# ---- block 1 ----
### Routing congestion map, block 1

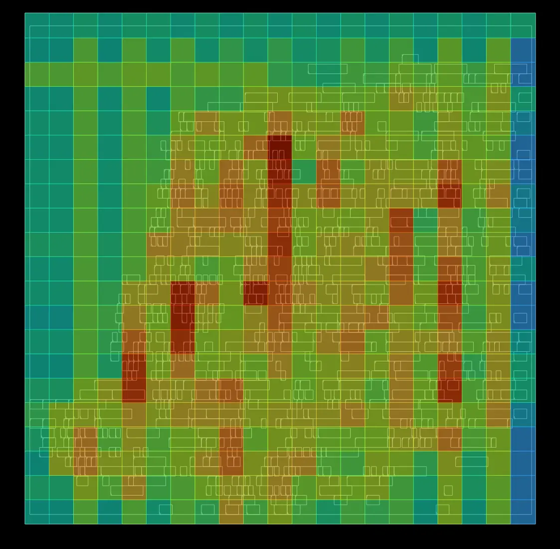

## src/rtl/mult_pkg.sv

```systemverilog
// Shared constants for the multiply-and-display sequencer: FSM encoding,
// default widths and iteration counts.
package mult_pkg;

  localparam int OP_W_DEF   = 8;
  localparam int BIN_W_DEF  = 2 * OP_W_DEF;
  localparam int DIGITS_DEF = 5;

  // One multiply iteration per multiplier bit, one BCD shift per product bit
  localparam int MULT_ITERS_DEF = OP_W_DEF;
  localparam int CONV_ITERS_DEF = BIN_W_DEF;

  localparam logic [1:0] ST_IDLE = 2'd0;
  localparam logic [1:0] ST_MULT = 2'd1;
  localparam logic [1:0] ST_CONV = 2'd2;
  localparam logic [1:0] ST_DONE = 2'd3;

endpackage

```

## src/rtl/bin2bcd_iter.sv

```systemverilog
// Iterative double-dabble converter: load a binary value, then one step per
// clock; after BIN_W steps bcd holds the packed decimal value.
module bin2bcd_iter
  import mult_pkg::*;
#(
  parameter int BIN_W  = BIN_W_DEF,
  parameter int DIGITS = DIGITS_DEF
) (
  input  logic                  clk,
  input  logic                  reset,
  input  logic                  load,
  input  logic                  step,
  input  logic [BIN_W-1:0]      bin_in,
  output logic [4*DIGITS-1:0]   bcd
);

  logic [4*DIGITS-1:0] bcd_r;
  logic [4*DIGITS-1:0] bcd_adj;
  logic [BIN_W-1:0]    bin_r;

  // Add-3 correction so each nibble carries correctly after the doubling shift
  always_comb begin
    bcd_adj = bcd_r;
    for (int d = 0; d < DIGITS; d++) begin
      if (bcd_r[4*d +: 4] >= 4'd5)
        bcd_adj[4*d +: 4] = bcd_r[4*d +: 4] + 4'd3;
    end
  end

  always_ff @(posedge clk or posedge reset) begin
    if (reset) begin
      bcd_r <= '0;
      bin_r <= '0;
    end else if (load) begin
      bcd_r <= '0;
      bin_r <= bin_in;
    end else if (step) begin
      {bcd_r, bin_r} <= {bcd_adj, bin_r} << 1;
    end
  end

  assign bcd = bcd_r;

endmodule

```

## src/rtl/mult_display_sequencer.sv

```systemverilog
// Signed shift-add multiply followed by BCD conversion for the display scroller.
// Optional MULT_BIN_OUT_EN adds a two's-complement bin_product output.
module mult_display_sequencer
  import mult_pkg::*;
#(
  parameter int OP_W   = OP_W_DEF,
  parameter int DIGITS = DIGITS_DEF
) (
  input  logic                    clk,
  input  logic                    reset,
  input  logic                    start,
  input  logic signed [OP_W-1:0]  op_a,
  input  logic signed [OP_W-1:0]  op_b,
  output logic                    busy,
  output logic                    done,
  output logic [4*DIGITS-1:0]     bcd_product,
`ifdef MULT_BIN_OUT_EN
  output logic [2*OP_W-1:0]       bin_product,
`endif
  output logic                    sign
);

  localparam int BIN_W = 2 * OP_W;
  localparam int CNT_W = $clog2(BIN_W) + 1;
  localparam logic [CNT_W-1:0] MULT_LAST = CNT_W'(OP_W - 1);
  localparam logic [CNT_W-1:0] CONV_LAST = CNT_W'(BIN_W - 1);

  logic [1:0]          state;
  logic [OP_W-1:0]     mcand;
  logic [OP_W-1:0]     mplier;
  logic [BIN_W-1:0]    acc;
  logic [BIN_W-1:0]    addend;
  logic [BIN_W-1:0]    acc_next;
  logic                neg;
  logic [CNT_W-1:0]    cnt;
  logic                bcd_load;
  logic                bcd_step;
  logic [4*DIGITS-1:0] conv_bcd;

  // Magnitude as unsigned: the most negative value maps to 2^(OP_W-1) exactly
  function automatic logic [OP_W-1:0] abs_mag(input logic signed [OP_W-1:0] v);
    logic [OP_W-1:0] u;
    u = v;
    return u[OP_W-1] ? (~u + 1'b1) : u;
  endfunction

  always_comb begin
    addend   = mplier[0] ? (BIN_W'(mcand) << cnt) : '0;
    acc_next = acc + addend;
    bcd_load = (state == ST_MULT) && (cnt == MULT_LAST);
    bcd_step = (state == ST_CONV);
  end

  // The converter is loaded with acc_next so the last partial product is included
  bin2bcd_iter #(
    .BIN_W  (BIN_W),
    .DIGITS (DIGITS)
  ) u_bin2bcd (
    .clk    (clk),
    .reset  (reset),
    .load   (bcd_load),
    .step   (bcd_step),
    .bin_in (acc_next),
    .bcd    (conv_bcd)
  );

  always_ff @(posedge clk or posedge reset) begin
    if (reset) begin
      state       <= ST_IDLE;
      mcand       <= '0;
      mplier      <= '0;
      acc         <= '0;
      neg         <= 1'b0;
      cnt         <= '0;
      busy        <= 1'b0;
      done        <= 1'b0;
      bcd_product <= '0;
      sign        <= 1'b0;
`ifdef MULT_BIN_OUT_EN
      bin_product <= '0;
`endif
    end else begin
      done <= 1'b0;
      case (state)
        ST_IDLE: begin
          if (start) begin
            mcand  <= abs_mag(op_a);
            mplier <= abs_mag(op_b);
            neg    <= op_a[OP_W-1] ^ op_b[OP_W-1];
            acc    <= '0;
            cnt    <= '0;
            busy   <= 1'b1;
            state  <= ST_MULT;
          end
        end
        ST_MULT: begin
          acc    <= acc_next;
          mplier <= mplier >> 1;
          if (cnt == MULT_LAST) begin
            cnt   <= '0;
            state <= ST_CONV;
          end else begin
            cnt <= cnt + 1'b1;
          end
        end
        ST_CONV: begin
          if (cnt == CONV_LAST) begin
            cnt   <= '0;
            state <= ST_DONE;
          end else begin
            cnt <= cnt + 1'b1;
          end
        end
        ST_DONE: begin
          // Zero is never presented as negative
          bcd_product <= conv_bcd;
          sign        <= neg & (acc != '0);
`ifdef MULT_BIN_OUT_EN
          bin_product <= neg ? (~acc + 1'b1) : acc;
`endif
          done        <= 1'b1;
          busy        <= 1'b0;
          state       <= ST_IDLE;
        end
        default: state <= ST_IDLE;
      endcase
    end
  end

endmodule

```

## config.mk

```make
export PLATFORM = sky130hd
export DESIGN_NAME = mult_display_sequencer
export DESIGN_NICKNAME = d
export VERILOG_FILES = /design/src/rtl/mult_pkg.sv /design/src/rtl/bin2bcd_iter.sv /design/src/rtl/mult_display_sequencer.sv
export SDC_FILE = /design/constraint.sdc
export NUM_CORES = 1
export LEC_CHECK = 0
export ABC_AREA = 1
export CORE_UTILIZATION = 30
export CTS_CLUSTER_SIZE = 10
export DETAILED_ROUTE_END_ITERATION = 10
export PLACE_DENSITY = 0.52
export SLEW_MARGIN = 20
export SYNTH_ARGS = -nofsm -noshare
export SYNTH_HDL_FRONTEND = slang
export SYNTH_SLANG_ARGS = --single-unit
```

## constraint.sdc

```tcl
create_clock -name clk -period 4.55 [get_ports clk]
set_input_delay 0.91 -clock clk [delete_from_list [all_inputs] [get_ports clk]]
set_output_delay 0.91 -clock clk [all_outputs]
set_load 0.01 [all_outputs]
```

# ---- block 2 ----
$ cat src/rtl/dfi_cmd_sched.sv
// dfi_cmd_sched: arbitrates per-bank ACT/RD/WR/PRE and refresh requests onto the DFI command bus.
// Optional feature macro SCHED_ODT_EN: drives dfi_odt around write data windows (tied 0 otherwise).
module dfi_cmd_sched #(
    parameter int unsigned NUM_BANKS  = 4,
    parameter int unsigned RA_WIDTH   = 14,
    parameter int unsigned CA_WIDTH   = 10,
    parameter int unsigned ADDR_WIDTH = 14,
    parameter int unsigned TW         = 4,
    localparam int unsigned BA_WIDTH  = (NUM_BANKS > 1) ? $clog2(NUM_BANKS) : 1
) (
    input  logic                          clk,
    input  logic                          rst_n,
    input  logic                          cke_en_i,
    input  logic [NUM_BANKS-1:0]          act_req_i,
    input  logic [NUM_BANKS-1:0]          rd_req_i,
    input  logic [NUM_BANKS-1:0]          wr_req_i,
    input  logic [NUM_BANKS-1:0]          pre_req_i,
    input  logic [NUM_BANKS*RA_WIDTH-1:0] ra_i,
    input  logic [NUM_BANKS*CA_WIDTH-1:0] ca_i,
    input  logic                          ref_req_i,
    output logic [NUM_BANKS-1:0]          act_gnt_o,
    output logic [NUM_BANKS-1:0]          rd_gnt_o,
    output logic [NUM_BANKS-1:0]          wr_gnt_o,
    output logic [NUM_BANKS-1:0]          pre_gnt_o,
    output logic                          ref_gnt_o,
    input  logic [TW-1:0]                 t_rrd_m1,
    input  logic [TW-1:0]                 t_ccd_m1,
    input  logic [TW-1:0]                 t_wtr_m1,
    input  logic [TW-1:0]                 t_rtw_m1,
    input  logic [3:0]                    dfi_wren_lat,
    input  logic [3:0]                    dfi_rden_lat,
    output logic                          dfi_cke,
    output logic                          dfi_cs_n,
    output logic                          dfi_ras_n,
    output logic                          dfi_cas_n,
    output logic                          dfi_we_n,
    output logic [BA_WIDTH-1:0]           dfi_ba,
    output logic [ADDR_WIDTH-1:0]         dfi_addr,
    output logic                          dfi_odt,
    output logic                          dfi_wrdata_en,
    output logic                          dfi_rddata_en
);
    // Stored taps; the bit entering this cycle completes the 16-deep line.
    localparam int unsigned LINE_W  = 15;
`ifdef SCHED_ODT_EN
    localparam int unsigned WLINE_W = 16;
`else
    localparam int unsigned WLINE_W = 15;
`endif
    localparam int unsigned WIDX_W  = $clog2(WLINE_W + 1);
    localparam int unsigned SPAN_W  = WIDX_W + 1;

    logic [TW-1:0]         rrd_cnt, ccd_cnt, wtr_cnt, rtw_cnt;
    logic [BA_WIDTH-1:0]   cas_ptr, act_ptr, pre_ptr;
    logic [LINE_W-1:0]     rd_line;
    logic [WLINE_W-1:0]    wr_line;
    logic [LINE_W:0]       rd_line_nx;
    logic [WLINE_W:0]      wr_line_nx;
    logic                  odt_nx;

    logic [RA_WIDTH-1:0]   ra_arr [NUM_BANKS];
    logic [CA_WIDTH-1:0]   ca_arr [NUM_BANKS];
    for (genvar b = 0; b < NUM_BANKS; b++) begin : g_unpack
        assign ra_arr[b] = ra_i[b*RA_WIDTH +: RA_WIDTH];
        assign ca_arr[b] = ca_i[b*CA_WIDTH +: CA_WIDTH];
    end

    function automatic logic [BA_WIDTH-1:0] rr_pick(input logic [NUM_BANKS-1:0] req,
                                                    input logic [BA_WIDTH-1:0]  ptr);
        logic                found;
        logic [BA_WIDTH-1:0] idx;
        rr_pick = ptr;
        found   = 1'b0;
        for (int unsigned i = 0; i < NUM_BANKS; i++) begin
            idx = BA_WIDTH'((32'(ptr) + i) % NUM_BANKS);
            if (!found && req[idx]) begin
                rr_pick = idx;
                found   = 1'b1;
            end
        end
    endfunction

    function automatic logic [BA_WIDTH-1:0] next_bank(input logic [BA_WIDTH-1:0] b);
        return (b == BA_WIDTH'(NUM_BANKS - 1)) ? '0 : b + BA_WIDTH'(1);
    endfunction

    function automatic logic [TW-1:0] cnt_next(input logic load, input logic [TW-1:0] val,
                                               input logic [TW-1:0] cnt);
        if (load)          return val;
        else if (cnt != '0) return cnt - TW'(1);
        else               return cnt;
    endfunction

    logic                 act_ok, rd_ok, wr_ok, can_issue;
    logic [NUM_BANKS-1:0] cas_elig, act_elig;
    assign act_ok    = (rrd_cnt == '0);
    assign rd_ok     = (ccd_cnt == '0) && (wtr_cnt == '0);
    assign wr_ok     = (ccd_cnt == '0) && (rtw_cnt == '0);
    assign can_issue = rst_n && cke_en_i;
    assign cas_elig  = (rd_req_i & {NUM_BANKS{rd_ok}}) | (wr_req_i & {NUM_BANKS{wr_ok}});
    assign act_elig  = act_req_i & {NUM_BANKS{act_ok}};

    logic                  gnt_ref, gnt_rd, gnt_wr, gnt_act, gnt_pre;
    logic [BA_WIDTH-1:0]   sel_bank;
    logic                  ras_nx, cas_nx, we_nx;
    logic [BA_WIDTH-1:0]   ba_nx;
    logic [ADDR_WIDTH-1:0] addr_nx, ca_addr;

    // Class arbitration: an illegal higher class falls through to the next one.
    always_comb begin
        gnt_ref  = 1'b0;
        gnt_rd   = 1'b0;
        gnt_wr   = 1'b0;
        gnt_act  = 1'b0;
        gnt_pre  = 1'b0;
        sel_bank = '0;
        if (can_issue) begin
            if (ref_req_i && act_ok) begin
                gnt_ref = 1'b1;
            end else if (|cas_elig) begin
                sel_bank = rr_pick(cas_elig, cas_ptr);
                if (rd_req_i[sel_bank] && rd_ok) gnt_rd = 1'b1;
                else                             gnt_wr = 1'b1;
            end else if (|act_elig) begin
                sel_bank = rr_pick(act_elig, act_ptr);
                gnt_act  = 1'b1;
            end else if (|pre_req_i) begin
                sel_bank = rr_pick(pre_req_i, pre_ptr);
                gnt_pre  = 1'b1;
            end
        end
    end

    assign ref_gnt_o = gnt_ref;
    assign act_gnt_o = gnt_act ? (NUM_BANKS'(1) << sel_bank) : '0;
    assign rd_gnt_o  = gnt_rd  ? (NUM_BANKS'(1) << sel_bank) : '0;
    assign wr_gnt_o  = gnt_wr  ? (NUM_BANKS'(1) << sel_bank) : '0;
    assign pre_gnt_o = gnt_pre ? (NUM_BANKS'(1) << sel_bank) : '0;

    // Command encoding for the next DFI cycle; NOP holds ba/addr.
    always_comb begin
        ras_nx  = 1'b1;
        cas_nx  = 1'b1;
        we_nx   = 1'b1;
        ba_nx   = dfi_ba;
        addr_nx = dfi_addr;
        ca_addr = ADDR_WIDTH'(ca_arr[sel_bank]);
        ca_addr[10] = 1'b0;
        if (gnt_ref) begin
            {ras_nx, cas_nx, we_nx} = 3'b001;
            ba_nx = '0;
        end else if (gnt_rd || gnt_wr) begin
            {ras_nx, cas_nx, we_nx} = gnt_rd ? 3'b101 : 3'b100;
            ba_nx   = sel_bank;
            addr_nx = ca_addr;
        end else if (gnt_act) begin
            {ras_nx, cas_nx, we_nx} = 3'b011;
            ba_nx   = sel_bank;
            addr_nx = ADDR_WIDTH'(ra_arr[sel_bank]);
        end else if (gnt_pre) begin
            {ras_nx, cas_nx, we_nx} = 3'b010;
            ba_nx   = sel_bank;
            addr_nx = '0;
        end
    end

    assign rd_line_nx = {rd_line, gnt_rd};
    assign wr_line_nx = {wr_line, gnt_wr};

`ifdef SCHED_ODT_EN
    logic [WLINE_W:0] odt_mask;
    logic [SPAN_W-1:0] odt_span;
    // Window covers WR command cycle through wrdata_en cycle plus one.
    always_comb begin
        odt_span = SPAN_W'(dfi_wren_lat) + SPAN_W'(2);
        odt_mask = ((WLINE_W+1)'(1) << odt_span) - (WLINE_W+1)'(1);
        odt_nx   = (|(wr_line_nx & odt_mask)) && !rd_line_nx[dfi_rden_lat];
    end
`else
    assign odt_nx = 1'b0;
`endif

    always_ff @(posedge clk or negedge rst_n) begin
        if (!rst_n) begin
            dfi_cke       <= 1'b0;
            dfi_cs_n      <= 1'b1;
            dfi_ras_n     <= 1'b1;
            dfi_cas_n     <= 1'b1;
            dfi_we_n      <= 1'b1;
            dfi_ba        <= '0;
            dfi_addr      <= '0;
            dfi_odt       <= 1'b0;
            dfi_wrdata_en <= 1'b0;
            dfi_rddata_en <= 1'b0;
            rrd_cnt       <= '0;
            ccd_cnt       <= '0;
            wtr_cnt       <= '0;
            rtw_cnt       <= '0;
            cas_ptr       <= '0;
            act_ptr       <= '0;
            pre_ptr       <= '0;
            rd_line       <= '0;
            wr_line       <= '0;
        end else begin
            dfi_cke       <= cke_en_i;
            dfi_cs_n      <= 1'b0;
            dfi_ras_n     <= ras_nx;
            dfi_cas_n     <= cas_nx;
            dfi_we_n      <= we_nx;
            dfi_ba        <= ba_nx;
            dfi_addr      <= addr_nx;
            dfi_odt       <= odt_nx;
            dfi_rddata_en <= rd_line_nx[dfi_rden_lat];
            dfi_wrdata_en <= wr_line_nx[WIDX_W'(dfi_wren_lat)];
            rd_line       <= rd_line_nx[LINE_W-1:0];
            wr_line       <= wr_line_nx[WLINE_W-1:0];
            rrd_cnt       <= cnt_next(gnt_act || gnt_ref, t_rrd_m1, rrd_cnt);
            ccd_cnt       <= cnt_next(gnt_rd || gnt_wr, t_ccd_m1, ccd_cnt);
            wtr_cnt       <= cnt_next(gnt_wr, t_wtr_m1, wtr_cnt);
            rtw_cnt       <= cnt_next(gnt_rd, t_rtw_m1, rtw_cnt);
            if (gnt_rd || gnt_wr) cas_ptr <= next_bank(sel_bank);
            if (gnt_act)          act_ptr <= next_bank(sel_bank);
            if (gnt_pre)          pre_ptr <= next_bank(sel_bank);
        end
    end
endmodule

$ cat config.mk
export PLATFORM = sky130hd
export DESIGN_NAME = dfi_cmd_sched
export DESIGN_NICKNAME = d
export VERILOG_FILES = /design/src/rtl/dfi_cmd_sched.sv
export SDC_FILE = /design/constraint.sdc
export NUM_CORES = 1
export LEC_CHECK = 0
export CORE_UTILIZATION = 30
export CTS_CLUSTER_SIZE = 24
export DETAILED_ROUTE_END_ITERATION = 7
export GPL_ROUTABILITY_DRIVEN = 0
export PLACE_DENSITY = 0.67
export SLEW_MARGIN = 30
export SYNTH_ARGS = -nofsm -noshare
export SYNTH_HDL_FRONTEND = slang
export SYNTH_SLANG_ARGS = --single-unit
$ cat constraint.sdc
create_clock -name clk -period 3.66 [get_ports clk]
set_input_delay 0.549 -clock clk [delete_from_list [all_inputs] [get_ports clk]]
set_output_delay 0.549 -clock clk [all_outputs]
set_load 0.03 [all_outputs]
# ---- block 3 ----
[config.mk]
export PLATFORM = sky130hd
export DESIGN_NAME = serial_subtractor_flat
export DESIGN_NICKNAME = d
export VERILOG_FILES = /design/src/rtl/serial_subtractor_if.sv /design/src/rtl/serial_subtractor.sv /design/src/flat_wrapper.sv
export SDC_FILE = /design/constraint.sdc
export NUM_CORES = 1
export LEC_CHECK = 0
export ABC_AREA = 1
export CAP_MARGIN = 20
export CORE_MARGIN = 10
export CORE_UTILIZATION = 42
export DETAILED_ROUTE_END_ITERATION = 10
export PLACE_DENSITY_LB_ADDON = 0.1
export SLEW_MARGIN = 20
export SYNTH_ARGS = -nofsm -noshare
export SYNTH_HDL_FRONTEND = slang
export SYNTH_SLANG_ARGS = --single-unit
[constraint.sdc]
create_clock -name clk -period 2.4 [get_ports clk]
set_input_delay 0.6 -clock clk [delete_from_list [all_inputs] [get_ports clk]]
set_output_delay 0.6 -clock clk [all_outputs]
set_load 0.005 [all_outputs]
[src/rtl/serial_subtractor_if.sv]
// serial_subtractor_if: operand/result handshake bundle for the bit-serial subtractor
interface serial_subtractor_if #(parameter int WIDTH = 8);
    logic             start, ready, valid, ack, bout, zero, ovf;
    logic [WIDTH-1:0] a, b, d;
    modport master (output start, a, b, ack, input ready, valid, d, bout, zero, ovf);
    modport slave  (input start, a, b, ack, output ready, valid, d, bout, zero, ovf);
endinterface

[src/rtl/serial_subtractor.sv]
// serial_subtractor: LSB-first bit-serial a - b with one borrow flop, start/ready in, valid/ack out
module serial_subtractor #(parameter int WIDTH = 8) (
    input logic                clk,
    input logic                reset,
    serial_subtractor_if.slave bus
);
    localparam int CW = $clog2(WIDTH);
    typedef enum logic [1:0] {IDLE, RUN, DONE} state_t;
    state_t           state_q, state_d;
    logic [WIDTH-1:0] sa_q, sa_d, sb_q, sb_d, sd_q, sd_d, d_q, d_d, sd_n;
    logic [CW-1:0]    cnt_q, cnt_d;
    logic             br_q, br_d, am_q, am_d, bm_q, bm_d;
    logic             bout_q, bout_d, zero_q, zero_d, ovf_q, ovf_d;
    logic             di, br_n;
    assign di   = sa_q[0] ^ sb_q[0] ^ br_q;
    assign br_n = (~sa_q[0] & sb_q[0]) | (~(sa_q[0] ^ sb_q[0]) & br_q);
    assign sd_n = {di, sd_q[WIDTH-1:1]};
    always_comb begin
        state_d = state_q;
        sa_d    = sa_q;
        sb_d    = sb_q;
        sd_d    = sd_q;
        cnt_d   = cnt_q;
        br_d    = br_q;
        am_d    = am_q;
        bm_d    = bm_q;
        d_d     = d_q;
        bout_d  = bout_q;
        zero_d  = zero_q;
        ovf_d   = ovf_q;
        case (state_q)
            IDLE: if (bus.start) begin
                sa_d    = bus.a;
                sb_d    = bus.b;
                am_d    = bus.a[WIDTH-1];
                bm_d    = bus.b[WIDTH-1];
                br_d    = 1'b0;
                cnt_d   = '0;
                state_d = RUN;
            end
            RUN: begin
                sa_d  = sa_q >> 1;
                sb_d  = sb_q >> 1;
                sd_d  = sd_n;
                br_d  = br_n;
                cnt_d = cnt_q + CW'(1);
                // the final bit computed this edge is the sign of the difference
                if (cnt_q == CW'(WIDTH - 1)) begin
                    state_d = DONE;
                    d_d     = sd_n;
                    bout_d  = br_n;
                    zero_d  = sd_n == '0;
                    ovf_d   = (am_q != bm_q) && (di != am_q);
                end
            end
            DONE: state_d = bus.ack ? IDLE : DONE;
            default: state_d = IDLE;
        endcase
    end
    always_ff @(posedge clk) begin
        if (reset) begin
            state_q <= IDLE;
            sa_q    <= '0;
            sb_q    <= '0;
            sd_q    <= '0;
            cnt_q   <= '0;
            br_q    <= 1'b0;
            am_q    <= 1'b0;
            bm_q    <= 1'b0;
            d_q     <= '0;
            bout_q  <= 1'b0;
            zero_q  <= 1'b0;
            ovf_q   <= 1'b0;
        end else begin
            state_q <= state_d;
            sa_q    <= sa_d;
            sb_q    <= sb_d;
            sd_q    <= sd_d;
            cnt_q   <= cnt_d;
            br_q    <= br_d;
            am_q    <= am_d;
            bm_q    <= bm_d;
            d_q     <= d_d;
            bout_q  <= bout_d;
            zero_q  <= zero_d;
            ovf_q   <= ovf_d;
        end
    end
    assign bus.ready = state_q == IDLE;
    assign bus.valid = state_q == DONE;
    assign bus.d     = d_q;
    assign bus.bout  = bout_q;
    assign bus.zero  = zero_q;
    assign bus.ovf   = ovf_q;
endmodule

[src/flat_wrapper.sv]
// flat-port wrapper written by rule: the top's interface ports become plain ports
module serial_subtractor_flat 
#(parameter int WIDTH = 8)
  (clk, reset, bus_start, bus_a, bus_b, bus_ack, bus_ready, bus_valid, bus_d, bus_bout, bus_zero, bus_ovf);
  serial_subtractor_if #(.WIDTH(WIDTH)) bus_i ();
  input logic clk;
  input logic reset;
  input wire logic [$bits(bus_i.start)-1:0] bus_start;
  input wire logic [$bits(bus_i.a)-1:0] bus_a;
  input wire logic [$bits(bus_i.b)-1:0] bus_b;
  input wire logic [$bits(bus_i.ack)-1:0] bus_ack;
  output wire logic [$bits(bus_i.ready)-1:0] bus_ready;
  output wire logic [$bits(bus_i.valid)-1:0] bus_valid;
  output wire logic [$bits(bus_i.d)-1:0] bus_d;
  output wire logic [$bits(bus_i.bout)-1:0] bus_bout;
  output wire logic [$bits(bus_i.zero)-1:0] bus_zero;
  output wire logic [$bits(bus_i.ovf)-1:0] bus_ovf;
  assign bus_i.start = bus_start;
  assign bus_i.a = bus_a;
  assign bus_i.b = bus_b;
  assign bus_i.ack = bus_ack;
  assign bus_ready = bus_i.ready;
  assign bus_valid = bus_i.valid;
  assign bus_d = bus_i.d;
  assign bus_bout = bus_i.bout;
  assign bus_zero = bus_i.zero;
  assign bus_ovf = bus_i.ovf;
  serial_subtractor #(.WIDTH(WIDTH)) u_core (.clk(clk), .reset(reset), .bus(bus_i));
endmodule
# ---- block 4 ----
`src/rtl/cache_l1_store_ctrl.sv`:
```
// L1 data-cache store sequencer: alignment check, tag lookup, write-allocate refill from L2,
// then a single store commit into the L1 data array.
//
//   state    | meaning
//   ---------+---------------------------------------------------------------
//   S_IDLE   | ready for a core store; request fields latched on accept
//   S_LOOKUP | alignment/funct3 legality check and L1 tag compare
//   S_REFILL | line fetch outstanding at L2, timeout counter running
//   S_FILL   | write refilled line into data array and tag/valid
//   S_STORE  | merge core data into the line, commit pulse
//   S_ERR    | one-cycle error pulse, no array writes
module cache_l1_store_ctrl #(
  parameter int offset_size = 2,
  parameter int word_size   = 2,
  parameter int index_size  = 6,
  parameter int block_size  = 128,
  parameter int L2_TIMEOUT  = 255
) (
  input  logic                   clk_i,
  input  logic                   rst_i,
  input  logic                   req_valid_i,
  output logic                   req_ready_o,
  input  logic [31:0]            req_addr_i,
  input  logic [63:0]            req_data_i,
  input  logic [2:0]             req_funct3_i,
  input  logic                   hit_i,
  output logic [index_size-1:0]  l1_index_o,
  output logic                   l1_we_o,
  output logic                   tag_we_o,
  output logic                   write_L2_o,
  output logic [offset_size-1:0] offset_o,
  output logic [word_size-1:0]   word_o,
  output logic [2:0]             write_instruction_o,
  output logic [63:0]            data_core_o,
  output logic [block_size-1:0]  data_L2_o,
  output logic                   l2_req_o,
  output logic [31:0]            l2_addr_o,
  input  logic                   l2_valid_i,
  input  logic [block_size-1:0]  l2_data_i,
  output logic                   done_o,
  output logic                   err_o
);

  localparam int LINE_LSB = offset_size + word_size;
  localparam int TW       = $clog2(L2_TIMEOUT + 1);

  typedef enum logic [2:0] {
    S_IDLE, S_LOOKUP, S_REFILL, S_FILL, S_STORE, S_ERR
  } state_t;

  state_t                  r_state, w_next;
  logic [31:0]             r_addr;
  logic [63:0]             r_data;
  logic [2:0]              r_funct3;
  logic [block_size-1:0]   r_line;
  logic [TW-1:0]           r_timer;
  logic                    w_accept;
  logic                    w_illegal;
  logic                    w_timeout;
  logic [offset_size-1:0]  w_off;

  assign w_off     = r_addr[offset_size-1:0];
  assign w_accept  = req_valid_i && req_ready_o;
  assign w_timeout = (r_timer == '0);

  // Only SB tolerates any byte offset; SD must also sit on an even word.
  always_comb begin
    w_illegal = 1'b0;
    case (r_funct3)
      3'b000:  w_illegal = 1'b0;
      3'b001:  w_illegal = (w_off == {offset_size{1'b1}});
      3'b010:  w_illegal = (w_off != '0);
      3'b011:  w_illegal = (w_off != '0) || r_addr[offset_size];
      default: w_illegal = 1'b1;
    endcase
  end

  always_ff @(posedge clk_i or posedge rst_i) begin
    if (rst_i) begin
      r_state  <= S_IDLE;
      r_addr   <= '0;
      r_data   <= '0;
      r_funct3 <= '0;
      r_line   <= '0;
      r_timer  <= '0;
    end else begin
      r_state <= w_next;
      if (w_accept) begin
        r_addr   <= req_addr_i;
        r_data   <= req_data_i;
        r_funct3 <= req_funct3_i;
      end
      // Down-counter: loaded on the way into REFILL, terminal count at zero.
      case (r_state)
        S_LOOKUP: r_timer <= TW'(L2_TIMEOUT);
        S_REFILL: begin
          if (l2_valid_i)       r_line  <= l2_data_i;
          else if (!w_timeout)  r_timer <= r_timer - 1'b1;
        end
        default: ;
      endcase
    end
  end

  always_comb begin
    w_next = r_state;
    case (r_state)
      S_IDLE:   if (w_accept) w_next = S_LOOKUP;
      S_LOOKUP: begin
        if (w_illegal)  w_next = S_ERR;
        else if (hit_i) w_next = S_STORE;
        else            w_next = S_REFILL;
      end
      S_REFILL: begin
        if (l2_valid_i)     w_next = S_FILL;
        else if (w_timeout) w_next = S_ERR;
      end
      S_FILL:   w_next = S_STORE;
      S_STORE:  w_next = S_IDLE;
      S_ERR:    w_next = S_IDLE;
      default:  w_next = S_IDLE;
    endcase
  end

  always_comb begin
    req_ready_o         = (r_state == S_IDLE) && !rst_i;
    l1_we_o             = 1'b0;
    tag_we_o            = 1'b0;
    write_L2_o          = 1'b0;
    l2_req_o            = 1'b0;
    done_o              = 1'b0;
    err_o               = 1'b0;
    write_instruction_o = 3'b111;
    case (r_state)
      S_REFILL: l2_req_o = 1'b1;
      S_FILL: begin
        write_L2_o = 1'b1;
        l1_we_o    = 1'b1;
        tag_we_o   = 1'b1;
      end
      S_STORE: begin
        l1_we_o             = 1'b1;
        write_instruction_o = r_funct3;
        done_o              = 1'b1;
      end
      S_ERR:   err_o = 1'b1;
      default: ;
    endcase
  end

  assign offset_o    = w_off;
  assign word_o      = r_addr[LINE_LSB-1:offset_size];
  assign l1_index_o  = r_addr[LINE_LSB+index_size-1:LINE_LSB];
  assign l2_addr_o   = {r_addr[31:LINE_LSB], {LINE_LSB{1'b0}}};
  assign data_core_o = r_data;
  assign data_L2_o   = r_line;

endmodule

```
`config.mk`:
```
export PLATFORM = sky130hd
export DESIGN_NAME = cache_l1_store_ctrl
export DESIGN_NICKNAME = d
export VERILOG_FILES = /design/src/rtl/cache_l1_store_ctrl.sv
export SDC_FILE = /design/constraint.sdc
export NUM_CORES = 1
export LEC_CHECK = 0
export CAP_MARGIN = 20
export CORE_AREA = 2 2 184 186
export CTS_CLUSTER_DIAMETER = 50
export DETAILED_ROUTE_END_ITERATION = 12
export DIE_AREA = 0 0 186 188
export SYNTH_ARGS = -nofsm -noshare
export SYNTH_HDL_FRONTEND = slang
export SYNTH_SLANG_ARGS = --single-unit
```
`constraint.sdc`:
```
create_clock -name clk_i -period 11.2 [get_ports clk_i]
set_input_delay 2.24 -clock clk_i [delete_from_list [all_inputs] [get_ports clk_i]]
set_output_delay 2.24 -clock clk_i [all_outputs]
set_load 0.005 [all_outputs]
```
### Routing congestion map, block 4

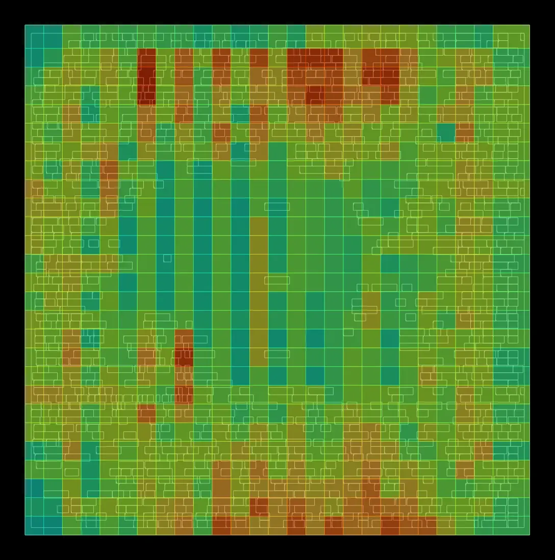
global routing met3 resource utilization: 0.04428
fraction of met2 tracks used by global routing: 0.2534
GR Layer Usage met1: 0.1697
Core Util, Final: 0.4625

==> flow_metrics.tcl, block 4 <==
# yosys + openroad results
set metrics [dict create \
    run_status "completed" \
    startpoint_of_the_worst_slack_reg_to_reg_timing_path "r_state[1]" \
    dp_hpwl_mm 19.19 \
    cp_common_cell "clkdlybuf4s50_1" \
    synth.avg_cell_area_um2 16.26 \
    netlist.top_cell.by_instances "dfrtp_1" \
    iteration_0_drc_markers 214 \
    p_clk_uw 968 \
    area_share_nonclk_buffers 0.3098 \
    maxSlewHeadroom 0.3551 \
    dp_cells 1457 \
    total_of_flip_flops_plus_latches_after_synthesis 238 \
    top_signal_layer_used "met4" \
    dr_total_vias 6425 \
    worstPathBufferInverterCount 2 \
    die_w_um 186 \
    crit_family "buffers and inverters" \
    startpoint "rst_i" \
    peakVddDrop_mv 0.1300 \
    die_area_mm2 0.03497 \
    combGateArea_mm2 0.003005 \
    ys_types 37 \
]
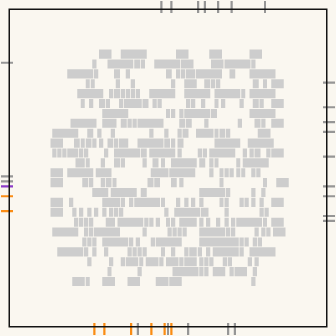
*Pin placement, block 3*
Pins as bars across the die edge, other pins in grey.
Key: bus_a = orange [pins 8, direction input, edge 6 bottom, 2 left]; bus_valid = purple [pins 1, direction output, edge left]
All pins by edge: 11 bottom, 9 right, 7 top, 6 left.
y dimension of the die: 86.94 um
die width: 86.94 um
Buffers on Ports: 32

==> flow_metrics.tcl, block 3 <==
# yosys + openroad results
set metrics [dict create \
    run_status "completed" \
    net-switching-power_uw 434.7 \
    global_route.peak_usage_layer "met2" \
    wirelength_mm 4.106 \
    warning_count 26 \
    layout_top_cells_excl_fill_tap "nand2_1 (109), nor2_1 (50), dfxtp_1 (42)" \
    critical_path_type "flop to primary output" \
    share_of_total_power_consumed_by_net_switching 0.2716 \
    critical_path.endpoint_type "primary output" \
    relative_area_of_clock_buffers_and_inverters_in_the_final_design 0.04770 \
    clock_slew_at_the_register_clock_pins_of_the_worst_setup_and_hold_paths_ps 80 \
    drt_pass1_iterations 4 \
    nNonClkBuffers 35 \
    power.leakage_nw 1.024 \
    maxSlewHeadroom 0.5001 \
    syn_area_mm2 0.001882 \
    final_core_utilization 0.5302 \
    largest_cell_class "multi-input combinational cells" \
    number_of_sinks_on_the_clock_net 42 \
    layoutNonFillerInstCount 365 \
    met1_usage 0.1374 \
    ys_sh_aoi 0.07912 \
    slowest_delay_ps 580 \
    viasPerCell 4.564 \
    netlist.top_cell.by_instances "nand2_1" \
    placement.setup.worst_slack_ps 431.8 \
]
### Register map, names as in the netlist, block 1

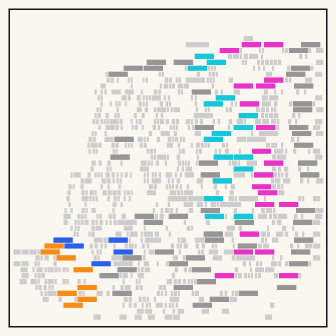
Key: mcand = orange [flops 8, where lower left]; u_bin2bcd.bin_r = cyan [flops 16]; cnt = blue [flops 5]; u_bin2bcd.bcd = magenta [flops 20]
Another 50 sequential cells are not coloured.

### Pin placement, block 1

Pins as bars across the die edge, other pins in grey.
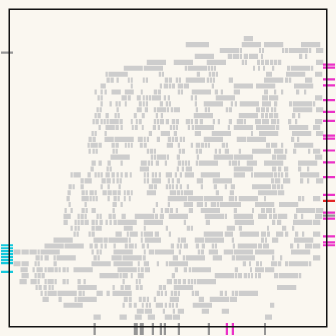
Key: sign = red [pins 1, direction output, edge right]; bcd_product = magenta [pins 20, direction output, edge 18 right, 2 bottom]; op_a = cyan [pins 8, direction input, edge left]
All pins by edge: 20 right, 13 bottom, 9 left.

Notes on 'Routing congestion map' of block 1 above:
fraction of met2 tracks used by global routing: 0.2267
Avg WL per Cell: 13.12 um

==> flow_metrics.tcl, block 1 <==
# yosys + openroad results
set metrics [dict create \
    run_status "completed" \
    worst_slew_pin_slew_ps 744.3 \
    ys_top_logic_family "simple AND/OR/NAND/NOR gates" \
    top_signal_layer_used "met4" \
    wirelength_mm 14.45 \
    nNonClkBuffers 45 \
    grt_max_degree 79 \
    path_max_fanout 12 \
    rsz0062_at_grt "no" \
    critical_path.endpoint_type "flop" \
    power.leakage_nw 3.350 \
    adder_share 0.07253 \
    viasPerCell 4.727 \
    net-switching-power_mw 1.503 \
    post_route_met1_wirelength_mm 7.333 \
    multi_input_comb_cells 578 \
    cp_common_cell "nand2_1" \
    arrival_ps 3120 \
    clk-insertion-delay-late_ps 350 \
    hold_ws_ps 480.7 \
    synth_chip_area_mm2 0.006141 \
    worst_setup_path_endpoint "u_bin2bcd.bin_r[15]" \
]
### Pin placement, block 2

Pins as bars across the die edge, other pins in grey.
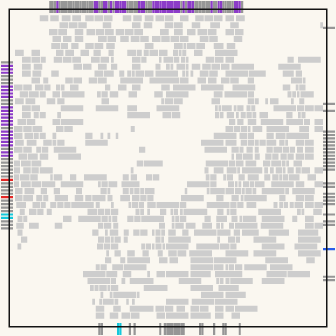
Key: dfi_wrdata_en = blue [pins 1, direction output, edge right]; dfi_ba = red [pins 2, direction output, edge left]; act_req_i = cyan [pins 4, direction input, edge 2 left, 2 bottom]; ra_i = purple [pins 56, direction input, edge 36 top, 20 left]
All pins by edge: 83 top, 49 left, 27 right, 22 bottom.
y dimension of the die: 124.3 um
Buffers on Ports: 179
die width: 124.3 um

### Register map, names as in the netlist, block 2

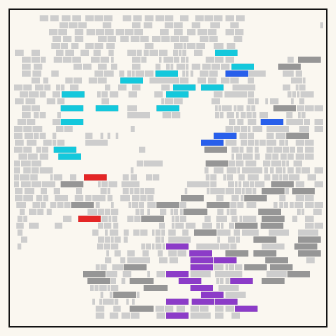
Key: wr_line = purple [flops 15, where bottom centre]; dfi_addr = cyan [flops 14]; act_ptr = red [flops 2]; ccd_cnt = blue [flops 4]

==> flow_metrics.tcl, block 2 <==
# yosys + openroad results
set metrics [dict create \
    run_status "finished with violations" \
    failed_checks "setup timing" \
    final-hold-violation-count 0 \
    top_power_group "combinational logic" \
    capturing_point_of_the_worst_reg2reg_path "wtr_cnt[3]" \
    netlist_instances 434 \
    tritoncts_buffers 9 \
    cp_common_cell "buf_6" \
    pwr_density_cell_mw_per_mm2 549.9 \
    drive_gt1_frac 0.2547 \
    yosys.area.top_type "dfrtp_1" \
    fill_cells 1295 \
    comb-cell-share 0.3424 \
    slowest_delay_ps 550 \
    tritoncts "built" \
    setup_viol_count_final 8 \
    peakVddDrop_mv 0.2448 \
    total_of_flip_flops_plus_latches_after_synthesis 75 \
    rsz0062_at_grt "yes" \
    timing.critical_path.required_ps 3110 \
    cts-root-buf "clkbuf_16" \
    synthArstFlopShare 1.000 \
    postLayoutSetupSlackWorst_ps -197.4 \
    maximum_clock_skew_at_final_layout_ps 5.765 \
]

==> screenshots <==
The metal 3 layer.
panel A
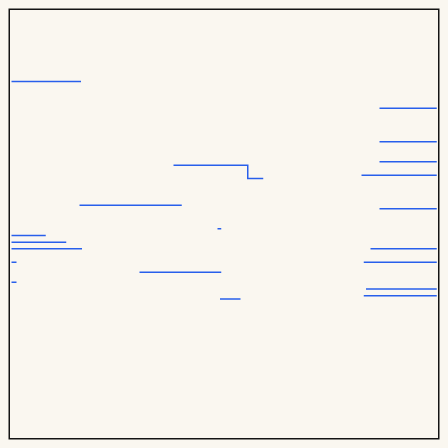
panel B
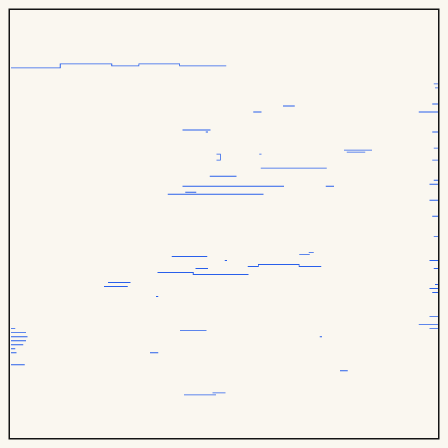
panel C
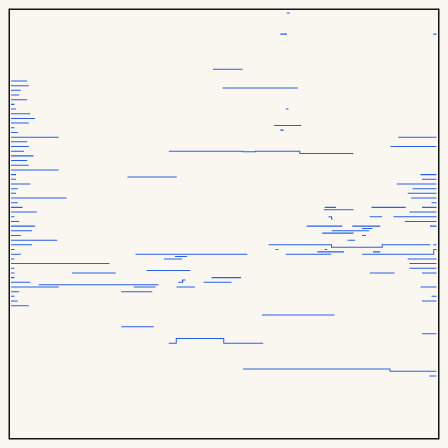
panel D
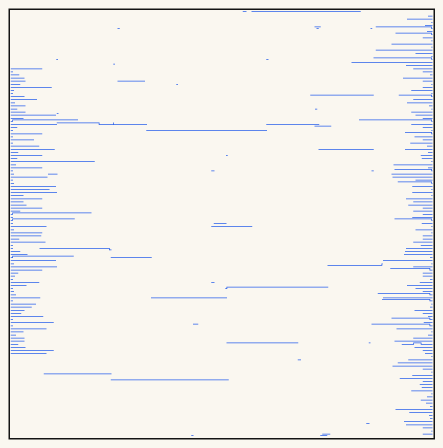
block 3: panel A
block 2: panel C
block 1: panel B
block 4: panel D

Key to panel C:
The wires run mostly horizontal. The longest straight run is 42.6 um. The layer carries 908 um of wire.


# ---- block 5 ----
### Routed metal, one colour a layer, block 5

Two of the layers only.
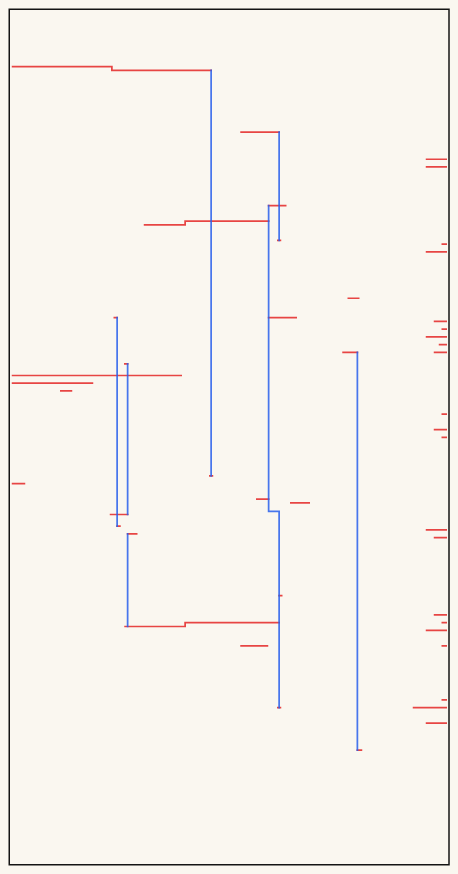

[src/rtl/threshold_adj_mc.sv]
// Multi-channel key-driven threshold adjuster with per-channel grades and auto-repeat.
// Optional build macro THRESH_WRAP_EN: up/down steps wrap instead of saturating.
module threshold_adj_mc #(
  parameter int unsigned CH         = 4,
  parameter int unsigned GRADES     = 16,
  parameter int unsigned GRADE_INIT = 9,
  parameter int unsigned TW         = 8,
  parameter int unsigned THR_BASE   = 10,
  parameter int unsigned THR_STEP   = 10,
  parameter int unsigned REP_DLY    = 50000000,
  parameter int unsigned REP_PER    = 10000000,
  localparam int unsigned CSW       = (CH > 1) ? $clog2(CH) : 1,
  localparam int unsigned GW        = (GRADES > 2) ? $clog2(GRADES) : 1
) (
  input  logic             clk,
  input  logic             rst,
  input  logic             key_flag,
  input  logic [1:0]       key_value,
  input  logic             key_hold,
  output logic [CSW-1:0]   ch_sel,
  output logic [CH*TW-1:0] threshold,
  output logic [GW-1:0]    grade_cur,
  output logic             upd
);

  localparam int unsigned RMAX = (REP_DLY > REP_PER) ? REP_DLY : REP_PER;
  localparam int unsigned CW   = (RMAX > 1) ? $clog2(RMAX) : 1;
  localparam int unsigned SW   = TW + GW;
  localparam logic [GW-1:0] GMAX = GW'(GRADES - 1);

  typedef enum logic [1:0] {
    IDLE   = 2'd0,
    DELAY  = 2'd1,
    REPEAT = 2'd2
  } state_e;

  state_e              state_q, state_d;
  logic [CW-1:0]       cnt_q, cnt_d;
  logic                dir_q, dir_d;
  logic [CSW-1:0]      ch_q, ch_d;
  logic [GW-1:0]       grade_q [CH];
  logic [CH*TW-1:0]    threshold_q;
  logic                upd_q, upd_d;

  logic                flag_ud, flag_nc, tick;
  logic                step_en, step_up;
  logic [GW-1:0]       g_cur, g_nxt;

  // Threshold for a grade, computed wide and clamped to the output range.
  function automatic logic [TW-1:0] thr_of(input logic [GW-1:0] g);
    logic [SW-1:0] s;
    s = SW'(THR_BASE) + SW'(g) * SW'(THR_STEP);
    if (s > SW'({TW{1'b1}})) thr_of = '1;
    else                     thr_of = s[TW-1:0];
  endfunction

  assign flag_ud = key_flag && ((key_value == 2'b01) || (key_value == 2'b10));
  assign flag_nc = key_flag && (key_value == 2'b11);
  assign g_cur   = grade_q[ch_q];

  // Auto-repeat FSM, channel select and step arbitration (key_flag beats tick).
  always_comb begin
    state_d = state_q;
    cnt_d   = cnt_q;
    dir_d   = dir_q;
    ch_d    = ch_q;
    tick    = 1'b0;
    step_en = 1'b0;
    step_up = dir_q;

    case (state_q)
      DELAY: begin
        if (!key_hold) begin
          state_d = IDLE;
          cnt_d   = '0;
        end else if (cnt_q == CW'(REP_DLY - 1)) begin
          tick    = 1'b1;
          cnt_d   = '0;
          state_d = REPEAT;
        end else begin
          cnt_d = cnt_q + CW'(1);
        end
      end
      REPEAT: begin
        if (!key_hold) begin
          state_d = IDLE;
          cnt_d   = '0;
        end else if (cnt_q == CW'(REP_PER - 1)) begin
          tick  = 1'b1;
          cnt_d = '0;
        end else begin
          cnt_d = cnt_q + CW'(1);
        end
      end
      default: ;
    endcase

    if (flag_ud) begin
      step_en = 1'b1;
      step_up = key_value[1];
      dir_d   = key_value[1];
      cnt_d   = '0;
      state_d = DELAY;
    end else if (flag_nc) begin
      ch_d    = (ch_q == CSW'(CH - 1)) ? '0 : ch_q + CSW'(1);
      cnt_d   = '0;
      state_d = IDLE;
    end else if (tick) begin
      step_en = 1'b1;
    end
  end

  // Next grade of the selected channel for the pending step.
  always_comb begin
    g_nxt = g_cur;
    if (step_up) begin
      if (g_cur == GMAX) begin
`ifdef THRESH_WRAP_EN
        g_nxt = '0;
`else
        g_nxt = g_cur;
`endif
      end else begin
        g_nxt = g_cur + GW'(1);
      end
    end else begin
      if (g_cur == '0) begin
`ifdef THRESH_WRAP_EN
        g_nxt = GMAX;
`else
        g_nxt = g_cur;
`endif
      end else begin
        g_nxt = g_cur - GW'(1);
      end
    end
    upd_d = step_en && (g_nxt != g_cur);
  end

  always_ff @(posedge clk) begin
    if (rst) begin
      state_q     <= IDLE;
      cnt_q       <= '0;
      dir_q       <= 1'b0;
      ch_q        <= '0;
      upd_q       <= 1'b0;
      threshold_q <= {CH{thr_of(GW'(GRADE_INIT))}};
      for (int unsigned n = 0; n < CH; n++) grade_q[n] <= GW'(GRADE_INIT);
    end else begin
      state_q <= state_d;
      cnt_q   <= cnt_d;
      dir_q   <= dir_d;
      ch_q    <= ch_d;
      upd_q   <= upd_d;
      if (step_en) grade_q[ch_q] <= g_nxt;
      for (int unsigned n = 0; n < CH; n++) threshold_q[n*TW +: TW] <= thr_of(grade_q[n]);
    end
  end

  assign ch_sel    = ch_q;
  assign threshold = threshold_q;
  assign grade_cur = g_cur;
  assign upd       = upd_q;

endmodule

[config.mk]
export PLATFORM = sky130hd
export DESIGN_NAME = threshold_adj_mc
export DESIGN_NICKNAME = d
export VERILOG_FILES = /design/src/rtl/threshold_adj_mc.sv
export SDC_FILE = /design/constraint.sdc
export NUM_CORES = 1
export LEC_CHECK = 0
export CORE_ASPECT_RATIO = 2
export CORE_MARGIN = 2
export CORE_UTILIZATION = 40
export DETAILED_ROUTE_END_ITERATION = 12
export GPL_ROUTABILITY_DRIVEN = 0
export PLACE_DENSITY_LB_ADDON = 0.12
export SYNTH_ARGS = -nofsm -noshare
export SYNTH_HDL_FRONTEND = slang
export SYNTH_SLANG_ARGS = --single-unit
[constraint.sdc]
create_clock -name clk -period 5.7 [get_ports clk]
set_clock_uncertainty 0.1 [all_clocks]
set_input_delay 1.14 -clock clk [delete_from_list [all_inputs] [get_ports clk]]
set_output_delay 1.14 -clock clk [all_outputs]
set_load 0.05 [all_outputs]
# ---- block 6 ----
$ cat config.mk
export PLATFORM = sky130hd
export DESIGN_NAME = seg7_scan_driver_flat
export DESIGN_NICKNAME = d
export VERILOG_FILES = /design/src/rtl/seg7_scan_driver_if.sv /design/src/rtl/seg7_scan_driver.sv /design/src/flat_wrapper.sv
export SDC_FILE = /design/constraint.sdc
export NUM_CORES = 1
export LEC_CHECK = 0
export ABC_CLOCK_PERIOD_IN_PS = 4650
export CAP_MARGIN = 40
export CORE_MARGIN = 10
export CORE_UTILIZATION = 28
export DETAILED_ROUTE_END_ITERATION = 7
export PLACE_DENSITY = 0.44
export SYNTH_ARGS = -nofsm -noshare
export SYNTH_HDL_FRONTEND = slang
export SYNTH_SLANG_ARGS = --single-unit
$ cat constraint.sdc
create_clock -name clk -period 4.65 [get_ports clk]
set_input_delay 1.395 -clock clk [delete_from_list [all_inputs] [get_ports clk]]
set_output_delay 1.395 -clock clk [all_outputs]
set_load 0.01 [all_outputs]
$ cat src/rtl/seg7_scan_driver_if.sv
// Load-side bus of the seven-segment scan driver: the value and decimal-point word
// offered by the producer, plus the driver's ready flag.
//
// Handshake: a word transfers on a posedge where load && ready are both 1. The producer
// keeps value_in/dp_in valid while load is high. ready is low while a word waits for the
// next frame boundary. A load presented while ready is low is dropped, not queued.
interface seg7_scan_driver_if #(
    parameter int DIGITS = 4
) ();
    logic [4*DIGITS-1:0] value_in;
    logic [DIGITS-1:0]   dp_in;
    logic                load;
    logic                ready;

    modport master (output value_in, output dp_in, output load, input ready);
    modport slave  (input value_in, input dp_in, input load, output ready);
endinterface

$ cat src/rtl/seg7_scan_driver.sv
// Time-multiplexed seven-segment driver. It double-buffers the display word and commits
// it only at a frame boundary. Each digit slot starts with a dead-time gap.
module seg7_scan_driver #(
    parameter int DIGITS     = 4,
    parameter int SCAN_DIV   = 1000,
    parameter int BLANK_CYC  = 8,
    parameter int HEX_MODE   = 0,
    parameter int BLANK_LZ   = 1,
    parameter int DIG_ACT_LO = 1
) (
    input  logic              clk,
    input  logic              rst,
    seg7_scan_driver_if.slave bus,
    output logic [7:0]        seg,
    output logic [DIGITS-1:0] digit_en
);
    localparam int DW = $clog2(SCAN_DIV);
    localparam int IW = (DIGITS > 1) ? $clog2(DIGITS) : 1;
    localparam logic [DIGITS-1:0] DIG_OFF = (DIG_ACT_LO != 0) ? {DIGITS{1'b1}} : {DIGITS{1'b0}};

    logic [DW-1:0]       div;
    logic [IW-1:0]       idx;
    logic                pending_valid;
    logic [4*DIGITS-1:0] pend_val;
    logic [DIGITS-1:0]   pend_dp;
    logic [4*DIGITS-1:0] com_val;
    logic [DIGITS-1:0]   com_dp;

    logic                slot_end;
    logic                frame_end;
    logic                accept;
    logic                in_blank;
    logic [3:0]          cur_nib;
    logic                cur_dp;
    logic                cur_blank;
    logic [DIGITS-1:0]   onehot;
    logic [DIGITS-1:0]   lz_vec;
    logic                zero_above;

    assign bus.ready = ~pending_valid;
    assign slot_end  = (div == DW'(SCAN_DIV - 1));
    assign frame_end = slot_end && (idx == IW'(DIGITS - 1));
    assign accept    = bus.load && !pending_valid;
    assign in_blank  = (32'(div) < BLANK_CYC);

    function automatic logic [6:0] glyph(input logic [3:0] n);
        logic [6:0] g;
        case (n)
            4'h0: g = 7'h3F;
            4'h1: g = 7'h06;
            4'h2: g = 7'h5B;
            4'h3: g = 7'h4F;
            4'h4: g = 7'h66;
            4'h5: g = 7'h6D;
            4'h6: g = 7'h7D;
            4'h7: g = 7'h07;
            4'h8: g = 7'h7F;
            4'h9: g = 7'h6F;
            4'hA: g = 7'h77;
            4'hB: g = 7'h7C;
            4'hC: g = 7'h39;
            4'hD: g = 7'h5E;
            4'hE: g = 7'h79;
            default: g = 7'h71;
        endcase
        if (HEX_MODE == 0 && n > 4'd9) g = 7'h00;
        return g;
    endfunction

    // A digit is a leading zero when it and every digit above it show 0 with no dp lit.
    always_comb begin
        zero_above = 1'b1;
        lz_vec     = '0;
        for (int k = DIGITS - 1; k >= 0; k--) begin
            zero_above = zero_above && (com_val[4*k +: 4] == 4'h0) && !com_dp[k];
            if (k > 0) lz_vec[k] = zero_above;
        end
    end

    always_comb begin
        cur_nib   = 4'h0;
        cur_dp    = 1'b0;
        cur_blank = 1'b0;
        onehot    = '0;
        for (int k = 0; k < DIGITS; k++) begin
            if (idx == IW'(k)) begin
                cur_nib   = com_val[4*k +: 4];
                cur_dp    = com_dp[k];
                cur_blank = lz_vec[k] && (BLANK_LZ != 0);
                onehot[k] = 1'b1;
            end
        end
    end

    always_ff @(posedge clk) begin
        if (rst) begin
            div           <= '0;
            idx           <= '0;
            pending_valid <= 1'b0;
            pend_val      <= '0;
            pend_dp       <= '0;
            com_val       <= '0;
            com_dp        <= '0;
            seg           <= 8'h00;
            digit_en      <= DIG_OFF;
        end else begin
            div <= slot_end ? '0 : div + DW'(1);
            if (slot_end) idx <= (idx == IW'(DIGITS - 1)) ? '0 : idx + IW'(1);

            // Commit and accept never coincide: one needs the flag set, the other clear.
            if (frame_end && pending_valid) begin
                com_val       <= pend_val;
                com_dp        <= pend_dp;
                pending_valid <= 1'b0;
            end else if (accept) begin
                pend_val      <= bus.value_in;
                pend_dp       <= bus.dp_in;
                pending_valid <= 1'b1;
            end

            if (in_blank) begin
                seg      <= 8'h00;
                digit_en <= DIG_OFF;
            end else begin
                seg      <= {cur_dp, cur_blank ? 7'h00 : glyph(cur_nib)};
                digit_en <= (DIG_ACT_LO != 0) ? ~onehot : onehot;
            end
        end
    end
endmodule
$ cat src/flat_wrapper.sv
// flat-port wrapper written by rule: the top's interface ports become plain ports
module seg7_scan_driver_flat 
#(
    parameter int DIGITS     = 4,
    parameter int SCAN_DIV   = 1000,
    parameter int BLANK_CYC  = 8,
    parameter int HEX_MODE   = 0,
    parameter int BLANK_LZ   = 1,
    parameter int DIG_ACT_LO = 1
)
  (clk, rst, seg, digit_en, bus_value_in, bus_dp_in, bus_load, bus_ready);
  seg7_scan_driver_if #(.DIGITS(DIGITS)) bus_i ();
  input  logic clk;
  input  logic rst;
  output logic [7:0] seg;
  output logic [DIGITS-1:0] digit_en;
  input wire logic [$bits(bus_i.value_in)-1:0] bus_value_in;
  input wire logic [$bits(bus_i.dp_in)-1:0] bus_dp_in;
  input wire logic [$bits(bus_i.load)-1:0] bus_load;
  output wire logic [$bits(bus_i.ready)-1:0] bus_ready;
  assign bus_i.value_in = bus_value_in;
  assign bus_i.dp_in = bus_dp_in;
  assign bus_i.load = bus_load;
  assign bus_ready = bus_i.ready;
  seg7_scan_driver #(.DIGITS(DIGITS), .SCAN_DIV(SCAN_DIV), .BLANK_CYC(BLANK_CYC), .HEX_MODE(HEX_MODE), .BLANK_LZ(BLANK_LZ), .DIG_ACT_LO(DIG_ACT_LO)) u_core (.clk(clk), .rst(rst), .bus(bus_i), .seg(seg), .digit_en(digit_en));
endmodule
# ---- block 7 ----
==> config.mk <==
export PLATFORM = sky130hd
export DESIGN_NAME = four_bit_rcs
export DESIGN_NICKNAME = d
export VERILOG_FILES = /design/src/rtl/four_bit_rcs.sv
export SDC_FILE = /design/constraint.sdc
export NUM_CORES = 1
export LEC_CHECK = 0
export ABC_AREA = 1
export CAP_MARGIN = 20
export CORE_AREA = 2 2 39 41
export DETAILED_ROUTE_END_ITERATION = 16
export DIE_AREA = 0 0 41 43
export HOLD_SLACK_MARGIN = 0.02
export PLACE_DENSITY = 0.49
export SLEW_MARGIN = 20
export SYNTH_ARGS = -nofsm -noshare
export SYNTH_HDL_FRONTEND = slang
export SYNTH_SLANG_ARGS = --single-unit
==> constraint.sdc <==
create_clock -name clk -period 0.8 [get_ports clk]
set_input_delay 0.16 -clock clk [delete_from_list [all_inputs] [get_ports clk]]
set_output_delay 0.16 -clock clk [all_outputs]
set_load 0.02 [all_outputs]
==> src/rtl/four_bit_rcs.sv <==
// four_bit_rcs: 4-bit ripple-carry adder/subtractor with registered outputs.
// Sub=0 computes A+B. Sub=1 computes A-B: B is inverted and Sub is fed in as
// the carry-in. The core is a four-stage ripple of full-adder cells.
// Optional macro FOUR_BIT_RCS_OVERFLOW_EN adds the registered signed-overflow
// output V (c3 ^ c4).
module four_bit_rcs (
    input  logic       clk,
    input  logic       rst_n,
    input  logic [3:0] A,
    input  logic [3:0] B,
    input  logic       Sub,
    output logic [3:0] S,
`ifdef FOUR_BIT_RCS_OVERFLOW_EN
    output logic       V,
`endif
    output logic       Cout
);

    // B after the conditional inversion; this is the B input of each cell
    logic [3:0] b_eff;
    // Ripple carry chain: carry[0] is the injected carry-in, carry[4] is the carry-out
    logic [4:0] carry;
    // Combinational sum bits from the cells
    logic [3:0] sum;

    genvar gi;
    generate
        for (gi = 0; gi < 4; gi++) begin : g_binv
            assign b_eff[gi] = B[gi] ^ Sub;
        end
    endgenerate

    // Ripple the carry through four full-adder cells, least significant bit first
    always_comb begin
        carry    = '0;
        sum      = '0;
        carry[0] = Sub;
        for (int i = 0; i < 4; i++) begin
            sum[i]     = A[i] ^ b_eff[i] ^ carry[i];
            carry[i+1] = (A[i] & b_eff[i]) | (carry[i] & (A[i] ^ b_eff[i]));
        end
    end

    // Capture the result and carry-out each edge; asynchronous clear to zero
    always_ff @(posedge clk or negedge rst_n) begin
        if (!rst_n) begin
            S    <= 4'b0000;
            Cout <= 1'b0;
        end else begin
            S    <= sum;
            Cout <= carry[4];
        end
    end

`ifdef FOUR_BIT_RCS_OVERFLOW_EN
    // Signed overflow: the carry into the sign bit differs from the carry out of it
    always_ff @(posedge clk or negedge rst_n) begin
        if (!rst_n) begin
            V <= 1'b0;
        end else begin
            V <= carry[3] ^ carry[4];
        end
    end
`endif

endmodule

### The metal 3 layer, block 6

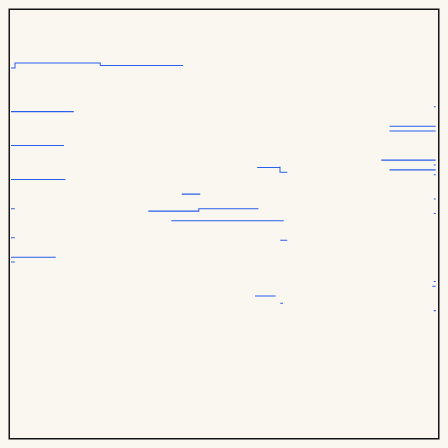
The layer holds 3.9% of the routed length. The wires run mostly horizontal. 23 nets have wire on it. The longest straight run is 31.3 um. The layer carries 250 um of wire.
via total after detailed routing: 2233
overall routed net length: 6.346 mm
global routing met3 resource utilization: 0.02625

==> flow_metrics.tcl, block 6 <==
# yosys + openroad results
set metrics [dict create \
    taps 133 \
    post-layout-total-power_mw 1.226 \
    yosys.area.top_type_share 0.4653 \
    clk-insertion-delay-late_ps 330 \
    cts_repair_resize_count 0 \
    run_status "completed" \
    startpoint "u_core.idx[0]" \
    seq_power_share 0.471 \
    cts-root-buf "clkbuf_8" \
    synthArstFlopShare 0 \
    warning_count 35 \
    largestRegisters "u_core.com_val (16), u_core.pend_val (16), u_core.div (10)" \
    slowest_delay_ps 700 \
    setup_viol_count_final 0 \
    netlist.top_cell.by_instances "nand2_1" \
    arrival_ps 3140 \
    synth.avg_cell_area_um2 8.348 \
]
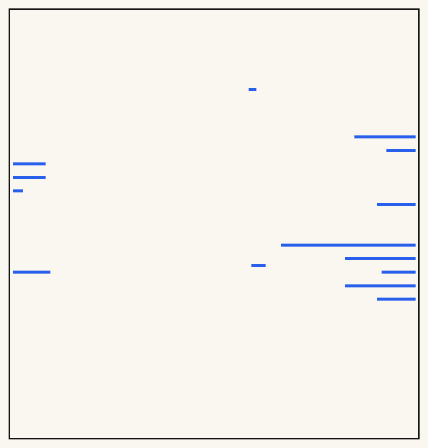
*The metal 3 layer, block 7*
13 nets have wire on it. The layer holds 11% of the routed length.

==> flow_metrics.tcl, block 7 <==
# yosys + openroad results
set metrics [dict create \
    wl_per_cell_um 7.000 \
    edf_count 0 \
    relative_area_of_clock_buffers_and_inverters_in_the_final_design 0.04440 \
    ys_top_logic_family "adder cells" \
    fmax_mhz 685.2 \
    iteration_0_drc_markers 0 \
    setup_total_negative_slack_ps -1936 \
    share_of_total_power_consumed_by_net_switching 0.2904 \
    syn_area_um2 279.0 \
    arrival_ps 1570 \
    postLayoutSetupSlackWorst_ps -659.3 \
    wl_met3_um 57 \
    setup_viol_count_final 9 \
    final_design_area_excluding_fillers_um2 591.8 \
    fill_cells 139 \
    die_y_um 43 \
    die_area_mm2 0.001763 \
    io_pins 16 \
    synthArstFlopShare 1.000 \
    net-switching-power_uw 276.6 \
    maxSlewHeadroom 0.8534 \
    number_of_sinks_on_the_clock_net 5 \
    worst_setup_path_endpoint "S[3]" \
    yosys.area.top_type "dfrtp_1" \
    run_status "finished with violations" \
    failed_checks "setup timing" \
]
### Pin placement, block 5

Pins as bars across the die edge, other pins in grey.
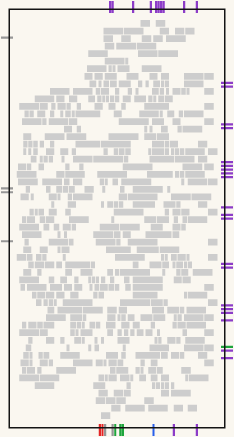
Key: grade_cur = green [pins 4, direction output, edge 3 bottom, 1 right]; key_value = red [pins 2, direction input, edge bottom]; upd = blue [pins 1, direction output, edge bottom]; threshold = purple [pins 32, direction output, edge 20 right, 10 top, 2 bottom]
All pins by edge: 21 right, 10 bottom, 10 top, 4 left.

### Register map, names as in the netlist, block 5

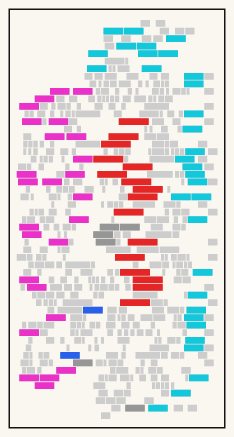
Key: grade_q = red [flops 16, where centre]; threshold = cyan [flops 32]; state_q = blue [flops 2]; cnt_q = magenta [flops 26]
Another 6 sequential cells are not coloured.

About 'Routed metal, one colour a layer' of block 5:
Key: metal 4 = blue [wire length 330 um]; metal 3 = red [wire length 215 um]
overall track demand over capacity in global routing: 0.1790
via total after detailed routing: 3390
overall routed net length: 9.796 mm

==> flow_metrics.tcl, block 5 <==
# yosys + openroad results
set metrics [dict create \
    run_status "completed" \
    nets_at_floorplan 487 \
    final_design_area_excluding_fillers_mm2 0.005115 \
    row_count 53 \
    postSynthSeqShare 0.4204 \
    report.final.slew_viol_count 0 \
    tritoncts "built" \
    netlist.top_cell.by_instances "dfxtp_1" \
    syn_area_mm2 0.004285 \
    ys_sh_aoi 0.1139 \
    synthTopCellsByArea "dfxtp_1 (31%), edfxtp_1 (11%), ha_1 (7.9%), xnor2_1 (4.5%), nor3_1 (4.3%)" \
    synth_chip_area_mm2 0.004285 \
    hold_ws_ps 396.4 \
    slowest_delay_ps 780 \
    worst_hold_path.num_cells 2 \
    worstPathBufferInverterCount 1 \
    combGateArea_mm2 0.002298 \
    layout-area-overhead-vs-synth_pct 19.36 \
]

==> notes/layouts.md <==
Pictures saved along the way, in no particular order.

Routing congestion map.
picture 1
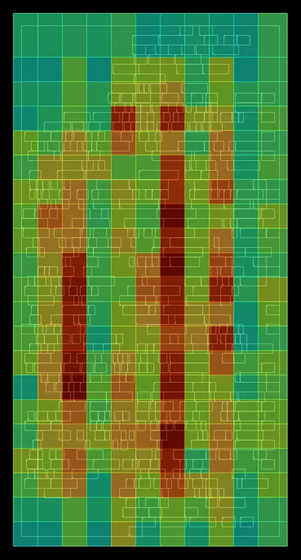
picture 2
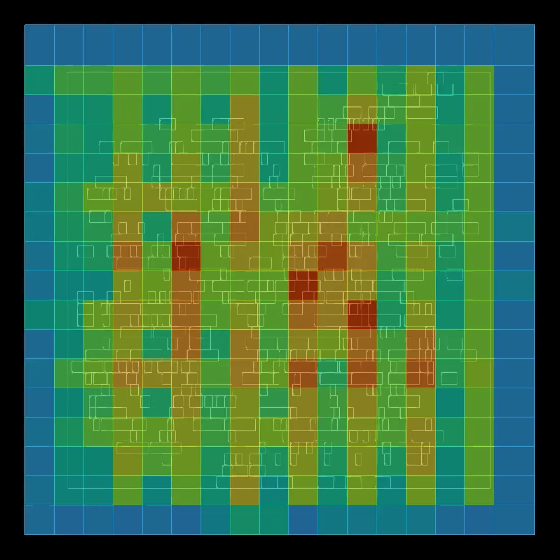
picture 3
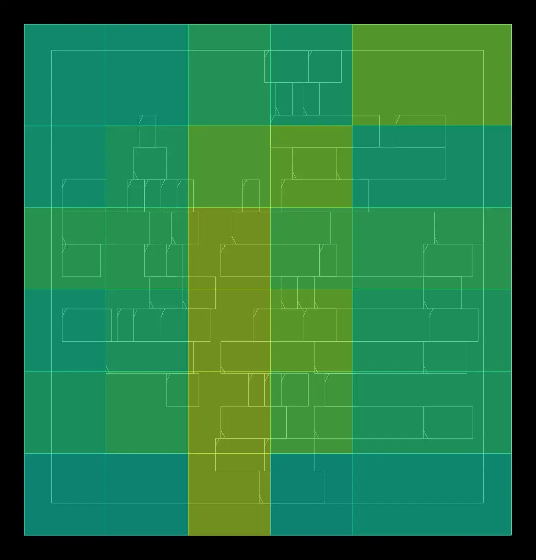
Of these, highest track usage: picture 1
Of these, most wire per cell: picture 1
block 7 -> picture 3
block 5 -> picture 1
block 6 -> picture 2


# ---- block 8 ----
### Register map, names as in the netlist, block 8

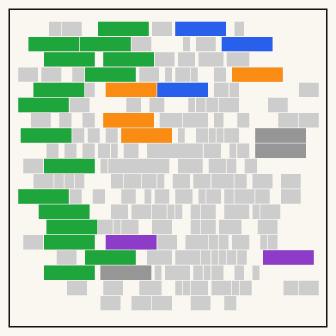

`src/rtl/scan_decoder_pkg.sv`:
```
// Shared mode encodings, FSM state constants and mode/state helpers for scan_decoder.
package scan_decoder_pkg;

   localparam int unsigned MODE_W = 2;

   localparam logic [MODE_W-1:0] MODE_DIRECT = 2'b00;
   localparam logic [MODE_W-1:0] MODE_SCAN   = 2'b01;
   localparam logic [MODE_W-1:0] MODE_SWEEP  = 2'b10;

   localparam int unsigned ST_W = 2;

   typedef logic [ST_W-1:0] state_t;

   localparam state_t ST_DIRECT     = 2'd0;
   localparam state_t ST_SCAN       = 2'd1;
   localparam state_t ST_SWEEP_IDLE = 2'd2;
   localparam state_t ST_SWEEP_RUN  = 2'd3;

   // Entry state for a mode value; the reserved encoding behaves as direct.
   function automatic state_t mode_entry(input logic [MODE_W-1:0] m);
      state_t s;
      case (m)
         MODE_SCAN:  s = ST_SCAN;
         MODE_SWEEP: s = ST_SWEEP_IDLE;
         default:    s = ST_DIRECT;
      endcase
      return s;
   endfunction

   // Mode family a state belongs to, expressed as that family's entry state.
   function automatic state_t state_family(input state_t s);
      return (s == ST_SWEEP_RUN) ? ST_SWEEP_IDLE : s;
   endfunction

endpackage

```
`src/rtl/onehot_dec.sv`:
```
// Combinational select-to-one-hot decoder; out-of-range selects yield all zeros.
module onehot_dec #(
   parameter int unsigned SEL_W = 4,
   parameter int unsigned OUTS  = 16
) (
   input  logic             en,
   input  logic [SEL_W-1:0] sel,
   output logic [OUTS-1:0]  dec_c
);

   // Compare against every valid position so values >= OUTS never match.
   always_comb begin
      dec_c = '0;
      for (int unsigned i = 0; i < OUTS; i++) begin
         dec_c[i] = en && (sel == SEL_W'(i));
      end
   end

endmodule

```
`src/rtl/scan_decoder.sv`:
```
// Registered one-hot decoder with direct select, continuous scan and single-sweep modes.
module scan_decoder
   import scan_decoder_pkg::*;
#(
   parameter int unsigned SEL_W = 4,
   parameter int unsigned OUTS  = 16,
   parameter int unsigned DWELL = 4
) (
   input  logic              clk,
   input  logic              rst_n,
   input  logic              en,
   input  logic [MODE_W-1:0] mode,
   input  logic [SEL_W-1:0]  A,
   input  logic              start,
   output logic [OUTS-1:0]   D,
   output logic [SEL_W-1:0]  sel,
   output logic              busy,
   output logic              done,
   output logic              wrap
);

   localparam int unsigned CNT_W = $clog2(DWELL + 1);

   state_t            state;
   state_t            state_nx;
   state_t            req_state;
   logic [SEL_W-1:0]  sel_nx;
   logic [CNT_W-1:0]  cnt;
   logic [CNT_W-1:0]  cnt_nx;
   logic              busy_nx;
   logic              done_nx;
   logic              wrap_nx;
   logic              show_nx;
   logic              last_dwell;
   logic              last_pos;
   logic [OUTS-1:0]   d_nx;

   // Terminal conditions of the dwell counter and the scan position.
   always_comb begin
      last_dwell = (cnt == CNT_W'(DWELL - 1));
      last_pos   = (sel == SEL_W'(OUTS - 1));
      req_state  = mode_entry(mode);
   end

   // Next-state and next-output logic; en low freezes everything but blanks D.
   always_comb begin
      state_nx = state;
      sel_nx   = sel;
      cnt_nx   = cnt;
      busy_nx  = busy;
      done_nx  = 1'b0;
      wrap_nx  = 1'b0;
      show_nx  = 1'b0;

      if (en) begin
         if (req_state != state_family(state)) begin
            // Mode change: restart in the new mode's entry state, aborting any sweep.
            state_nx = req_state;
            sel_nx   = '0;
            cnt_nx   = '0;
            busy_nx  = 1'b0;
            if (req_state == ST_DIRECT) begin
               sel_nx  = A;
               show_nx = 1'b1;
            end else if (req_state == ST_SCAN) begin
               show_nx = 1'b1;
            end
         end else begin
            case (state)
               ST_DIRECT: begin
                  sel_nx  = A;
                  cnt_nx  = '0;
                  show_nx = 1'b1;
               end
               ST_SCAN: begin
                  show_nx = 1'b1;
                  if (last_dwell) begin
                     cnt_nx = '0;
                     if (last_pos) begin
                        sel_nx  = '0;
                        wrap_nx = 1'b1;
                     end else begin
                        sel_nx = sel + SEL_W'(1);
                     end
                  end else begin
                     cnt_nx = cnt + CNT_W'(1);
                  end
               end
               ST_SWEEP_IDLE: begin
                  sel_nx = '0;
                  cnt_nx = '0;
                  if (start) begin
                     state_nx = ST_SWEEP_RUN;
                     busy_nx  = 1'b1;
                     show_nx  = 1'b1;
                  end
               end
               ST_SWEEP_RUN: begin
                  if (last_dwell) begin
                     cnt_nx = '0;
                     if (last_pos) begin
                        state_nx = ST_SWEEP_IDLE;
                        sel_nx   = '0;
                        busy_nx  = 1'b0;
                        done_nx  = 1'b1;
                     end else begin
                        sel_nx  = sel + SEL_W'(1);
                        show_nx = 1'b1;
                     end
                  end else begin
                     cnt_nx  = cnt + CNT_W'(1);
                     show_nx = 1'b1;
                  end
               end
               default: begin
                  state_nx = ST_DIRECT;
                  sel_nx   = '0;
                  cnt_nx   = '0;
                  busy_nx  = 1'b0;
               end
            endcase
         end
      end
   end

   // Decode the next select so D is registered alongside sel.
   onehot_dec #(
      .SEL_W (SEL_W),
      .OUTS  (OUTS)
   ) u_dec (
      .en    (show_nx),
      .sel   (sel_nx),
      .dec_c (d_nx)
   );

   // State and output registers.
   always_ff @(posedge clk or negedge rst_n) begin
      if (!rst_n) begin
         state <= ST_DIRECT;
         sel   <= '0;
         cnt   <= '0;
         D     <= '0;
         busy  <= 1'b0;
         done  <= 1'b0;
         wrap  <= 1'b0;
      end else begin
         state <= state_nx;
         sel   <= sel_nx;
         cnt   <= cnt_nx;
         D     <= d_nx;
         busy  <= busy_nx;
         done  <= done_nx;
         wrap  <= wrap_nx;
      end
   end

endmodule
```
`config.mk`:
```
export PLATFORM = sky130hd
export DESIGN_NAME = scan_decoder
export DESIGN_NICKNAME = d
export VERILOG_FILES = /design/src/rtl/scan_decoder_pkg.sv /design/src/rtl/onehot_dec.sv /design/src/rtl/scan_decoder.sv
export SDC_FILE = /design/constraint.sdc
export NUM_CORES = 1
export LEC_CHECK = 0
export CAP_MARGIN = 20
export CORE_MARGIN = 1
export CORE_UTILIZATION = 51
export DETAILED_ROUTE_END_ITERATION = 10
export HOLD_SLACK_MARGIN = 0.15
export PLACE_DENSITY = 0.8
export SYNTH_ARGS = -nofsm -noshare
export SYNTH_HDL_FRONTEND = slang
export SYNTH_SLANG_ARGS = --single-unit
```
`constraint.sdc`:
```
create_clock -name clk -period 5.7 [get_ports clk]
set_clock_uncertainty 0.05 [all_clocks]
set_input_delay 0.855 -clock clk [delete_from_list [all_inputs] [get_ports clk]]
set_output_delay 0.855 -clock clk [all_outputs]
set_load 0.02 [all_outputs]
```
# ---- block 9 ----
$ cat config.mk
export PLATFORM = sky130hd
export DESIGN_NAME = uart_rx_fifo
export DESIGN_NICKNAME = d
export VERILOG_FILES = /design/src/rtl/uart_rx_fifo.sv
export SDC_FILE = /design/constraint.sdc
export NUM_CORES = 1
export LEC_CHECK = 0
export ABC_CLOCK_PERIOD_IN_PS = 8300
export CAP_MARGIN = 10
export CELL_PAD_IN_SITES_DETAIL_PLACEMENT = 1
export CELL_PAD_IN_SITES_GLOBAL_PLACEMENT = 1
export CORE_MARGIN = 4
export CORE_UTILIZATION = 55
export DETAILED_ROUTE_END_ITERATION = 16
export DONT_BUFFER_PORTS = 1
export PLACE_DENSITY_LB_ADDON = 0.1
export SYNTH_ARGS = -nofsm -noshare
export SYNTH_HDL_FRONTEND = slang
export SYNTH_SLANG_ARGS = --single-unit
export TNS_END_PERCENT = 30
$ cat constraint.sdc
create_clock -name clk -period 8.3 [get_ports clk]
set_input_delay 0.83 -clock clk [delete_from_list [all_inputs] [get_ports clk]]
set_output_delay 0.83 -clock clk [all_outputs]
set_load 0.01 [all_outputs]
$ cat src/rtl/uart_rx_fifo.sv
`default_nettype none
// ============================================================================
//  Module   : uart_rx_fifo
//  Purpose  : Byte FIFO behind the 8N1 UART receiver. Turns each rising edge
//             of rx_ready into one push and presents bytes first-word-fall-
//             through, with a sticky overflow flag for bytes dropped when full.
//  Revision : 1.0  initial release
// ============================================================================
module uart_rx_fifo #(
  parameter int DEPTH_LOG2 = 4
) (
  input  logic                  clk,
  input  logic                  rst,
  input  logic                  en,
  input  logic                  rx_ready,
  input  logic [7:0]            rx_data,
  input  logic                  rd_en,
  output logic [7:0]            dout,
  output logic                  empty,
  output logic                  full,
  output logic [DEPTH_LOG2:0]   count,
  output logic                  overflow,
  input  logic                  clr_overflow
);

  localparam logic [DEPTH_LOG2:0] c_DEPTH = {1'b1, {DEPTH_LOG2{1'b0}}};

  logic [7:0]            r_mem [2**DEPTH_LOG2];
  logic [DEPTH_LOG2-1:0] r_wr_ptr;
  logic [DEPTH_LOG2-1:0] r_rd_ptr;
  logic [DEPTH_LOG2:0]   r_count;
  logic                  r_overflow;
  logic                  r_prev_ready;

  logic w_empty;
  logic w_full;
  logic w_push;
  logic w_pop;
  logic w_wr_accept;
  logic w_drop;

  assign w_empty = (r_count == '0);
  assign w_full  = (r_count == c_DEPTH);

  // prev_ready resets high so a level already present at reset release is ignored
  assign w_push      = en & rx_ready & ~r_prev_ready;
  assign w_pop       = en & rd_en & ~w_empty;
  // A pop in the same cycle frees a slot, so a push into a full FIFO still fits
  assign w_wr_accept = w_push & (~w_full | w_pop);
  assign w_drop      = w_push & w_full & ~w_pop;

  always_ff @(posedge clk or posedge rst) begin
    if (rst) begin
      r_wr_ptr     <= '0;
      r_rd_ptr     <= '0;
      r_count      <= '0;
      r_overflow   <= 1'b0;
      r_prev_ready <= 1'b1;
    end else begin
      r_prev_ready <= rx_ready;
      if (!en) begin
        r_wr_ptr   <= '0;
        r_rd_ptr   <= '0;
        r_count    <= '0;
        r_overflow <= 1'b0;
      end else begin
        if (w_wr_accept) r_wr_ptr <= r_wr_ptr + DEPTH_LOG2'(1);
        if (w_pop)       r_rd_ptr <= r_rd_ptr + DEPTH_LOG2'(1);

        if (w_wr_accept && !w_pop)
          r_count <= r_count + (DEPTH_LOG2 + 1)'(1);
        else if (!w_wr_accept && w_pop)
          r_count <= r_count - (DEPTH_LOG2 + 1)'(1);

        // a drop in the same cycle as a clear keeps the flag set
        if (w_drop)
          r_overflow <= 1'b1;
        else if (clr_overflow)
          r_overflow <= 1'b0;
      end
    end
  end

  always_ff @(posedge clk) begin
    if (w_wr_accept) r_mem[r_wr_ptr] <= rx_data;
  end

  // Storage is not reset, so the head is masked to zero while nothing is held
  assign dout     = w_empty ? 8'h00 : r_mem[r_rd_ptr];
  assign empty    = w_empty;
  assign full     = w_full;
  assign count    = r_count;
  assign overflow = r_overflow;

endmodule
`default_nettype wire

# ---- block 10 ----
File: config.mk
export PLATFORM = sky130hd
export DESIGN_NAME = somador_flat
export DESIGN_NICKNAME = d
export VERILOG_FILES = /design/src/rtl/somador_if.sv /design/src/rtl/somador.sv /design/src/flat_wrapper.sv
export SDC_FILE = /design/constraint.sdc
export NUM_CORES = 1
export LEC_CHECK = 0
export CORE_AREA = 3 3 40 42
export CTS_CLUSTER_DIAMETER = 150
export DETAILED_ROUTE_END_ITERATION = 16
export DIE_AREA = 0 0 43 45
export HOLD_SLACK_MARGIN = 0.03
export PLACE_DENSITY = 0.52
export SLEW_MARGIN = 20
export SYNTH_ARGS = -nofsm -noshare
export SYNTH_HDL_FRONTEND = slang
export SYNTH_SLANG_ARGS = --single-unit
File: constraint.sdc
create_clock -name clk -period 1.8 [get_ports clk]
set_input_delay 0.54 -clock clk [delete_from_list [all_inputs] [get_ports clk]]
set_output_delay 0.54 -clock clk [all_outputs]
set_load 0.01 [all_outputs]
File: src/rtl/somador_if.sv
// Dual-rail full-adder bus: operand and carry-in rails in, sum/carry rails plus
// completion and illegal-code flags out.
interface somador_if;
    logic A_t, A_f;
    logic B_t, B_f;
    logic Cin_t, Cin_f;
    logic Soma_t, Soma_f;
    logic Cout_t, Cout_f;
    logic ko;
    logic err;

    modport master (
        output A_t, A_f, B_t, B_f, Cin_t, Cin_f,
        input  Soma_t, Soma_f, Cout_t, Cout_f, ko, err
    );

    modport slave (
        input  A_t, A_f, B_t, B_f, Cin_t, Cin_f,
        output Soma_t, Soma_f, Cout_t, Cout_f, ko, err
    );
endinterface

File: src/rtl/somador.sv
// Registered dual-rail (NCL-style) full adder with NULL/DATA hysteresis,
// completion output ko and an illegal-code flag.
module somador (
    input  logic       clk,
    input  logic       rst,
    somador_if.slave   bus
);
    typedef enum logic {OUT_NULL = 1'b0, OUT_DATA = 1'b1} state_t;

    state_t state_q, state_d;
    logic   soma_t_q, soma_t_d, soma_f_q, soma_f_d;
    logic   cout_t_q, cout_t_d, cout_f_q, cout_f_d;
    logic   ko_q, ko_d;
    logic   err_q, err_d;

    logic illegal, data_done, null_done;
    logic a, b, c, sum_v, carry_v;

    always_comb begin
        illegal   = (bus.A_t & bus.A_f) | (bus.B_t & bus.B_f) | (bus.Cin_t & bus.Cin_f);
        // Legal DATA on every pair means exactly one rail high per pair.
        data_done = (bus.A_t ^ bus.A_f) & (bus.B_t ^ bus.B_f) & (bus.Cin_t ^ bus.Cin_f);
        null_done = ~(bus.A_t | bus.A_f | bus.B_t | bus.B_f | bus.Cin_t | bus.Cin_f);
        a         = bus.A_t;
        b         = bus.B_t;
        c         = bus.Cin_t;
        sum_v     = a ^ b ^ c;
        carry_v   = (a & b) | (a & c) | (b & c);
    end

    always_comb begin
        state_d  = state_q;
        soma_t_d = soma_t_q;
        soma_f_d = soma_f_q;
        cout_t_d = cout_t_q;
        cout_f_d = cout_f_q;
        ko_d     = ko_q;
        err_d    = illegal;
        unique case (state_q)
            OUT_NULL: begin
                if (data_done) begin
                    state_d  = OUT_DATA;
                    soma_t_d = sum_v;
                    soma_f_d = ~sum_v;
                    cout_t_d = carry_v;
                    cout_f_d = ~carry_v;
                    ko_d     = 1'b0;
                end
            end
            OUT_DATA: begin
                if (null_done) begin
                    state_d  = OUT_NULL;
                    soma_t_d = 1'b0;
                    soma_f_d = 1'b0;
                    cout_t_d = 1'b0;
                    cout_f_d = 1'b0;
                    ko_d     = 1'b1;
                end
            end
            default: state_d = OUT_NULL;
        endcase
    end

    always_ff @(posedge clk) begin
        if (rst) begin
            state_q  <= OUT_NULL;
            soma_t_q <= 1'b0;
            soma_f_q <= 1'b0;
            cout_t_q <= 1'b0;
            cout_f_q <= 1'b0;
            ko_q     <= 1'b1;
            err_q    <= 1'b0;
        end else begin
            state_q  <= state_d;
            soma_t_q <= soma_t_d;
            soma_f_q <= soma_f_d;
            cout_t_q <= cout_t_d;
            cout_f_q <= cout_f_d;
            ko_q     <= ko_d;
            err_q    <= err_d;
        end
    end

    assign bus.Soma_t = soma_t_q;
    assign bus.Soma_f = soma_f_q;
    assign bus.Cout_t = cout_t_q;
    assign bus.Cout_f = cout_f_q;
    assign bus.ko     = ko_q;
    assign bus.err    = err_q;
endmodule

File: src/flat_wrapper.sv
// flat-port wrapper written by rule: the top's interface ports become plain ports
module somador_flat 
  (clk, rst, bus_A_t, bus_A_f, bus_B_t, bus_B_f, bus_Cin_t, bus_Cin_f, bus_Soma_t, bus_Soma_f, bus_Cout_t, bus_Cout_f, bus_ko, bus_err);
  somador_if bus_i ();
  input  logic clk;
  input  logic rst;
  input wire logic [$bits(bus_i.A_t)-1:0] bus_A_t;
  input wire logic [$bits(bus_i.A_f)-1:0] bus_A_f;
  input wire logic [$bits(bus_i.B_t)-1:0] bus_B_t;
  input wire logic [$bits(bus_i.B_f)-1:0] bus_B_f;
  input wire logic [$bits(bus_i.Cin_t)-1:0] bus_Cin_t;
  input wire logic [$bits(bus_i.Cin_f)-1:0] bus_Cin_f;
  output wire logic [$bits(bus_i.Soma_t)-1:0] bus_Soma_t;
  output wire logic [$bits(bus_i.Soma_f)-1:0] bus_Soma_f;
  output wire logic [$bits(bus_i.Cout_t)-1:0] bus_Cout_t;
  output wire logic [$bits(bus_i.Cout_f)-1:0] bus_Cout_f;
  output wire logic [$bits(bus_i.ko)-1:0] bus_ko;
  output wire logic [$bits(bus_i.err)-1:0] bus_err;
  assign bus_i.A_t = bus_A_t;
  assign bus_i.A_f = bus_A_f;
  assign bus_i.B_t = bus_B_t;
  assign bus_i.B_f = bus_B_f;
  assign bus_i.Cin_t = bus_Cin_t;
  assign bus_i.Cin_f = bus_Cin_f;
  assign bus_Soma_t = bus_i.Soma_t;
  assign bus_Soma_f = bus_i.Soma_f;
  assign bus_Cout_t = bus_i.Cout_t;
  assign bus_Cout_f = bus_i.Cout_f;
  assign bus_ko = bus_i.ko;
  assign bus_err = bus_i.err;
  somador u_core (.clk(clk), .rst(rst), .bus(bus_i));
endmodule
# ---- block 11 ----
`src/rtl/dff_pipeline.sv`:
```
// Elastic register chain: DEPTH stages of WIDTH bits with per-stage valids,
// valid/ready handshakes on both ends, synchronous flush and an occupancy count.

module dff_pipeline_stage #(
    parameter int               WIDTH   = 8,
    parameter logic [WIDTH-1:0] RST_VAL = '0
) (
    input  logic             clk,
    input  logic             reset,
    input  logic             flush_i,
    input  logic             adv_i,
    input  logic             prev_v_i,
    input  logic [WIDTH-1:0] prev_d_i,
    output logic             v_o,
    output logic             v_nxt_o,
    output logic [WIDTH-1:0] d_o
);
    logic             v_q, v_d;
    logic [WIDTH-1:0] d_q, d_d;

    // The data register only loads when a real beat moves in; bubbles leave it stale.
    always_comb begin
        v_d = v_q;
        d_d = d_q;
        if (flush_i) begin
            v_d = 1'b0;
        end else if (adv_i) begin
            v_d = prev_v_i;
            if (prev_v_i) d_d = prev_d_i;
        end
    end

    always_ff @(posedge clk or negedge reset) begin
        if (!reset) begin
            v_q <= 1'b0;
            d_q <= RST_VAL;
        end else begin
            v_q <= v_d;
            d_q <= d_d;
        end
    end

    assign v_o     = v_q;
    assign v_nxt_o = v_d;
    assign d_o     = d_q;
endmodule

module dff_pipeline #(
    parameter int               WIDTH   = 8,
    parameter int               DEPTH   = 4,
    parameter logic [WIDTH-1:0] RST_VAL = '0
) (
    input  logic                         clk,
    input  logic                         reset,
    input  logic                         flush,
    input  logic                         in_valid,
    output logic                         in_ready,
    input  logic [WIDTH-1:0]             in_data,
    output logic                         out_valid,
    input  logic                         out_ready,
    output logic [WIDTH-1:0]             out_data,
    output logic [$clog2(DEPTH+1)-1:0]   occupancy
);
    localparam int CW = $clog2(DEPTH+1);

    logic [DEPTH-1:0]            v_q, v_nxt, adv, prev_v;
    logic [DEPTH-1:0][WIDTH-1:0] d_q, prev_d;
    logic [CW-1:0]               occ_q, occ_d;

    // A stage moves when it is empty or its successor moves; ripples back from out_ready.
    always_comb begin : adv_chain
        logic acc;
        adv = '0;
        acc = ~v_q[DEPTH-1] | out_ready;
        adv[DEPTH-1] = acc;
        for (int i = DEPTH - 2; i >= 0; i--) begin
            acc    = ~v_q[i] | acc;
            adv[i] = acc;
        end
    end

    always_comb begin
        prev_v    = '0;
        prev_d    = '0;
        prev_v[0] = in_valid;
        prev_d[0] = in_data;
        for (int i = 1; i < DEPTH; i++) begin
            prev_v[i] = v_q[i-1];
            prev_d[i] = d_q[i-1];
        end
    end

    for (genvar i = 0; i < DEPTH; i++) begin : g_stage
        dff_pipeline_stage #(.WIDTH(WIDTH), .RST_VAL(RST_VAL)) u_stage (
            .clk      (clk),
            .reset    (reset),
            .flush_i  (flush),
            .adv_i    (adv[i]),
            .prev_v_i (prev_v[i]),
            .prev_d_i (prev_d[i]),
            .v_o      (v_q[i]),
            .v_nxt_o  (v_nxt[i]),
            .d_o      (d_q[i])
        );
    end

    always_comb begin
        occ_d = '0;
        for (int i = 0; i < DEPTH; i++) occ_d = occ_d + CW'(v_nxt[i]);
    end

    always_ff @(posedge clk or negedge reset) begin
        if (!reset) occ_q <= '0;
        else        occ_q <= occ_d;
    end

    assign in_ready  = adv[0] & ~flush;
    assign out_valid = v_q[DEPTH-1];
    assign out_data  = d_q[DEPTH-1];
    assign occupancy = occ_q;
endmodule

```
`config.mk`:
```
export PLATFORM = sky130hd
export DESIGN_NAME = dff_pipeline
export DESIGN_NICKNAME = d
export VERILOG_FILES = /design/src/rtl/dff_pipeline.sv
export SDC_FILE = /design/constraint.sdc
export NUM_CORES = 1
export LEC_CHECK = 0
export CAP_MARGIN = 10
export CORE_MARGIN = 2
export CORE_UTILIZATION = 46
export CTS_CLUSTER_SIZE = 16
export DETAILED_ROUTE_END_ITERATION = 12
export GPL_ROUTABILITY_DRIVEN = 0
export HOLD_SLACK_MARGIN = 0.02
export PLACE_DENSITY = 0.76
export SYNTH_ARGS = -nofsm -noshare
export SYNTH_HDL_FRONTEND = slang
export SYNTH_HIERARCHICAL = 1
export SYNTH_SLANG_ARGS = --single-unit
```
`constraint.sdc`:
```
create_clock -name clk -period 2.71 [get_ports clk]
set_input_delay 0.542 -clock clk [delete_from_list [all_inputs] [get_ports clk]]
set_output_delay 0.542 -clock clk [all_outputs]
set_load 0.1 [all_outputs]
```

==> screenshots <==
Routing congestion map.
shot_01.png
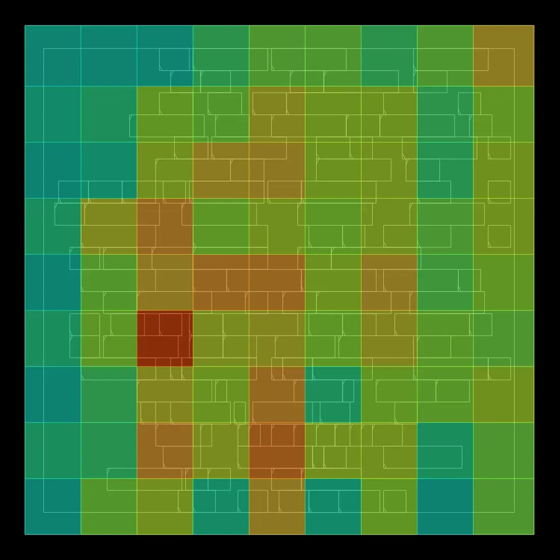
shot_02.png
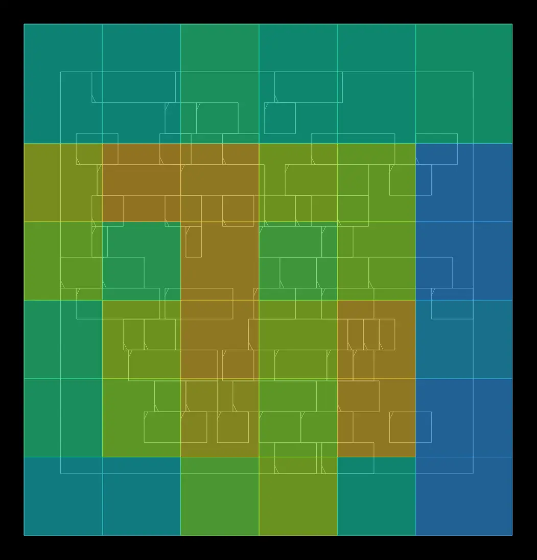
shot_03.png
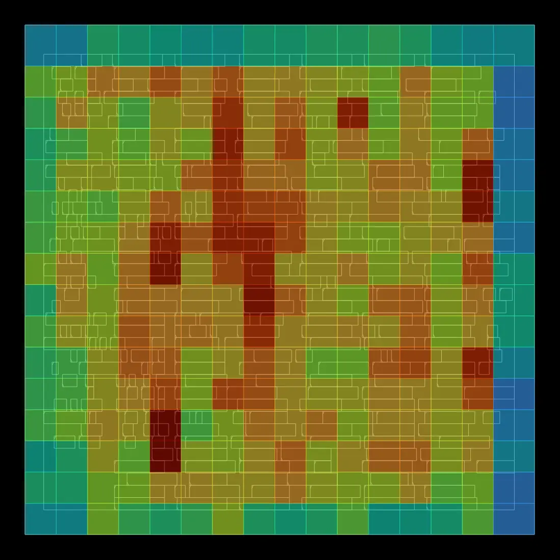
shot_04.png
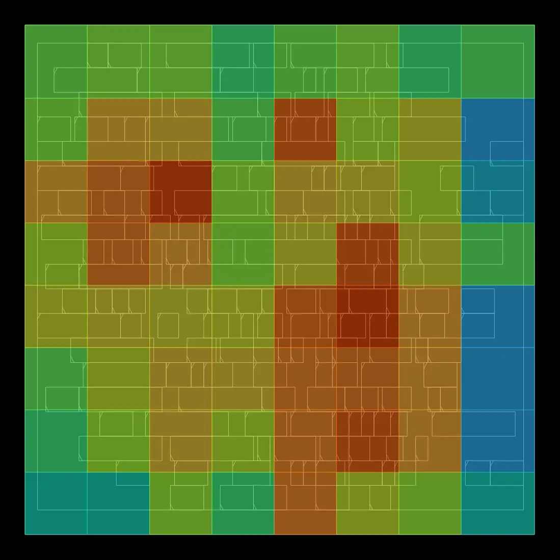
Block 11 is shot_01.png.
Block 10 is shot_02.png.
Block 8 is shot_04.png.
Block 9 is shot_03.png.
The one with the lowest track usage is shot_02.png.
The one with the most wire per cell is shot_03.png.

### Routed metal, one colour a layer, block 10

Two of the layers only.
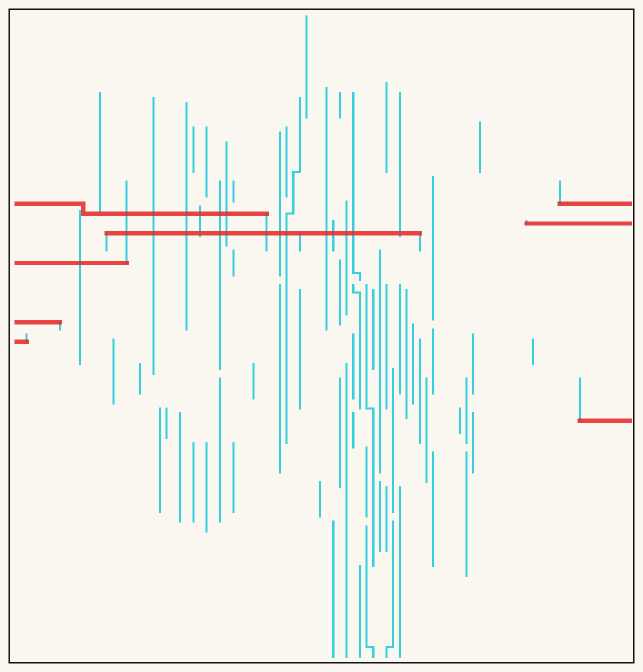
Key: metal 3 = red [wire length 66.2 um]; metal 2 = cyan [wire length 536 um]

### Wire density map, block 10

Bar = 10 um. The die is cut into 9 by 9 equal tiles; white is low, dark blue is high, scaled to the fullest tile. Values are wire area over tile area, all layers added.
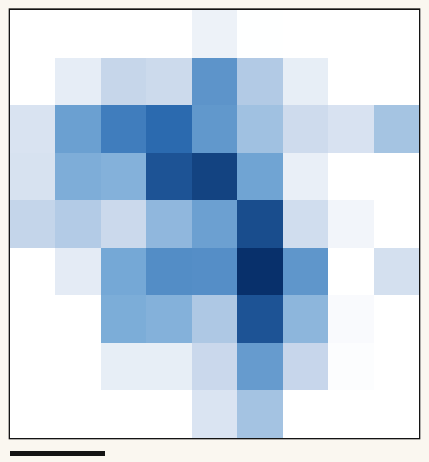
37% of the tiles are nearly empty. The mean over all tiles is 0.082. 21% of the tiles are over half the peak.
overall track demand over capacity in global routing: 0.1128
via total after detailed routing: 357
Avg WL per Cell: 14.01 um

==> flow_metrics.tcl, block 10 <==
# yosys + openroad results
set metrics [dict create \
    run_status "completed" \
    placement.setup.worst_slack_ps -256.3 \
    maxCapViolCount 0 \
    wl_met3_um 66 \
    die_area_mm2 0.001935 \
    tritoncts_buffers 3 \
    min_period_over_period 0.9772 \
    dr_wl_met2_um 536 \
    critical_path.endpoint_type "flop" \
    timing.critical_path.depth 7 \
    synth-simple-area-share 0.2516 \
    route.antenna.remaining_nets 0 \
    period_minus_slack_ps 1759 \
    final.clkbuf_count 4 \
    comb_power_share 0.260 \
    grt_use_met2 0.1946 \
    worst_slew_pin_slew_ps 383.5 \
    holdPathEnd "u_core.bus.ko" \
    arrival_ps 1900 \
    yosys.area.top_type_share 0.3660 \
    met3_usage 0.07570 \
    final_core_utilization 0.4917 \
    placed_area_um2 550.5 \
    maxSlewHeadroom 0.7435 \
    grt_antenna_before_repair 0 \
    syn_warnings 0 \
    syn_area_um2 382.9 \
    yosys.area.top_type "dfxtp_1" \
]
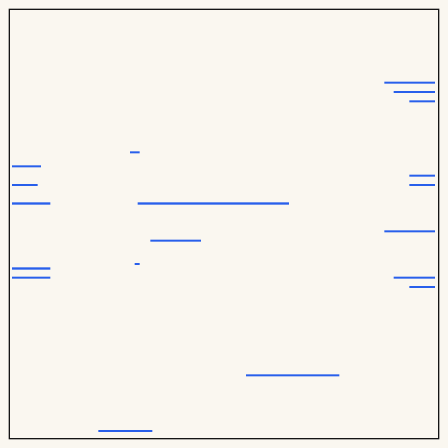
*The metal 3 layer, block 11*
The layer carries 114 um of wire. The layer holds 4.9% of the routed length. 16 nets have wire on it. The longest straight run is 21.8 um.
via total after detailed routing: 864
global routing met3 resource utilization: 0.03604
overall routed net length: 2.345 mm

### Pin placement, block 11

Pins as bars across the die edge, other pins in grey.
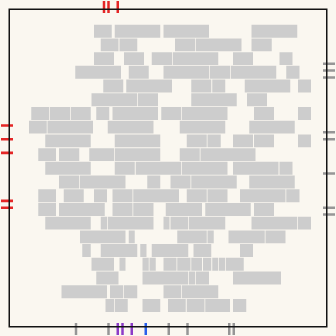
Key: flush = blue [pins 1, direction input, edge bottom]; occupancy = purple [pins 3, direction output, edge bottom]; in_data = red [pins 8, direction input, edge 5 left, 3 top]
All pins by edge: 10 bottom, 8 right, 5 left, 3 top.

==> flow_metrics.tcl, block 11 <==
# yosys + openroad results
set metrics [dict create \
    run_status "completed" \
    numSequentialCells 39 \
    syn_warnings 6 \
    antennaDiodeCount 0 \
    drt_pass1_iterations 4 \
    fmax_mhz 409.2 \
    synth.cells.most_frequent "dfrtp_1 (39), mux2_2 (32), inv_1 (6)" \
    postSynthSeqShare 0.6161 \
    nets_at_floorplan 113 \
    layout-area-overhead-vs-synth_pct 25.28 \
    netlist_instances 97 \
    comb_power_share 0.344 \
    final-hold-violation-count 0 \
    dr_wl_met2_mm 1.161 \
    warning_count 26 \
    grt_use_met2 0.2191 \
    startpoint "out_ready" \
    ys_sh_aoi 0.01027 \
    synth-xor-area-share 0 \
    placed_area_mm2 0.001898 \
    min_period_over_period 0.9018 \
    final_design_area_excluding_fillers_mm2 0.001984 \
]
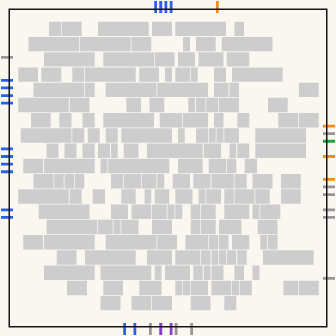
*Pin placement, block 8*
Pins as bars across the die edge, other pins in grey.
Key: wrap = green [pins 1, direction output, edge right]; mode = purple [pins 2, direction input, edge bottom]; D = blue [pins 16, direction output, edge 10 left, 4 top, 2 bottom]; sel = orange [pins 4, direction output, edge 3 right, 1 top]

About 'Register map, names as in the netlist' of block 8:
Key: state = purple [flops 2]; cnt = blue [flops 3]; D = green [flops 16]; sel = orange [flops 4]
Another 3 sequential cells are not coloured.
Core Util, Final: 0.6748
register fraction of the total cell area: 0.3733
seq pwr: 275 uW
FF+latch area: 700.7 um^2

==> flow_metrics.tcl, block 8 <==
# yosys + openroad results
set metrics [dict create \
    p_clk_uw 128 \
    buffer_ports.inserted 32 \
    net-switching-power_uw 269.1 \
    setup_total_negative_slack_ps 0 \
    postLayoutSetupSlackWorst_ps 2405 \
    grt_use_met2 0.3946 \
    largestRegisters "D (16), sel (4), cnt (3)" \
    top_power_group "combinational logic" \
    nNonClkBuffers 33 \
    comb-cell-share 0.3860 \
    run_status "completed" \
    area_share_nonclk_buffers 0.1747 \
    capturing_point_of_the_worst_reg2reg_path "D[9]" \
    grt-ovfl-total 0 \
    timing.critical_path.required_ps 5850 \
    critical_path.endpoint_type "flop" \
]
### Pin placement, block 9

Pins as bars across the die edge, other pins in grey.
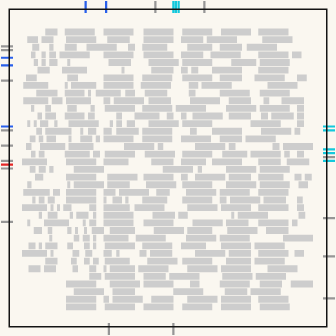
Key: dout = cyan [pins 8, direction output, edge 5 right, 3 top]; count = blue [pins 5, direction output, edge 3 left, 2 top]; rx_ready = red [pins 1, direction input, edge left]
All pins by edge: 12 left, 9 right, 7 top, 2 bottom.

==> flow_metrics.tcl, block 9 <==
# yosys + openroad results
set metrics [dict create \
    run_status "completed" \
    pwr_density_cell_mw_per_mm2 286.9 \
    startpoint "r_rd_ptr[1]" \
    synthArstFlopShare 0.1049 \
    cellInternalPower_mw 1.437 \
    worst_slew_pin_slew_ps 1263 \
    combGateArea_mm2 0.001699 \
    period_minus_slack_ps 3636 \
    area_share_nonclk_buffers 0.006663 \
    drc 0 \
    row_count 37 \
    n_all_inverters 9 \
    layout-area-overhead-vs-synth_pct 12.45 \
    total_of_flip_flops_plus_latches_after_synthesis 143 \
    global_route.peak_usage_layer "met2" \
    antennaDiodeCount 0 \
]

# ---- block 12 ----
### The metal 3 layer, block 12

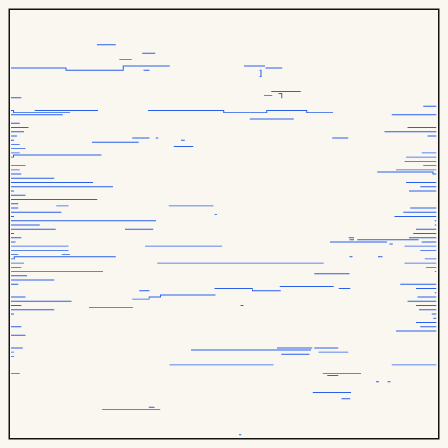

[config.mk]
export PLATFORM = sky130hd
export DESIGN_NAME = cp0_regs
export DESIGN_NICKNAME = d
export VERILOG_FILES = /design/src/rtl/cp0_regs.sv
export SDC_FILE = /design/constraint.sdc
export NUM_CORES = 1
export LEC_CHECK = 0
export ABC_AREA = 1
export CAP_MARGIN = 0
export CORE_MARGIN = 2
export CORE_UTILIZATION = 30
export CTS_BUF_LIST = sky130_fd_sc_hd__clkbuf_2
export CTS_CLUSTER_SIZE = 28
export DETAILED_ROUTE_END_ITERATION = 6
export PLACE_DENSITY_LB_ADDON = 0.3
export REMOVE_ABC_BUFFERS = 1
export SLEW_MARGIN = 20
export SYNTH_ARGS = -nofsm -noshare
export SYNTH_HDL_FRONTEND = slang
export SYNTH_SLANG_ARGS = --single-unit
export TNS_END_PERCENT = 30
[constraint.sdc]
create_clock -name clk -period 2.2 [get_ports clk]
set_input_delay 0.55 -clock clk [delete_from_list [all_inputs] [get_ports clk]]
set_output_delay 0.55 -clock clk [all_outputs]
set_load 0.1 [all_outputs]
[src/rtl/cp0_regs.sv]
// MIPS CP0 register subset: BadVAddr, Status, Cause, EPC, with MFC0 bypass and exception/ERET sequencing.
// Define CP0_TIMER_EN to build the Count/Compare timer; without it Count and Compare read 0.
module cp0_regs (
  input  logic        clk,
  input  logic        rst,
  input  logic        we,
  input  logic [4:0]  waddr,
  input  logic [31:0] wdata,
  input  logic [4:0]  raddr,
  output logic [31:0] rdata,
  input  logic [5:0]  hw_int,
  input  logic        exc_valid,
  input  logic [4:0]  exc_code,
  input  logic [31:0] exc_pc,
  input  logic        exc_bd,
  input  logic [31:0] exc_badvaddr,
  input  logic        eret,
  output logic [31:0] epc,
  output logic        int_req
);

  localparam logic [4:0] REG_BADVADDR = 5'd8;
  localparam logic [4:0] REG_COUNT    = 5'd9;
  localparam logic [4:0] REG_COMPARE  = 5'd11;
  localparam logic [4:0] REG_STATUS   = 5'd12;
  localparam logic [4:0] REG_CAUSE    = 5'd13;
  localparam logic [4:0] REG_EPC      = 5'd14;

  logic [31:0] r_badvaddr;
  logic [31:0] r_epc;
  logic [7:0]  r_im;
  logic        r_exl;
  logic        r_ie;
  logic        r_bd;
  logic [4:0]  r_exccode;
  logic [1:0]  r_ip_sw;
  logic [5:0]  r_ip_hw;

  logic        w_wr_status;
  logic        w_wr_cause;
  logic        w_wr_epc;
  logic        w_byp;
  logic        w_ti;
  logic [31:0] w_count_rd;
  logic [31:0] w_compare_rd;
  logic [31:0] w_status_q;
  logic [31:0] w_status_wr;
  logic [31:0] w_cause_q;
  logic [31:0] w_cause_wr;

  assign w_wr_status = we && (waddr == REG_STATUS);
  assign w_wr_cause  = we && (waddr == REG_CAUSE);
  assign w_wr_epc    = we && (waddr == REG_EPC);
  assign w_byp       = we && (waddr == raddr);

  always_ff @(posedge clk) begin
    if (rst) begin
      r_badvaddr <= '0;
      r_epc      <= '0;
      r_im       <= '0;
      r_exl      <= 1'b0;
      r_ie       <= 1'b0;
      r_bd       <= 1'b0;
      r_exccode  <= '0;
      r_ip_sw    <= '0;
      r_ip_hw    <= '0;
    end else begin
      // NOTE: non-blocking assignments so every branch sees pre-edge register values.
      r_ip_hw <= {hw_int[5] | w_ti, hw_int[4:0]};
      if (w_wr_status) begin
        r_im <= wdata[15:8];
        r_ie <= wdata[0];
      end
      if (w_wr_cause) r_ip_sw <= wdata[9:8];
      // Exception owns EXL/EPC/BD/ExcCode, ERET owns EXL; MTC0 only lands on fields neither claims.
      if (exc_valid) begin
        r_exccode <= exc_code;
        r_exl     <= 1'b1;
        if (!r_exl) begin
          r_epc <= exc_bd ? exc_pc - 32'd4 : exc_pc;
          r_bd  <= exc_bd;
        end
        if (exc_code == 5'd4 || exc_code == 5'd5) r_badvaddr <= exc_badvaddr;
      end else if (eret) begin
        r_exl <= 1'b0;
        if (w_wr_epc) r_epc <= wdata;
      end else begin
        if (w_wr_status) r_exl <= wdata[1];
        if (w_wr_epc)    r_epc <= wdata;
      end
    end
  end

`ifdef CP0_TIMER_EN
  logic [31:0] r_count;
  logic [31:0] r_compare;
  logic        r_toggle;
  logic        r_ti;
  logic        w_wr_count;
  logic        w_wr_compare;

  assign w_wr_count   = we && (waddr == REG_COUNT);
  assign w_wr_compare = we && (waddr == REG_COMPARE);

  always_ff @(posedge clk) begin
    if (rst) begin
      r_count   <= '0;
      r_compare <= '0;
      r_toggle  <= 1'b0;
      r_ti      <= 1'b0;
    end else begin
      if (w_wr_count) begin
        r_count  <= wdata;
        r_toggle <= 1'b0;
      end else begin
        r_toggle <= ~r_toggle;
        if (r_toggle) r_count <= r_count + 32'd1;
      end
      if (w_wr_compare) r_compare <= wdata;
      // A Compare write acknowledges the timer and beats a same-cycle match.
      if (w_wr_compare)                r_ti <= 1'b0;
      else if (r_count == r_compare)   r_ti <= 1'b1;
    end
  end

  assign w_ti         = r_ti;
  assign w_count_rd   = w_byp ? wdata : r_count;
  assign w_compare_rd = w_byp ? wdata : r_compare;
`else
  assign w_ti         = 1'b0;
  assign w_count_rd   = '0;
  assign w_compare_rd = '0;
`endif

  assign w_status_q  = {9'b0, 1'b1, 6'b0, r_im, 6'b0, r_exl, r_ie};
  assign w_status_wr = {9'b0, 1'b1, 6'b0, wdata[15:8], 6'b0, wdata[1], wdata[0]};
  assign w_cause_q   = {r_bd, w_ti, 14'b0, r_ip_hw, r_ip_sw, 1'b0, r_exccode, 2'b0};
  assign w_cause_wr  = {r_bd, w_ti, 14'b0, r_ip_hw, wdata[9:8], 1'b0, r_exccode, 2'b0};

  always_comb begin
    // NOTE: default assigned first so the partial case cannot infer a latch.
    rdata = '0;
    case (raddr)
      REG_BADVADDR: rdata = r_badvaddr;
      REG_COUNT:    rdata = w_count_rd;
      REG_COMPARE:  rdata = w_compare_rd;
      REG_STATUS:   rdata = w_byp ? w_status_wr : w_status_q;
      REG_CAUSE:    rdata = w_byp ? w_cause_wr : w_cause_q;
      REG_EPC:      rdata = w_byp ? wdata : r_epc;
      default:      rdata = '0;
    endcase
  end

  assign epc     = r_epc;
  assign int_req = r_ie & ~r_exl & (|({r_ip_hw, r_ip_sw} & r_im));

endmodule

# ---- block 13 ----
<file path="config.mk">
export PLATFORM = sky130hd
export DESIGN_NAME = memory_access_flat
export DESIGN_NICKNAME = d
export VERILOG_FILES = /design/src/rtl/memory_access_pkg.sv /design/src/rtl/memory_access_if.sv /design/src/rtl/memory_access_timeout_counter.sv /design/src/rtl/memory_access.sv /design/src/flat_wrapper.sv
export SDC_FILE = /design/constraint.sdc
export NUM_CORES = 1
export LEC_CHECK = 0
export CELL_PAD_IN_SITES_DETAIL_PLACEMENT = 1
export CELL_PAD_IN_SITES_GLOBAL_PLACEMENT = 1
export CORE_AREA = 3 3 229 231
export DETAILED_ROUTE_END_ITERATION = 10
export DIE_AREA = 0 0 232 234
export PLACE_DENSITY = 0.68
export SETUP_SLACK_MARGIN = 0.1
export SKIP_LAST_GASP = 1
export SLEW_MARGIN = 10
export SYNTH_ARGS = -nofsm -noshare
export SYNTH_HDL_FRONTEND = slang
export SYNTH_HIERARCHICAL = 1
export SYNTH_SLANG_ARGS = --single-unit
</file>
<file path="constraint.sdc">
create_clock -name clk -period 2.6 [get_ports clk]
set_clock_uncertainty 0.2 [all_clocks]
set_input_delay 0.26 -clock clk [delete_from_list [all_inputs] [get_ports clk]]
set_output_delay 0.26 -clock clk [all_outputs]
set_load 0.02 [all_outputs]
</file>
<file path="src/rtl/memory_access_pkg.sv">
// rtl/memory_access_pkg.sv - shared types and constants for the memory stage
package memory_access_pkg;

    typedef enum logic [1:0] {
        IDLE = 2'd0,
        REQ  = 2'd1,
        DONE = 2'd2
    } ma_state_t;

    // Low address bits that must be zero for a 64-bit access
    localparam logic [2:0] ALIGN_MASK = 3'b111;

    function automatic logic is_misaligned(input logic [2:0] addr_lsbs);
        return (addr_lsbs & ALIGN_MASK) != 3'b000;
    endfunction

endpackage

</file>
<file path="src/rtl/memory_access_if.sv">
// rtl/memory_access_if.sv - data memory req/ack bus
interface memory_access_if #(
    parameter int N = 64
);
    logic         dm_req;
    logic         dm_we;
    logic [N-1:0] dm_addr;
    logic [N-1:0] dm_wdata;
    logic [N-1:0] dm_rdata;
    logic         dm_ack;

    modport master (
        output dm_req, dm_we, dm_addr, dm_wdata,
        input  dm_rdata, dm_ack
    );

    modport slave (
        input  dm_req, dm_we, dm_addr, dm_wdata,
        output dm_rdata, dm_ack
    );
endinterface

</file>
<file path="src/rtl/memory_access_timeout_counter.sv">
// rtl/memory_access_timeout_counter.sv - request timeout counter with terminal count
module memory_access_timeout_counter #(
    parameter int TIMEOUT = 16
) (
    input  logic clk,
    input  logic reset,
    input  logic clear,
    input  logic enable,
    output logic tc
);
    logic [7:0] count;

    // Count cycles spent waiting for an ack; clear wins over enable
    always_ff @(posedge clk) begin
        if (!reset) begin
            count <= 8'd0;
        end else if (clear) begin
            count <= 8'd0;
        end else if (enable) begin
            count <= count + 8'd1;
        end
    end

    assign tc = (count == 8'(TIMEOUT - 1));
endmodule

</file>
<file path="src/rtl/memory_access.sv">
// rtl/memory_access.sv - memory stage: branch resolve and multi-cycle load/store
module memory_access
    import memory_access_pkg::*;
#(
    parameter int N       = 64,
    parameter int TIMEOUT = 16
) (
    input  logic         clk,
    input  logic         reset,
    input  logic         valid_M,
    input  logic         memRead_M,
    input  logic         memWrite_M,
    input  logic         Branch_M,
    input  logic         zero_M,
    input  logic [N-1:0] aluResult_M,
    input  logic [N-1:0] writeData_M,
    input  logic [N-1:0] PCBranch_M,
    output logic         PCSrc_M,
    output logic [N-1:0] PCBranch_out,
    output logic [N-1:0] aluResult_out,
    output logic [N-1:0] readData_M,
    output logic         stall_M,
    output logic         fault_M,
    memory_access_if.master dm
);
    ma_state_t    state, next_state;
    logic         memop, bad;
    logic         accept, capture_rd, load_zero, set_abort;
    logic         cnt_clr, cnt_en, tc;
    logic         abort_q, we_q;
    logic [N-1:0] addr_q, wdata_q, rdata_q;

    assign PCSrc_M       = valid_M & Branch_M & zero_M;
    assign PCBranch_out  = PCBranch_M;
    assign aluResult_out = aluResult_M;

    assign memop = valid_M & (memRead_M | memWrite_M);
    assign bad   = memop & ((memRead_M & memWrite_M) | is_misaligned(aluResult_M[2:0]));

    // Request side of the bus comes straight from flops
    assign dm.dm_req   = (state == REQ);
    assign dm.dm_we    = we_q;
    assign dm.dm_addr  = addr_q;
    assign dm.dm_wdata = wdata_q;
    assign readData_M  = rdata_q;

    memory_access_timeout_counter #(
        .TIMEOUT (TIMEOUT)
    ) u_timeout (
        .clk    (clk),
        .reset  (reset),
        .clear  (cnt_clr),
        .enable (cnt_en),
        .tc     (tc)
    );

    // FSM state register
    always_ff @(posedge clk) begin
        if (!reset) begin
            state <= IDLE;
        end else begin
            state <= next_state;
        end
    end

    // Next state, stall/fault and datapath strobes; ack outranks timeout
    always_comb begin
        next_state = state;
        stall_M    = 1'b0;
        fault_M    = 1'b0;
        accept     = 1'b0;
        capture_rd = 1'b0;
        load_zero  = 1'b0;
        set_abort  = 1'b0;
        cnt_clr    = 1'b0;
        cnt_en     = 1'b0;
        case (state)
            IDLE: begin
                if (bad) begin
                    fault_M = 1'b1;
                end else if (memop) begin
                    accept     = 1'b1;
                    cnt_clr    = 1'b1;
                    stall_M    = 1'b1;
                    next_state = REQ;
                end
            end
            REQ: begin
                stall_M = 1'b1;
                if (dm.dm_ack) begin
                    capture_rd = ~we_q;
                    next_state = DONE;
                end else if (tc) begin
                    load_zero  = 1'b1;
                    set_abort  = 1'b1;
                    next_state = DONE;
                end else begin
                    cnt_en = 1'b1;
                end
            end
            DONE: begin
                fault_M    = abort_q;
                next_state = IDLE;
            end
            default: next_state = IDLE;
        endcase
    end

    // Request latch, load data and abort flag
    always_ff @(posedge clk) begin
        if (!reset) begin
            addr_q  <= '0;
            wdata_q <= '0;
            we_q    <= 1'b0;
            rdata_q <= '0;
            abort_q <= 1'b0;
        end else begin
            if (accept) begin
                addr_q  <= aluResult_M;
                wdata_q <= writeData_M;
                we_q    <= memWrite_M;
            end
            if (capture_rd) begin
                rdata_q <= dm.dm_rdata;
            end else if (load_zero) begin
                rdata_q <= '0;
            end
            abort_q <= set_abort;
        end
    end
endmodule
</file>
<file path="src/flat_wrapper.sv">
// flat-port wrapper written by rule: the top's interface ports become plain ports
module memory_access_flat import memory_access_pkg::*;
#(
    parameter int N       = 64,
    parameter int TIMEOUT = 16
)
  (clk, reset, valid_M, memRead_M, memWrite_M, Branch_M, zero_M, aluResult_M, writeData_M, PCBranch_M, PCSrc_M, PCBranch_out, aluResult_out, readData_M, stall_M, fault_M, dm_dm_req, dm_dm_we, dm_dm_addr, dm_dm_wdata, dm_dm_rdata, dm_dm_ack);
  memory_access_if #(.N(N)) dm_i ();
  input  logic clk;
  input  logic reset;
  input  logic valid_M;
  input  logic memRead_M;
  input  logic memWrite_M;
  input  logic Branch_M;
  input  logic zero_M;
  input  logic [N-1:0] aluResult_M;
  input  logic [N-1:0] writeData_M;
  input  logic [N-1:0] PCBranch_M;
  output logic PCSrc_M;
  output logic [N-1:0] PCBranch_out;
  output logic [N-1:0] aluResult_out;
  output logic [N-1:0] readData_M;
  output logic stall_M;
  output logic fault_M;
  output wire logic [$bits(dm_i.dm_req)-1:0] dm_dm_req;
  output wire logic [$bits(dm_i.dm_we)-1:0] dm_dm_we;
  output wire logic [$bits(dm_i.dm_addr)-1:0] dm_dm_addr;
  output wire logic [$bits(dm_i.dm_wdata)-1:0] dm_dm_wdata;
  input wire logic [$bits(dm_i.dm_rdata)-1:0] dm_dm_rdata;
  input wire logic [$bits(dm_i.dm_ack)-1:0] dm_dm_ack;
  assign dm_dm_req = dm_i.dm_req;
  assign dm_dm_we = dm_i.dm_we;
  assign dm_dm_addr = dm_i.dm_addr;
  assign dm_dm_wdata = dm_i.dm_wdata;
  assign dm_i.dm_rdata = dm_dm_rdata;
  assign dm_i.dm_ack = dm_dm_ack;
  memory_access #(.N(N), .TIMEOUT(TIMEOUT)) u_core (.clk(clk), .reset(reset), .valid_M(valid_M), .memRead_M(memRead_M), .memWrite_M(memWrite_M), .Branch_M(Branch_M), .zero_M(zero_M), .aluResult_M(aluResult_M), .writeData_M(writeData_M), .PCBranch_M(PCBranch_M), .PCSrc_M(PCSrc_M), .PCBranch_out(PCBranch_out), .aluResult_out(aluResult_out), .readData_M(readData_M), .stall_M(stall_M), .fault_M(fault_M), .dm(dm_i));
endmodule
</file>
### Routing congestion map, block 13

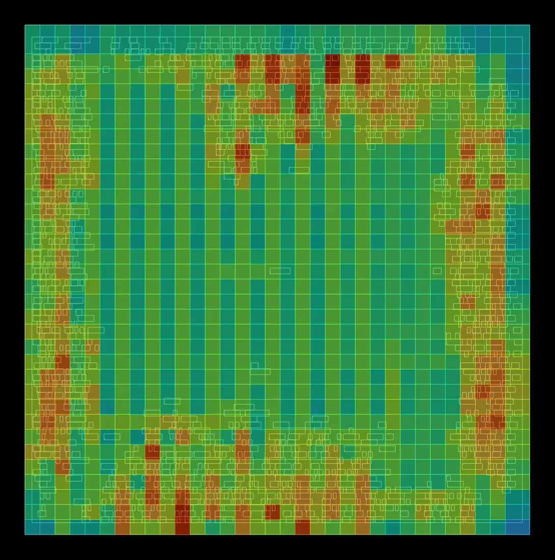
global routing met3 resource utilization: 0.03705
GR Layer Usage met1: 0.1187
Core Util, Final: 0.2735
most congested layer reported by global routing: met2
overall track demand over capacity in global routing: 0.1097

### Pin placement, block 13

Pins as bars across the die edge, other pins in grey.
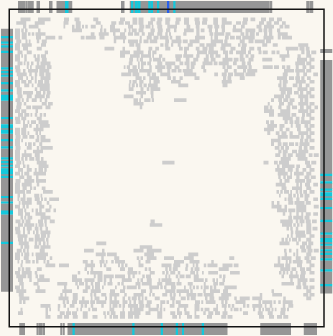
Key: aluResult_M = cyan [pins 64, direction input, edge 31 left, 17 right, 10 top, 6 bottom]; zero_M = blue [pins 1, direction input, edge top]
Buffers on Ports: 460
y dimension of the die: 234 um
die width: 232 um

==> flow_metrics.tcl, block 13 <==
# yosys + openroad results
set metrics [dict create \
    clk-insertion-delay-late_ps 530 \
    combinational_logic_power_uw 878 \
    adder_share 0.001473 \
    final_design_area_excluding_fillers_mm2 0.01375 \
    startpoint_of_the_worst_slack_reg_to_reg_timing_path "u_core/u_timeout/count[0]" \
    worst_hold_startpoint "reset" \
    ctsHtreeMaxLevel 1 \
    antennaDiodeCount 0 \
    run_status "completed" \
    crit_family "buffers and inverters" \
    wl_met3_mm 2.802 \
    synthArstFlopShare 0 \
    peakVddDrop_mv 0.3814 \
    synthTopCellsByArea "dfxtp_1 (48%), buf_4 (11%), nand3_1 (6.8%), a22oi_1 (5.7%), nand2_1 (5.7%)" \
    comb_power_share 0.119 \
    net-switching-power_mw 1.772 \
    seq_share 0.2970 \
    top_signal_layer_used "met4" \
    crit_path_cell_trace "nand2b_1, inv_1, clkdlybuf4s50_1" \
    grt_antenna_before_repair 1 \
    dp_hpwl_mm 23.93 \
    p_clk_mw 3.34 \
    p_seq_mw 3.18 \
    grt_use_met2 0.1968 \
    synth.yosys.num_cells 975 \
    drt_pass1_iterations 4 \
]
### Register map, names as in the netlist, block 12

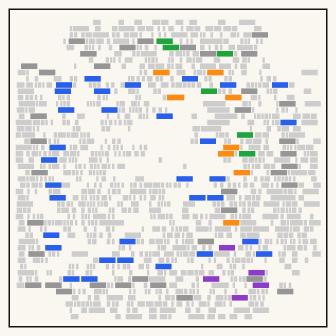
Key: r_exccode = purple [flops 5, where lower right]; epc = blue [flops 32]; r_ip_hw = green [flops 6]; r_im = orange [flops 8]

## Picture notes: 'The metal 3 layer' of block 12
The longest straight run is 53.1 um. The wires run mostly horizontal. The layer holds 6.7% of the routed length. 128 nets have wire on it. The layer carries 1410 um of wire.

==> flow_metrics.tcl, block 12 <==
# yosys + openroad results
set metrics [dict create \
    postLayoutSetupSlackWorst_ps -417.5 \
    dp_hpwl_mm 15.02 \
    met3_usage 0.06512 \
    coreArea_mm2 0.01736 \
    peakVddDrop_mv 0.2960 \
    clock_slew_at_the_register_clock_pins_of_the_worst_setup_and_hold_paths_ps 250 \
    maxSlewHeadroom 0.7069 \
    crit_family "simple AND/OR/NAND/NOR gates" \
    power.leakage_nw 3.839 \
    post_cts_buffers 8 \
    run_status "finished with violations" \
    setup_viol_count_final 33 \
    hold_path_class "primary input to flop" \
    design.final.nets 1227 \
    cts_repair_resize_count 110 \
    synth-xor-area-share 0.008216 \
    route.antenna.remaining_nets 0 \
    startpoint_of_the_worst_slack_reg_to_reg_timing_path "r_exl" \
    final_design_area_excluding_fillers_mm2 0.008742 \
    path_max_fanout 5 \
    syn_area_mm2 0.005330 \
    slowest_delay_ps 250 \
    placer_s_final_routability_congestion_estimate 0.8353 \
    edf_count 0 \
    cp_common_cell "buf_12" \
    met1_usage 0.2873 \
    failed_checks "setup timing" \
    initial_utilization 0.3071 \
    die_y_um 137.3 \
]


==> screenshots <==
Routed metal, one colour a layer.
Two of the layers only.
image #1
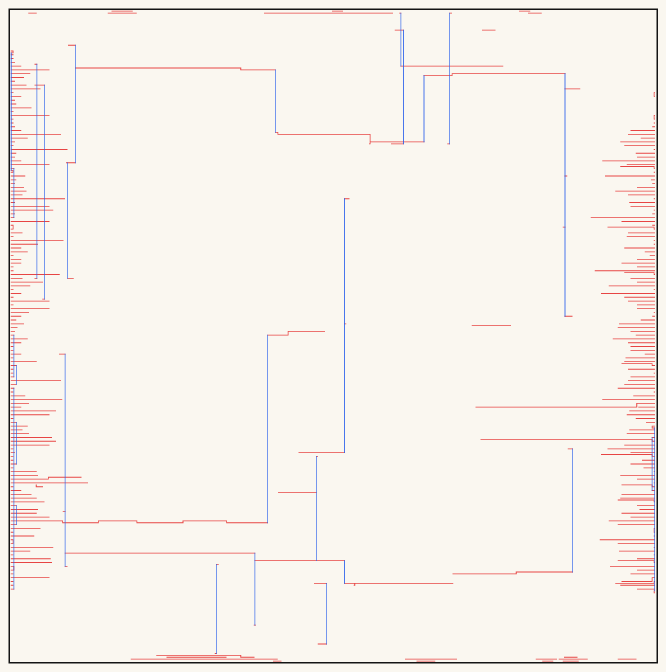
image #2
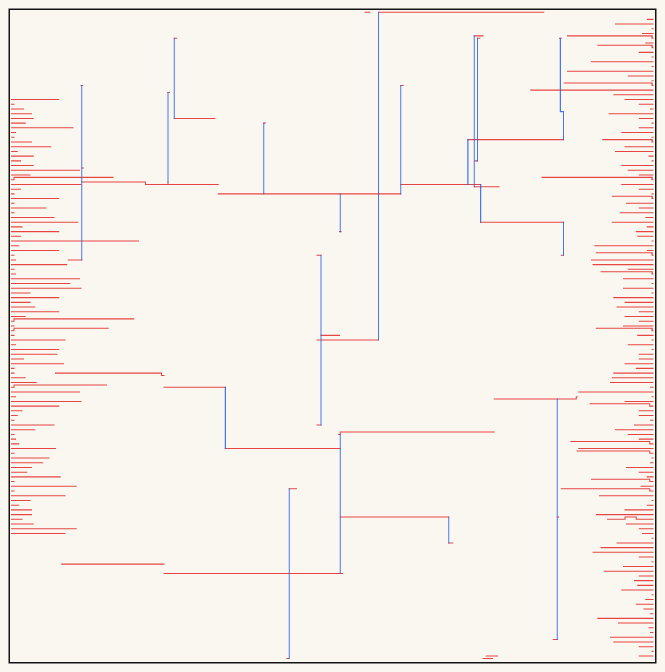
image #3
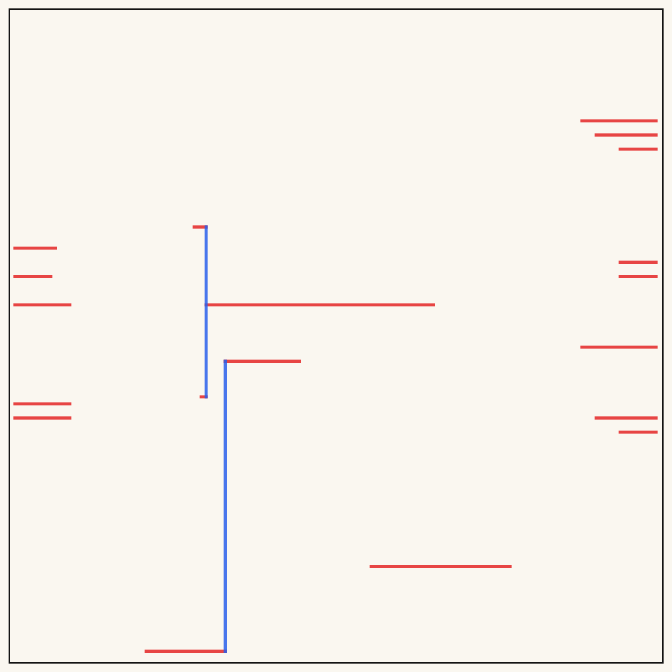
image #4
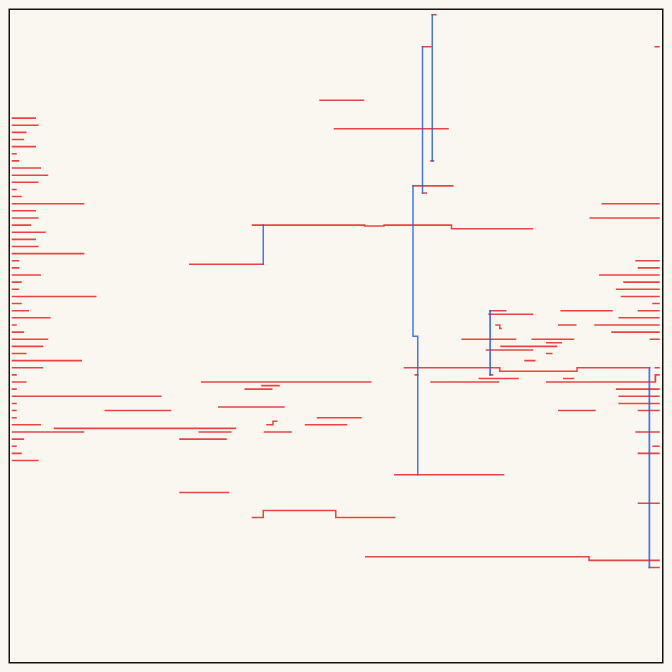
image #5
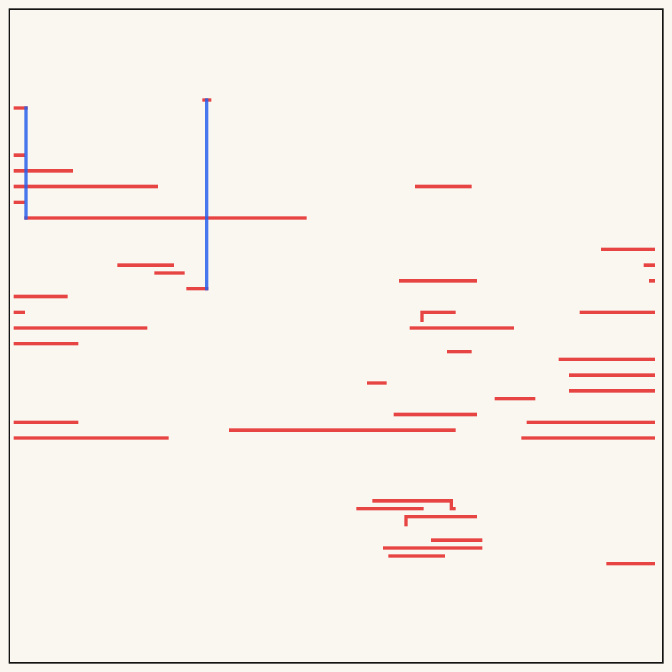
image #6
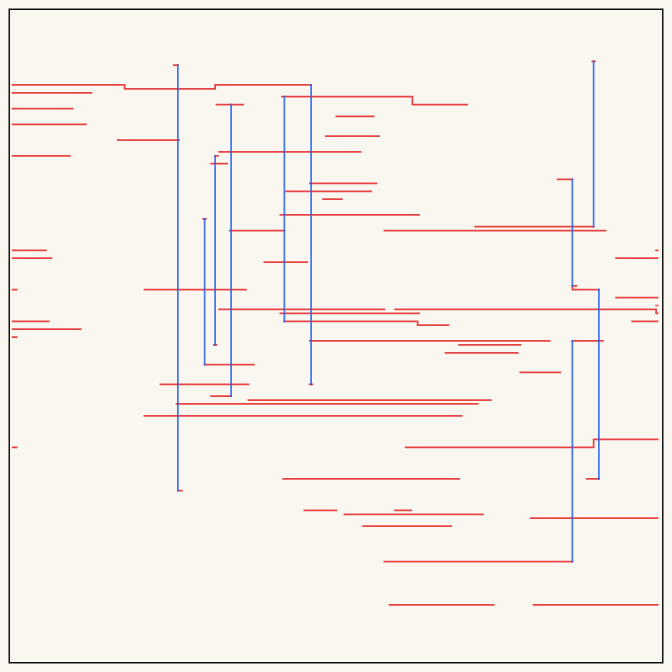
block 2: image #4
block 4: image #2
block 13: image #1
block 11: image #3
block 8: image #5
block 9: image #6


==> screenshots <==
Pin placement.
Pins as bars across the die edge, other pins in grey.
Plate I
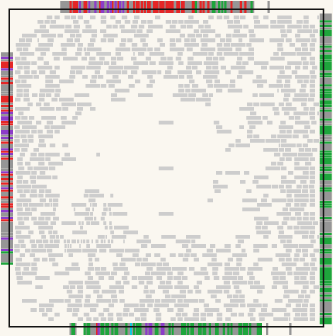
Plate II
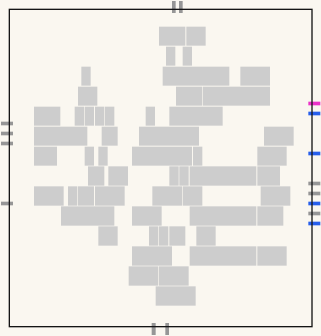
Plate III
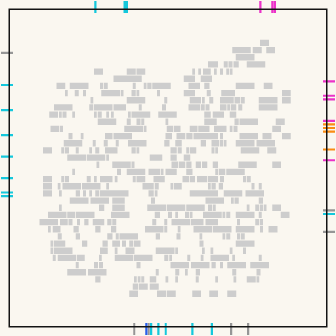
Plate IV
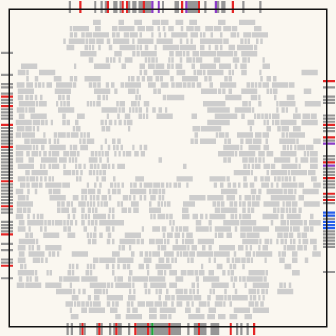
Plate I is block 4.
Plate III is block 6.
Plate II is block 7.
Plate IV is block 12.

Power is estimated from default activity; no workload was simulated.
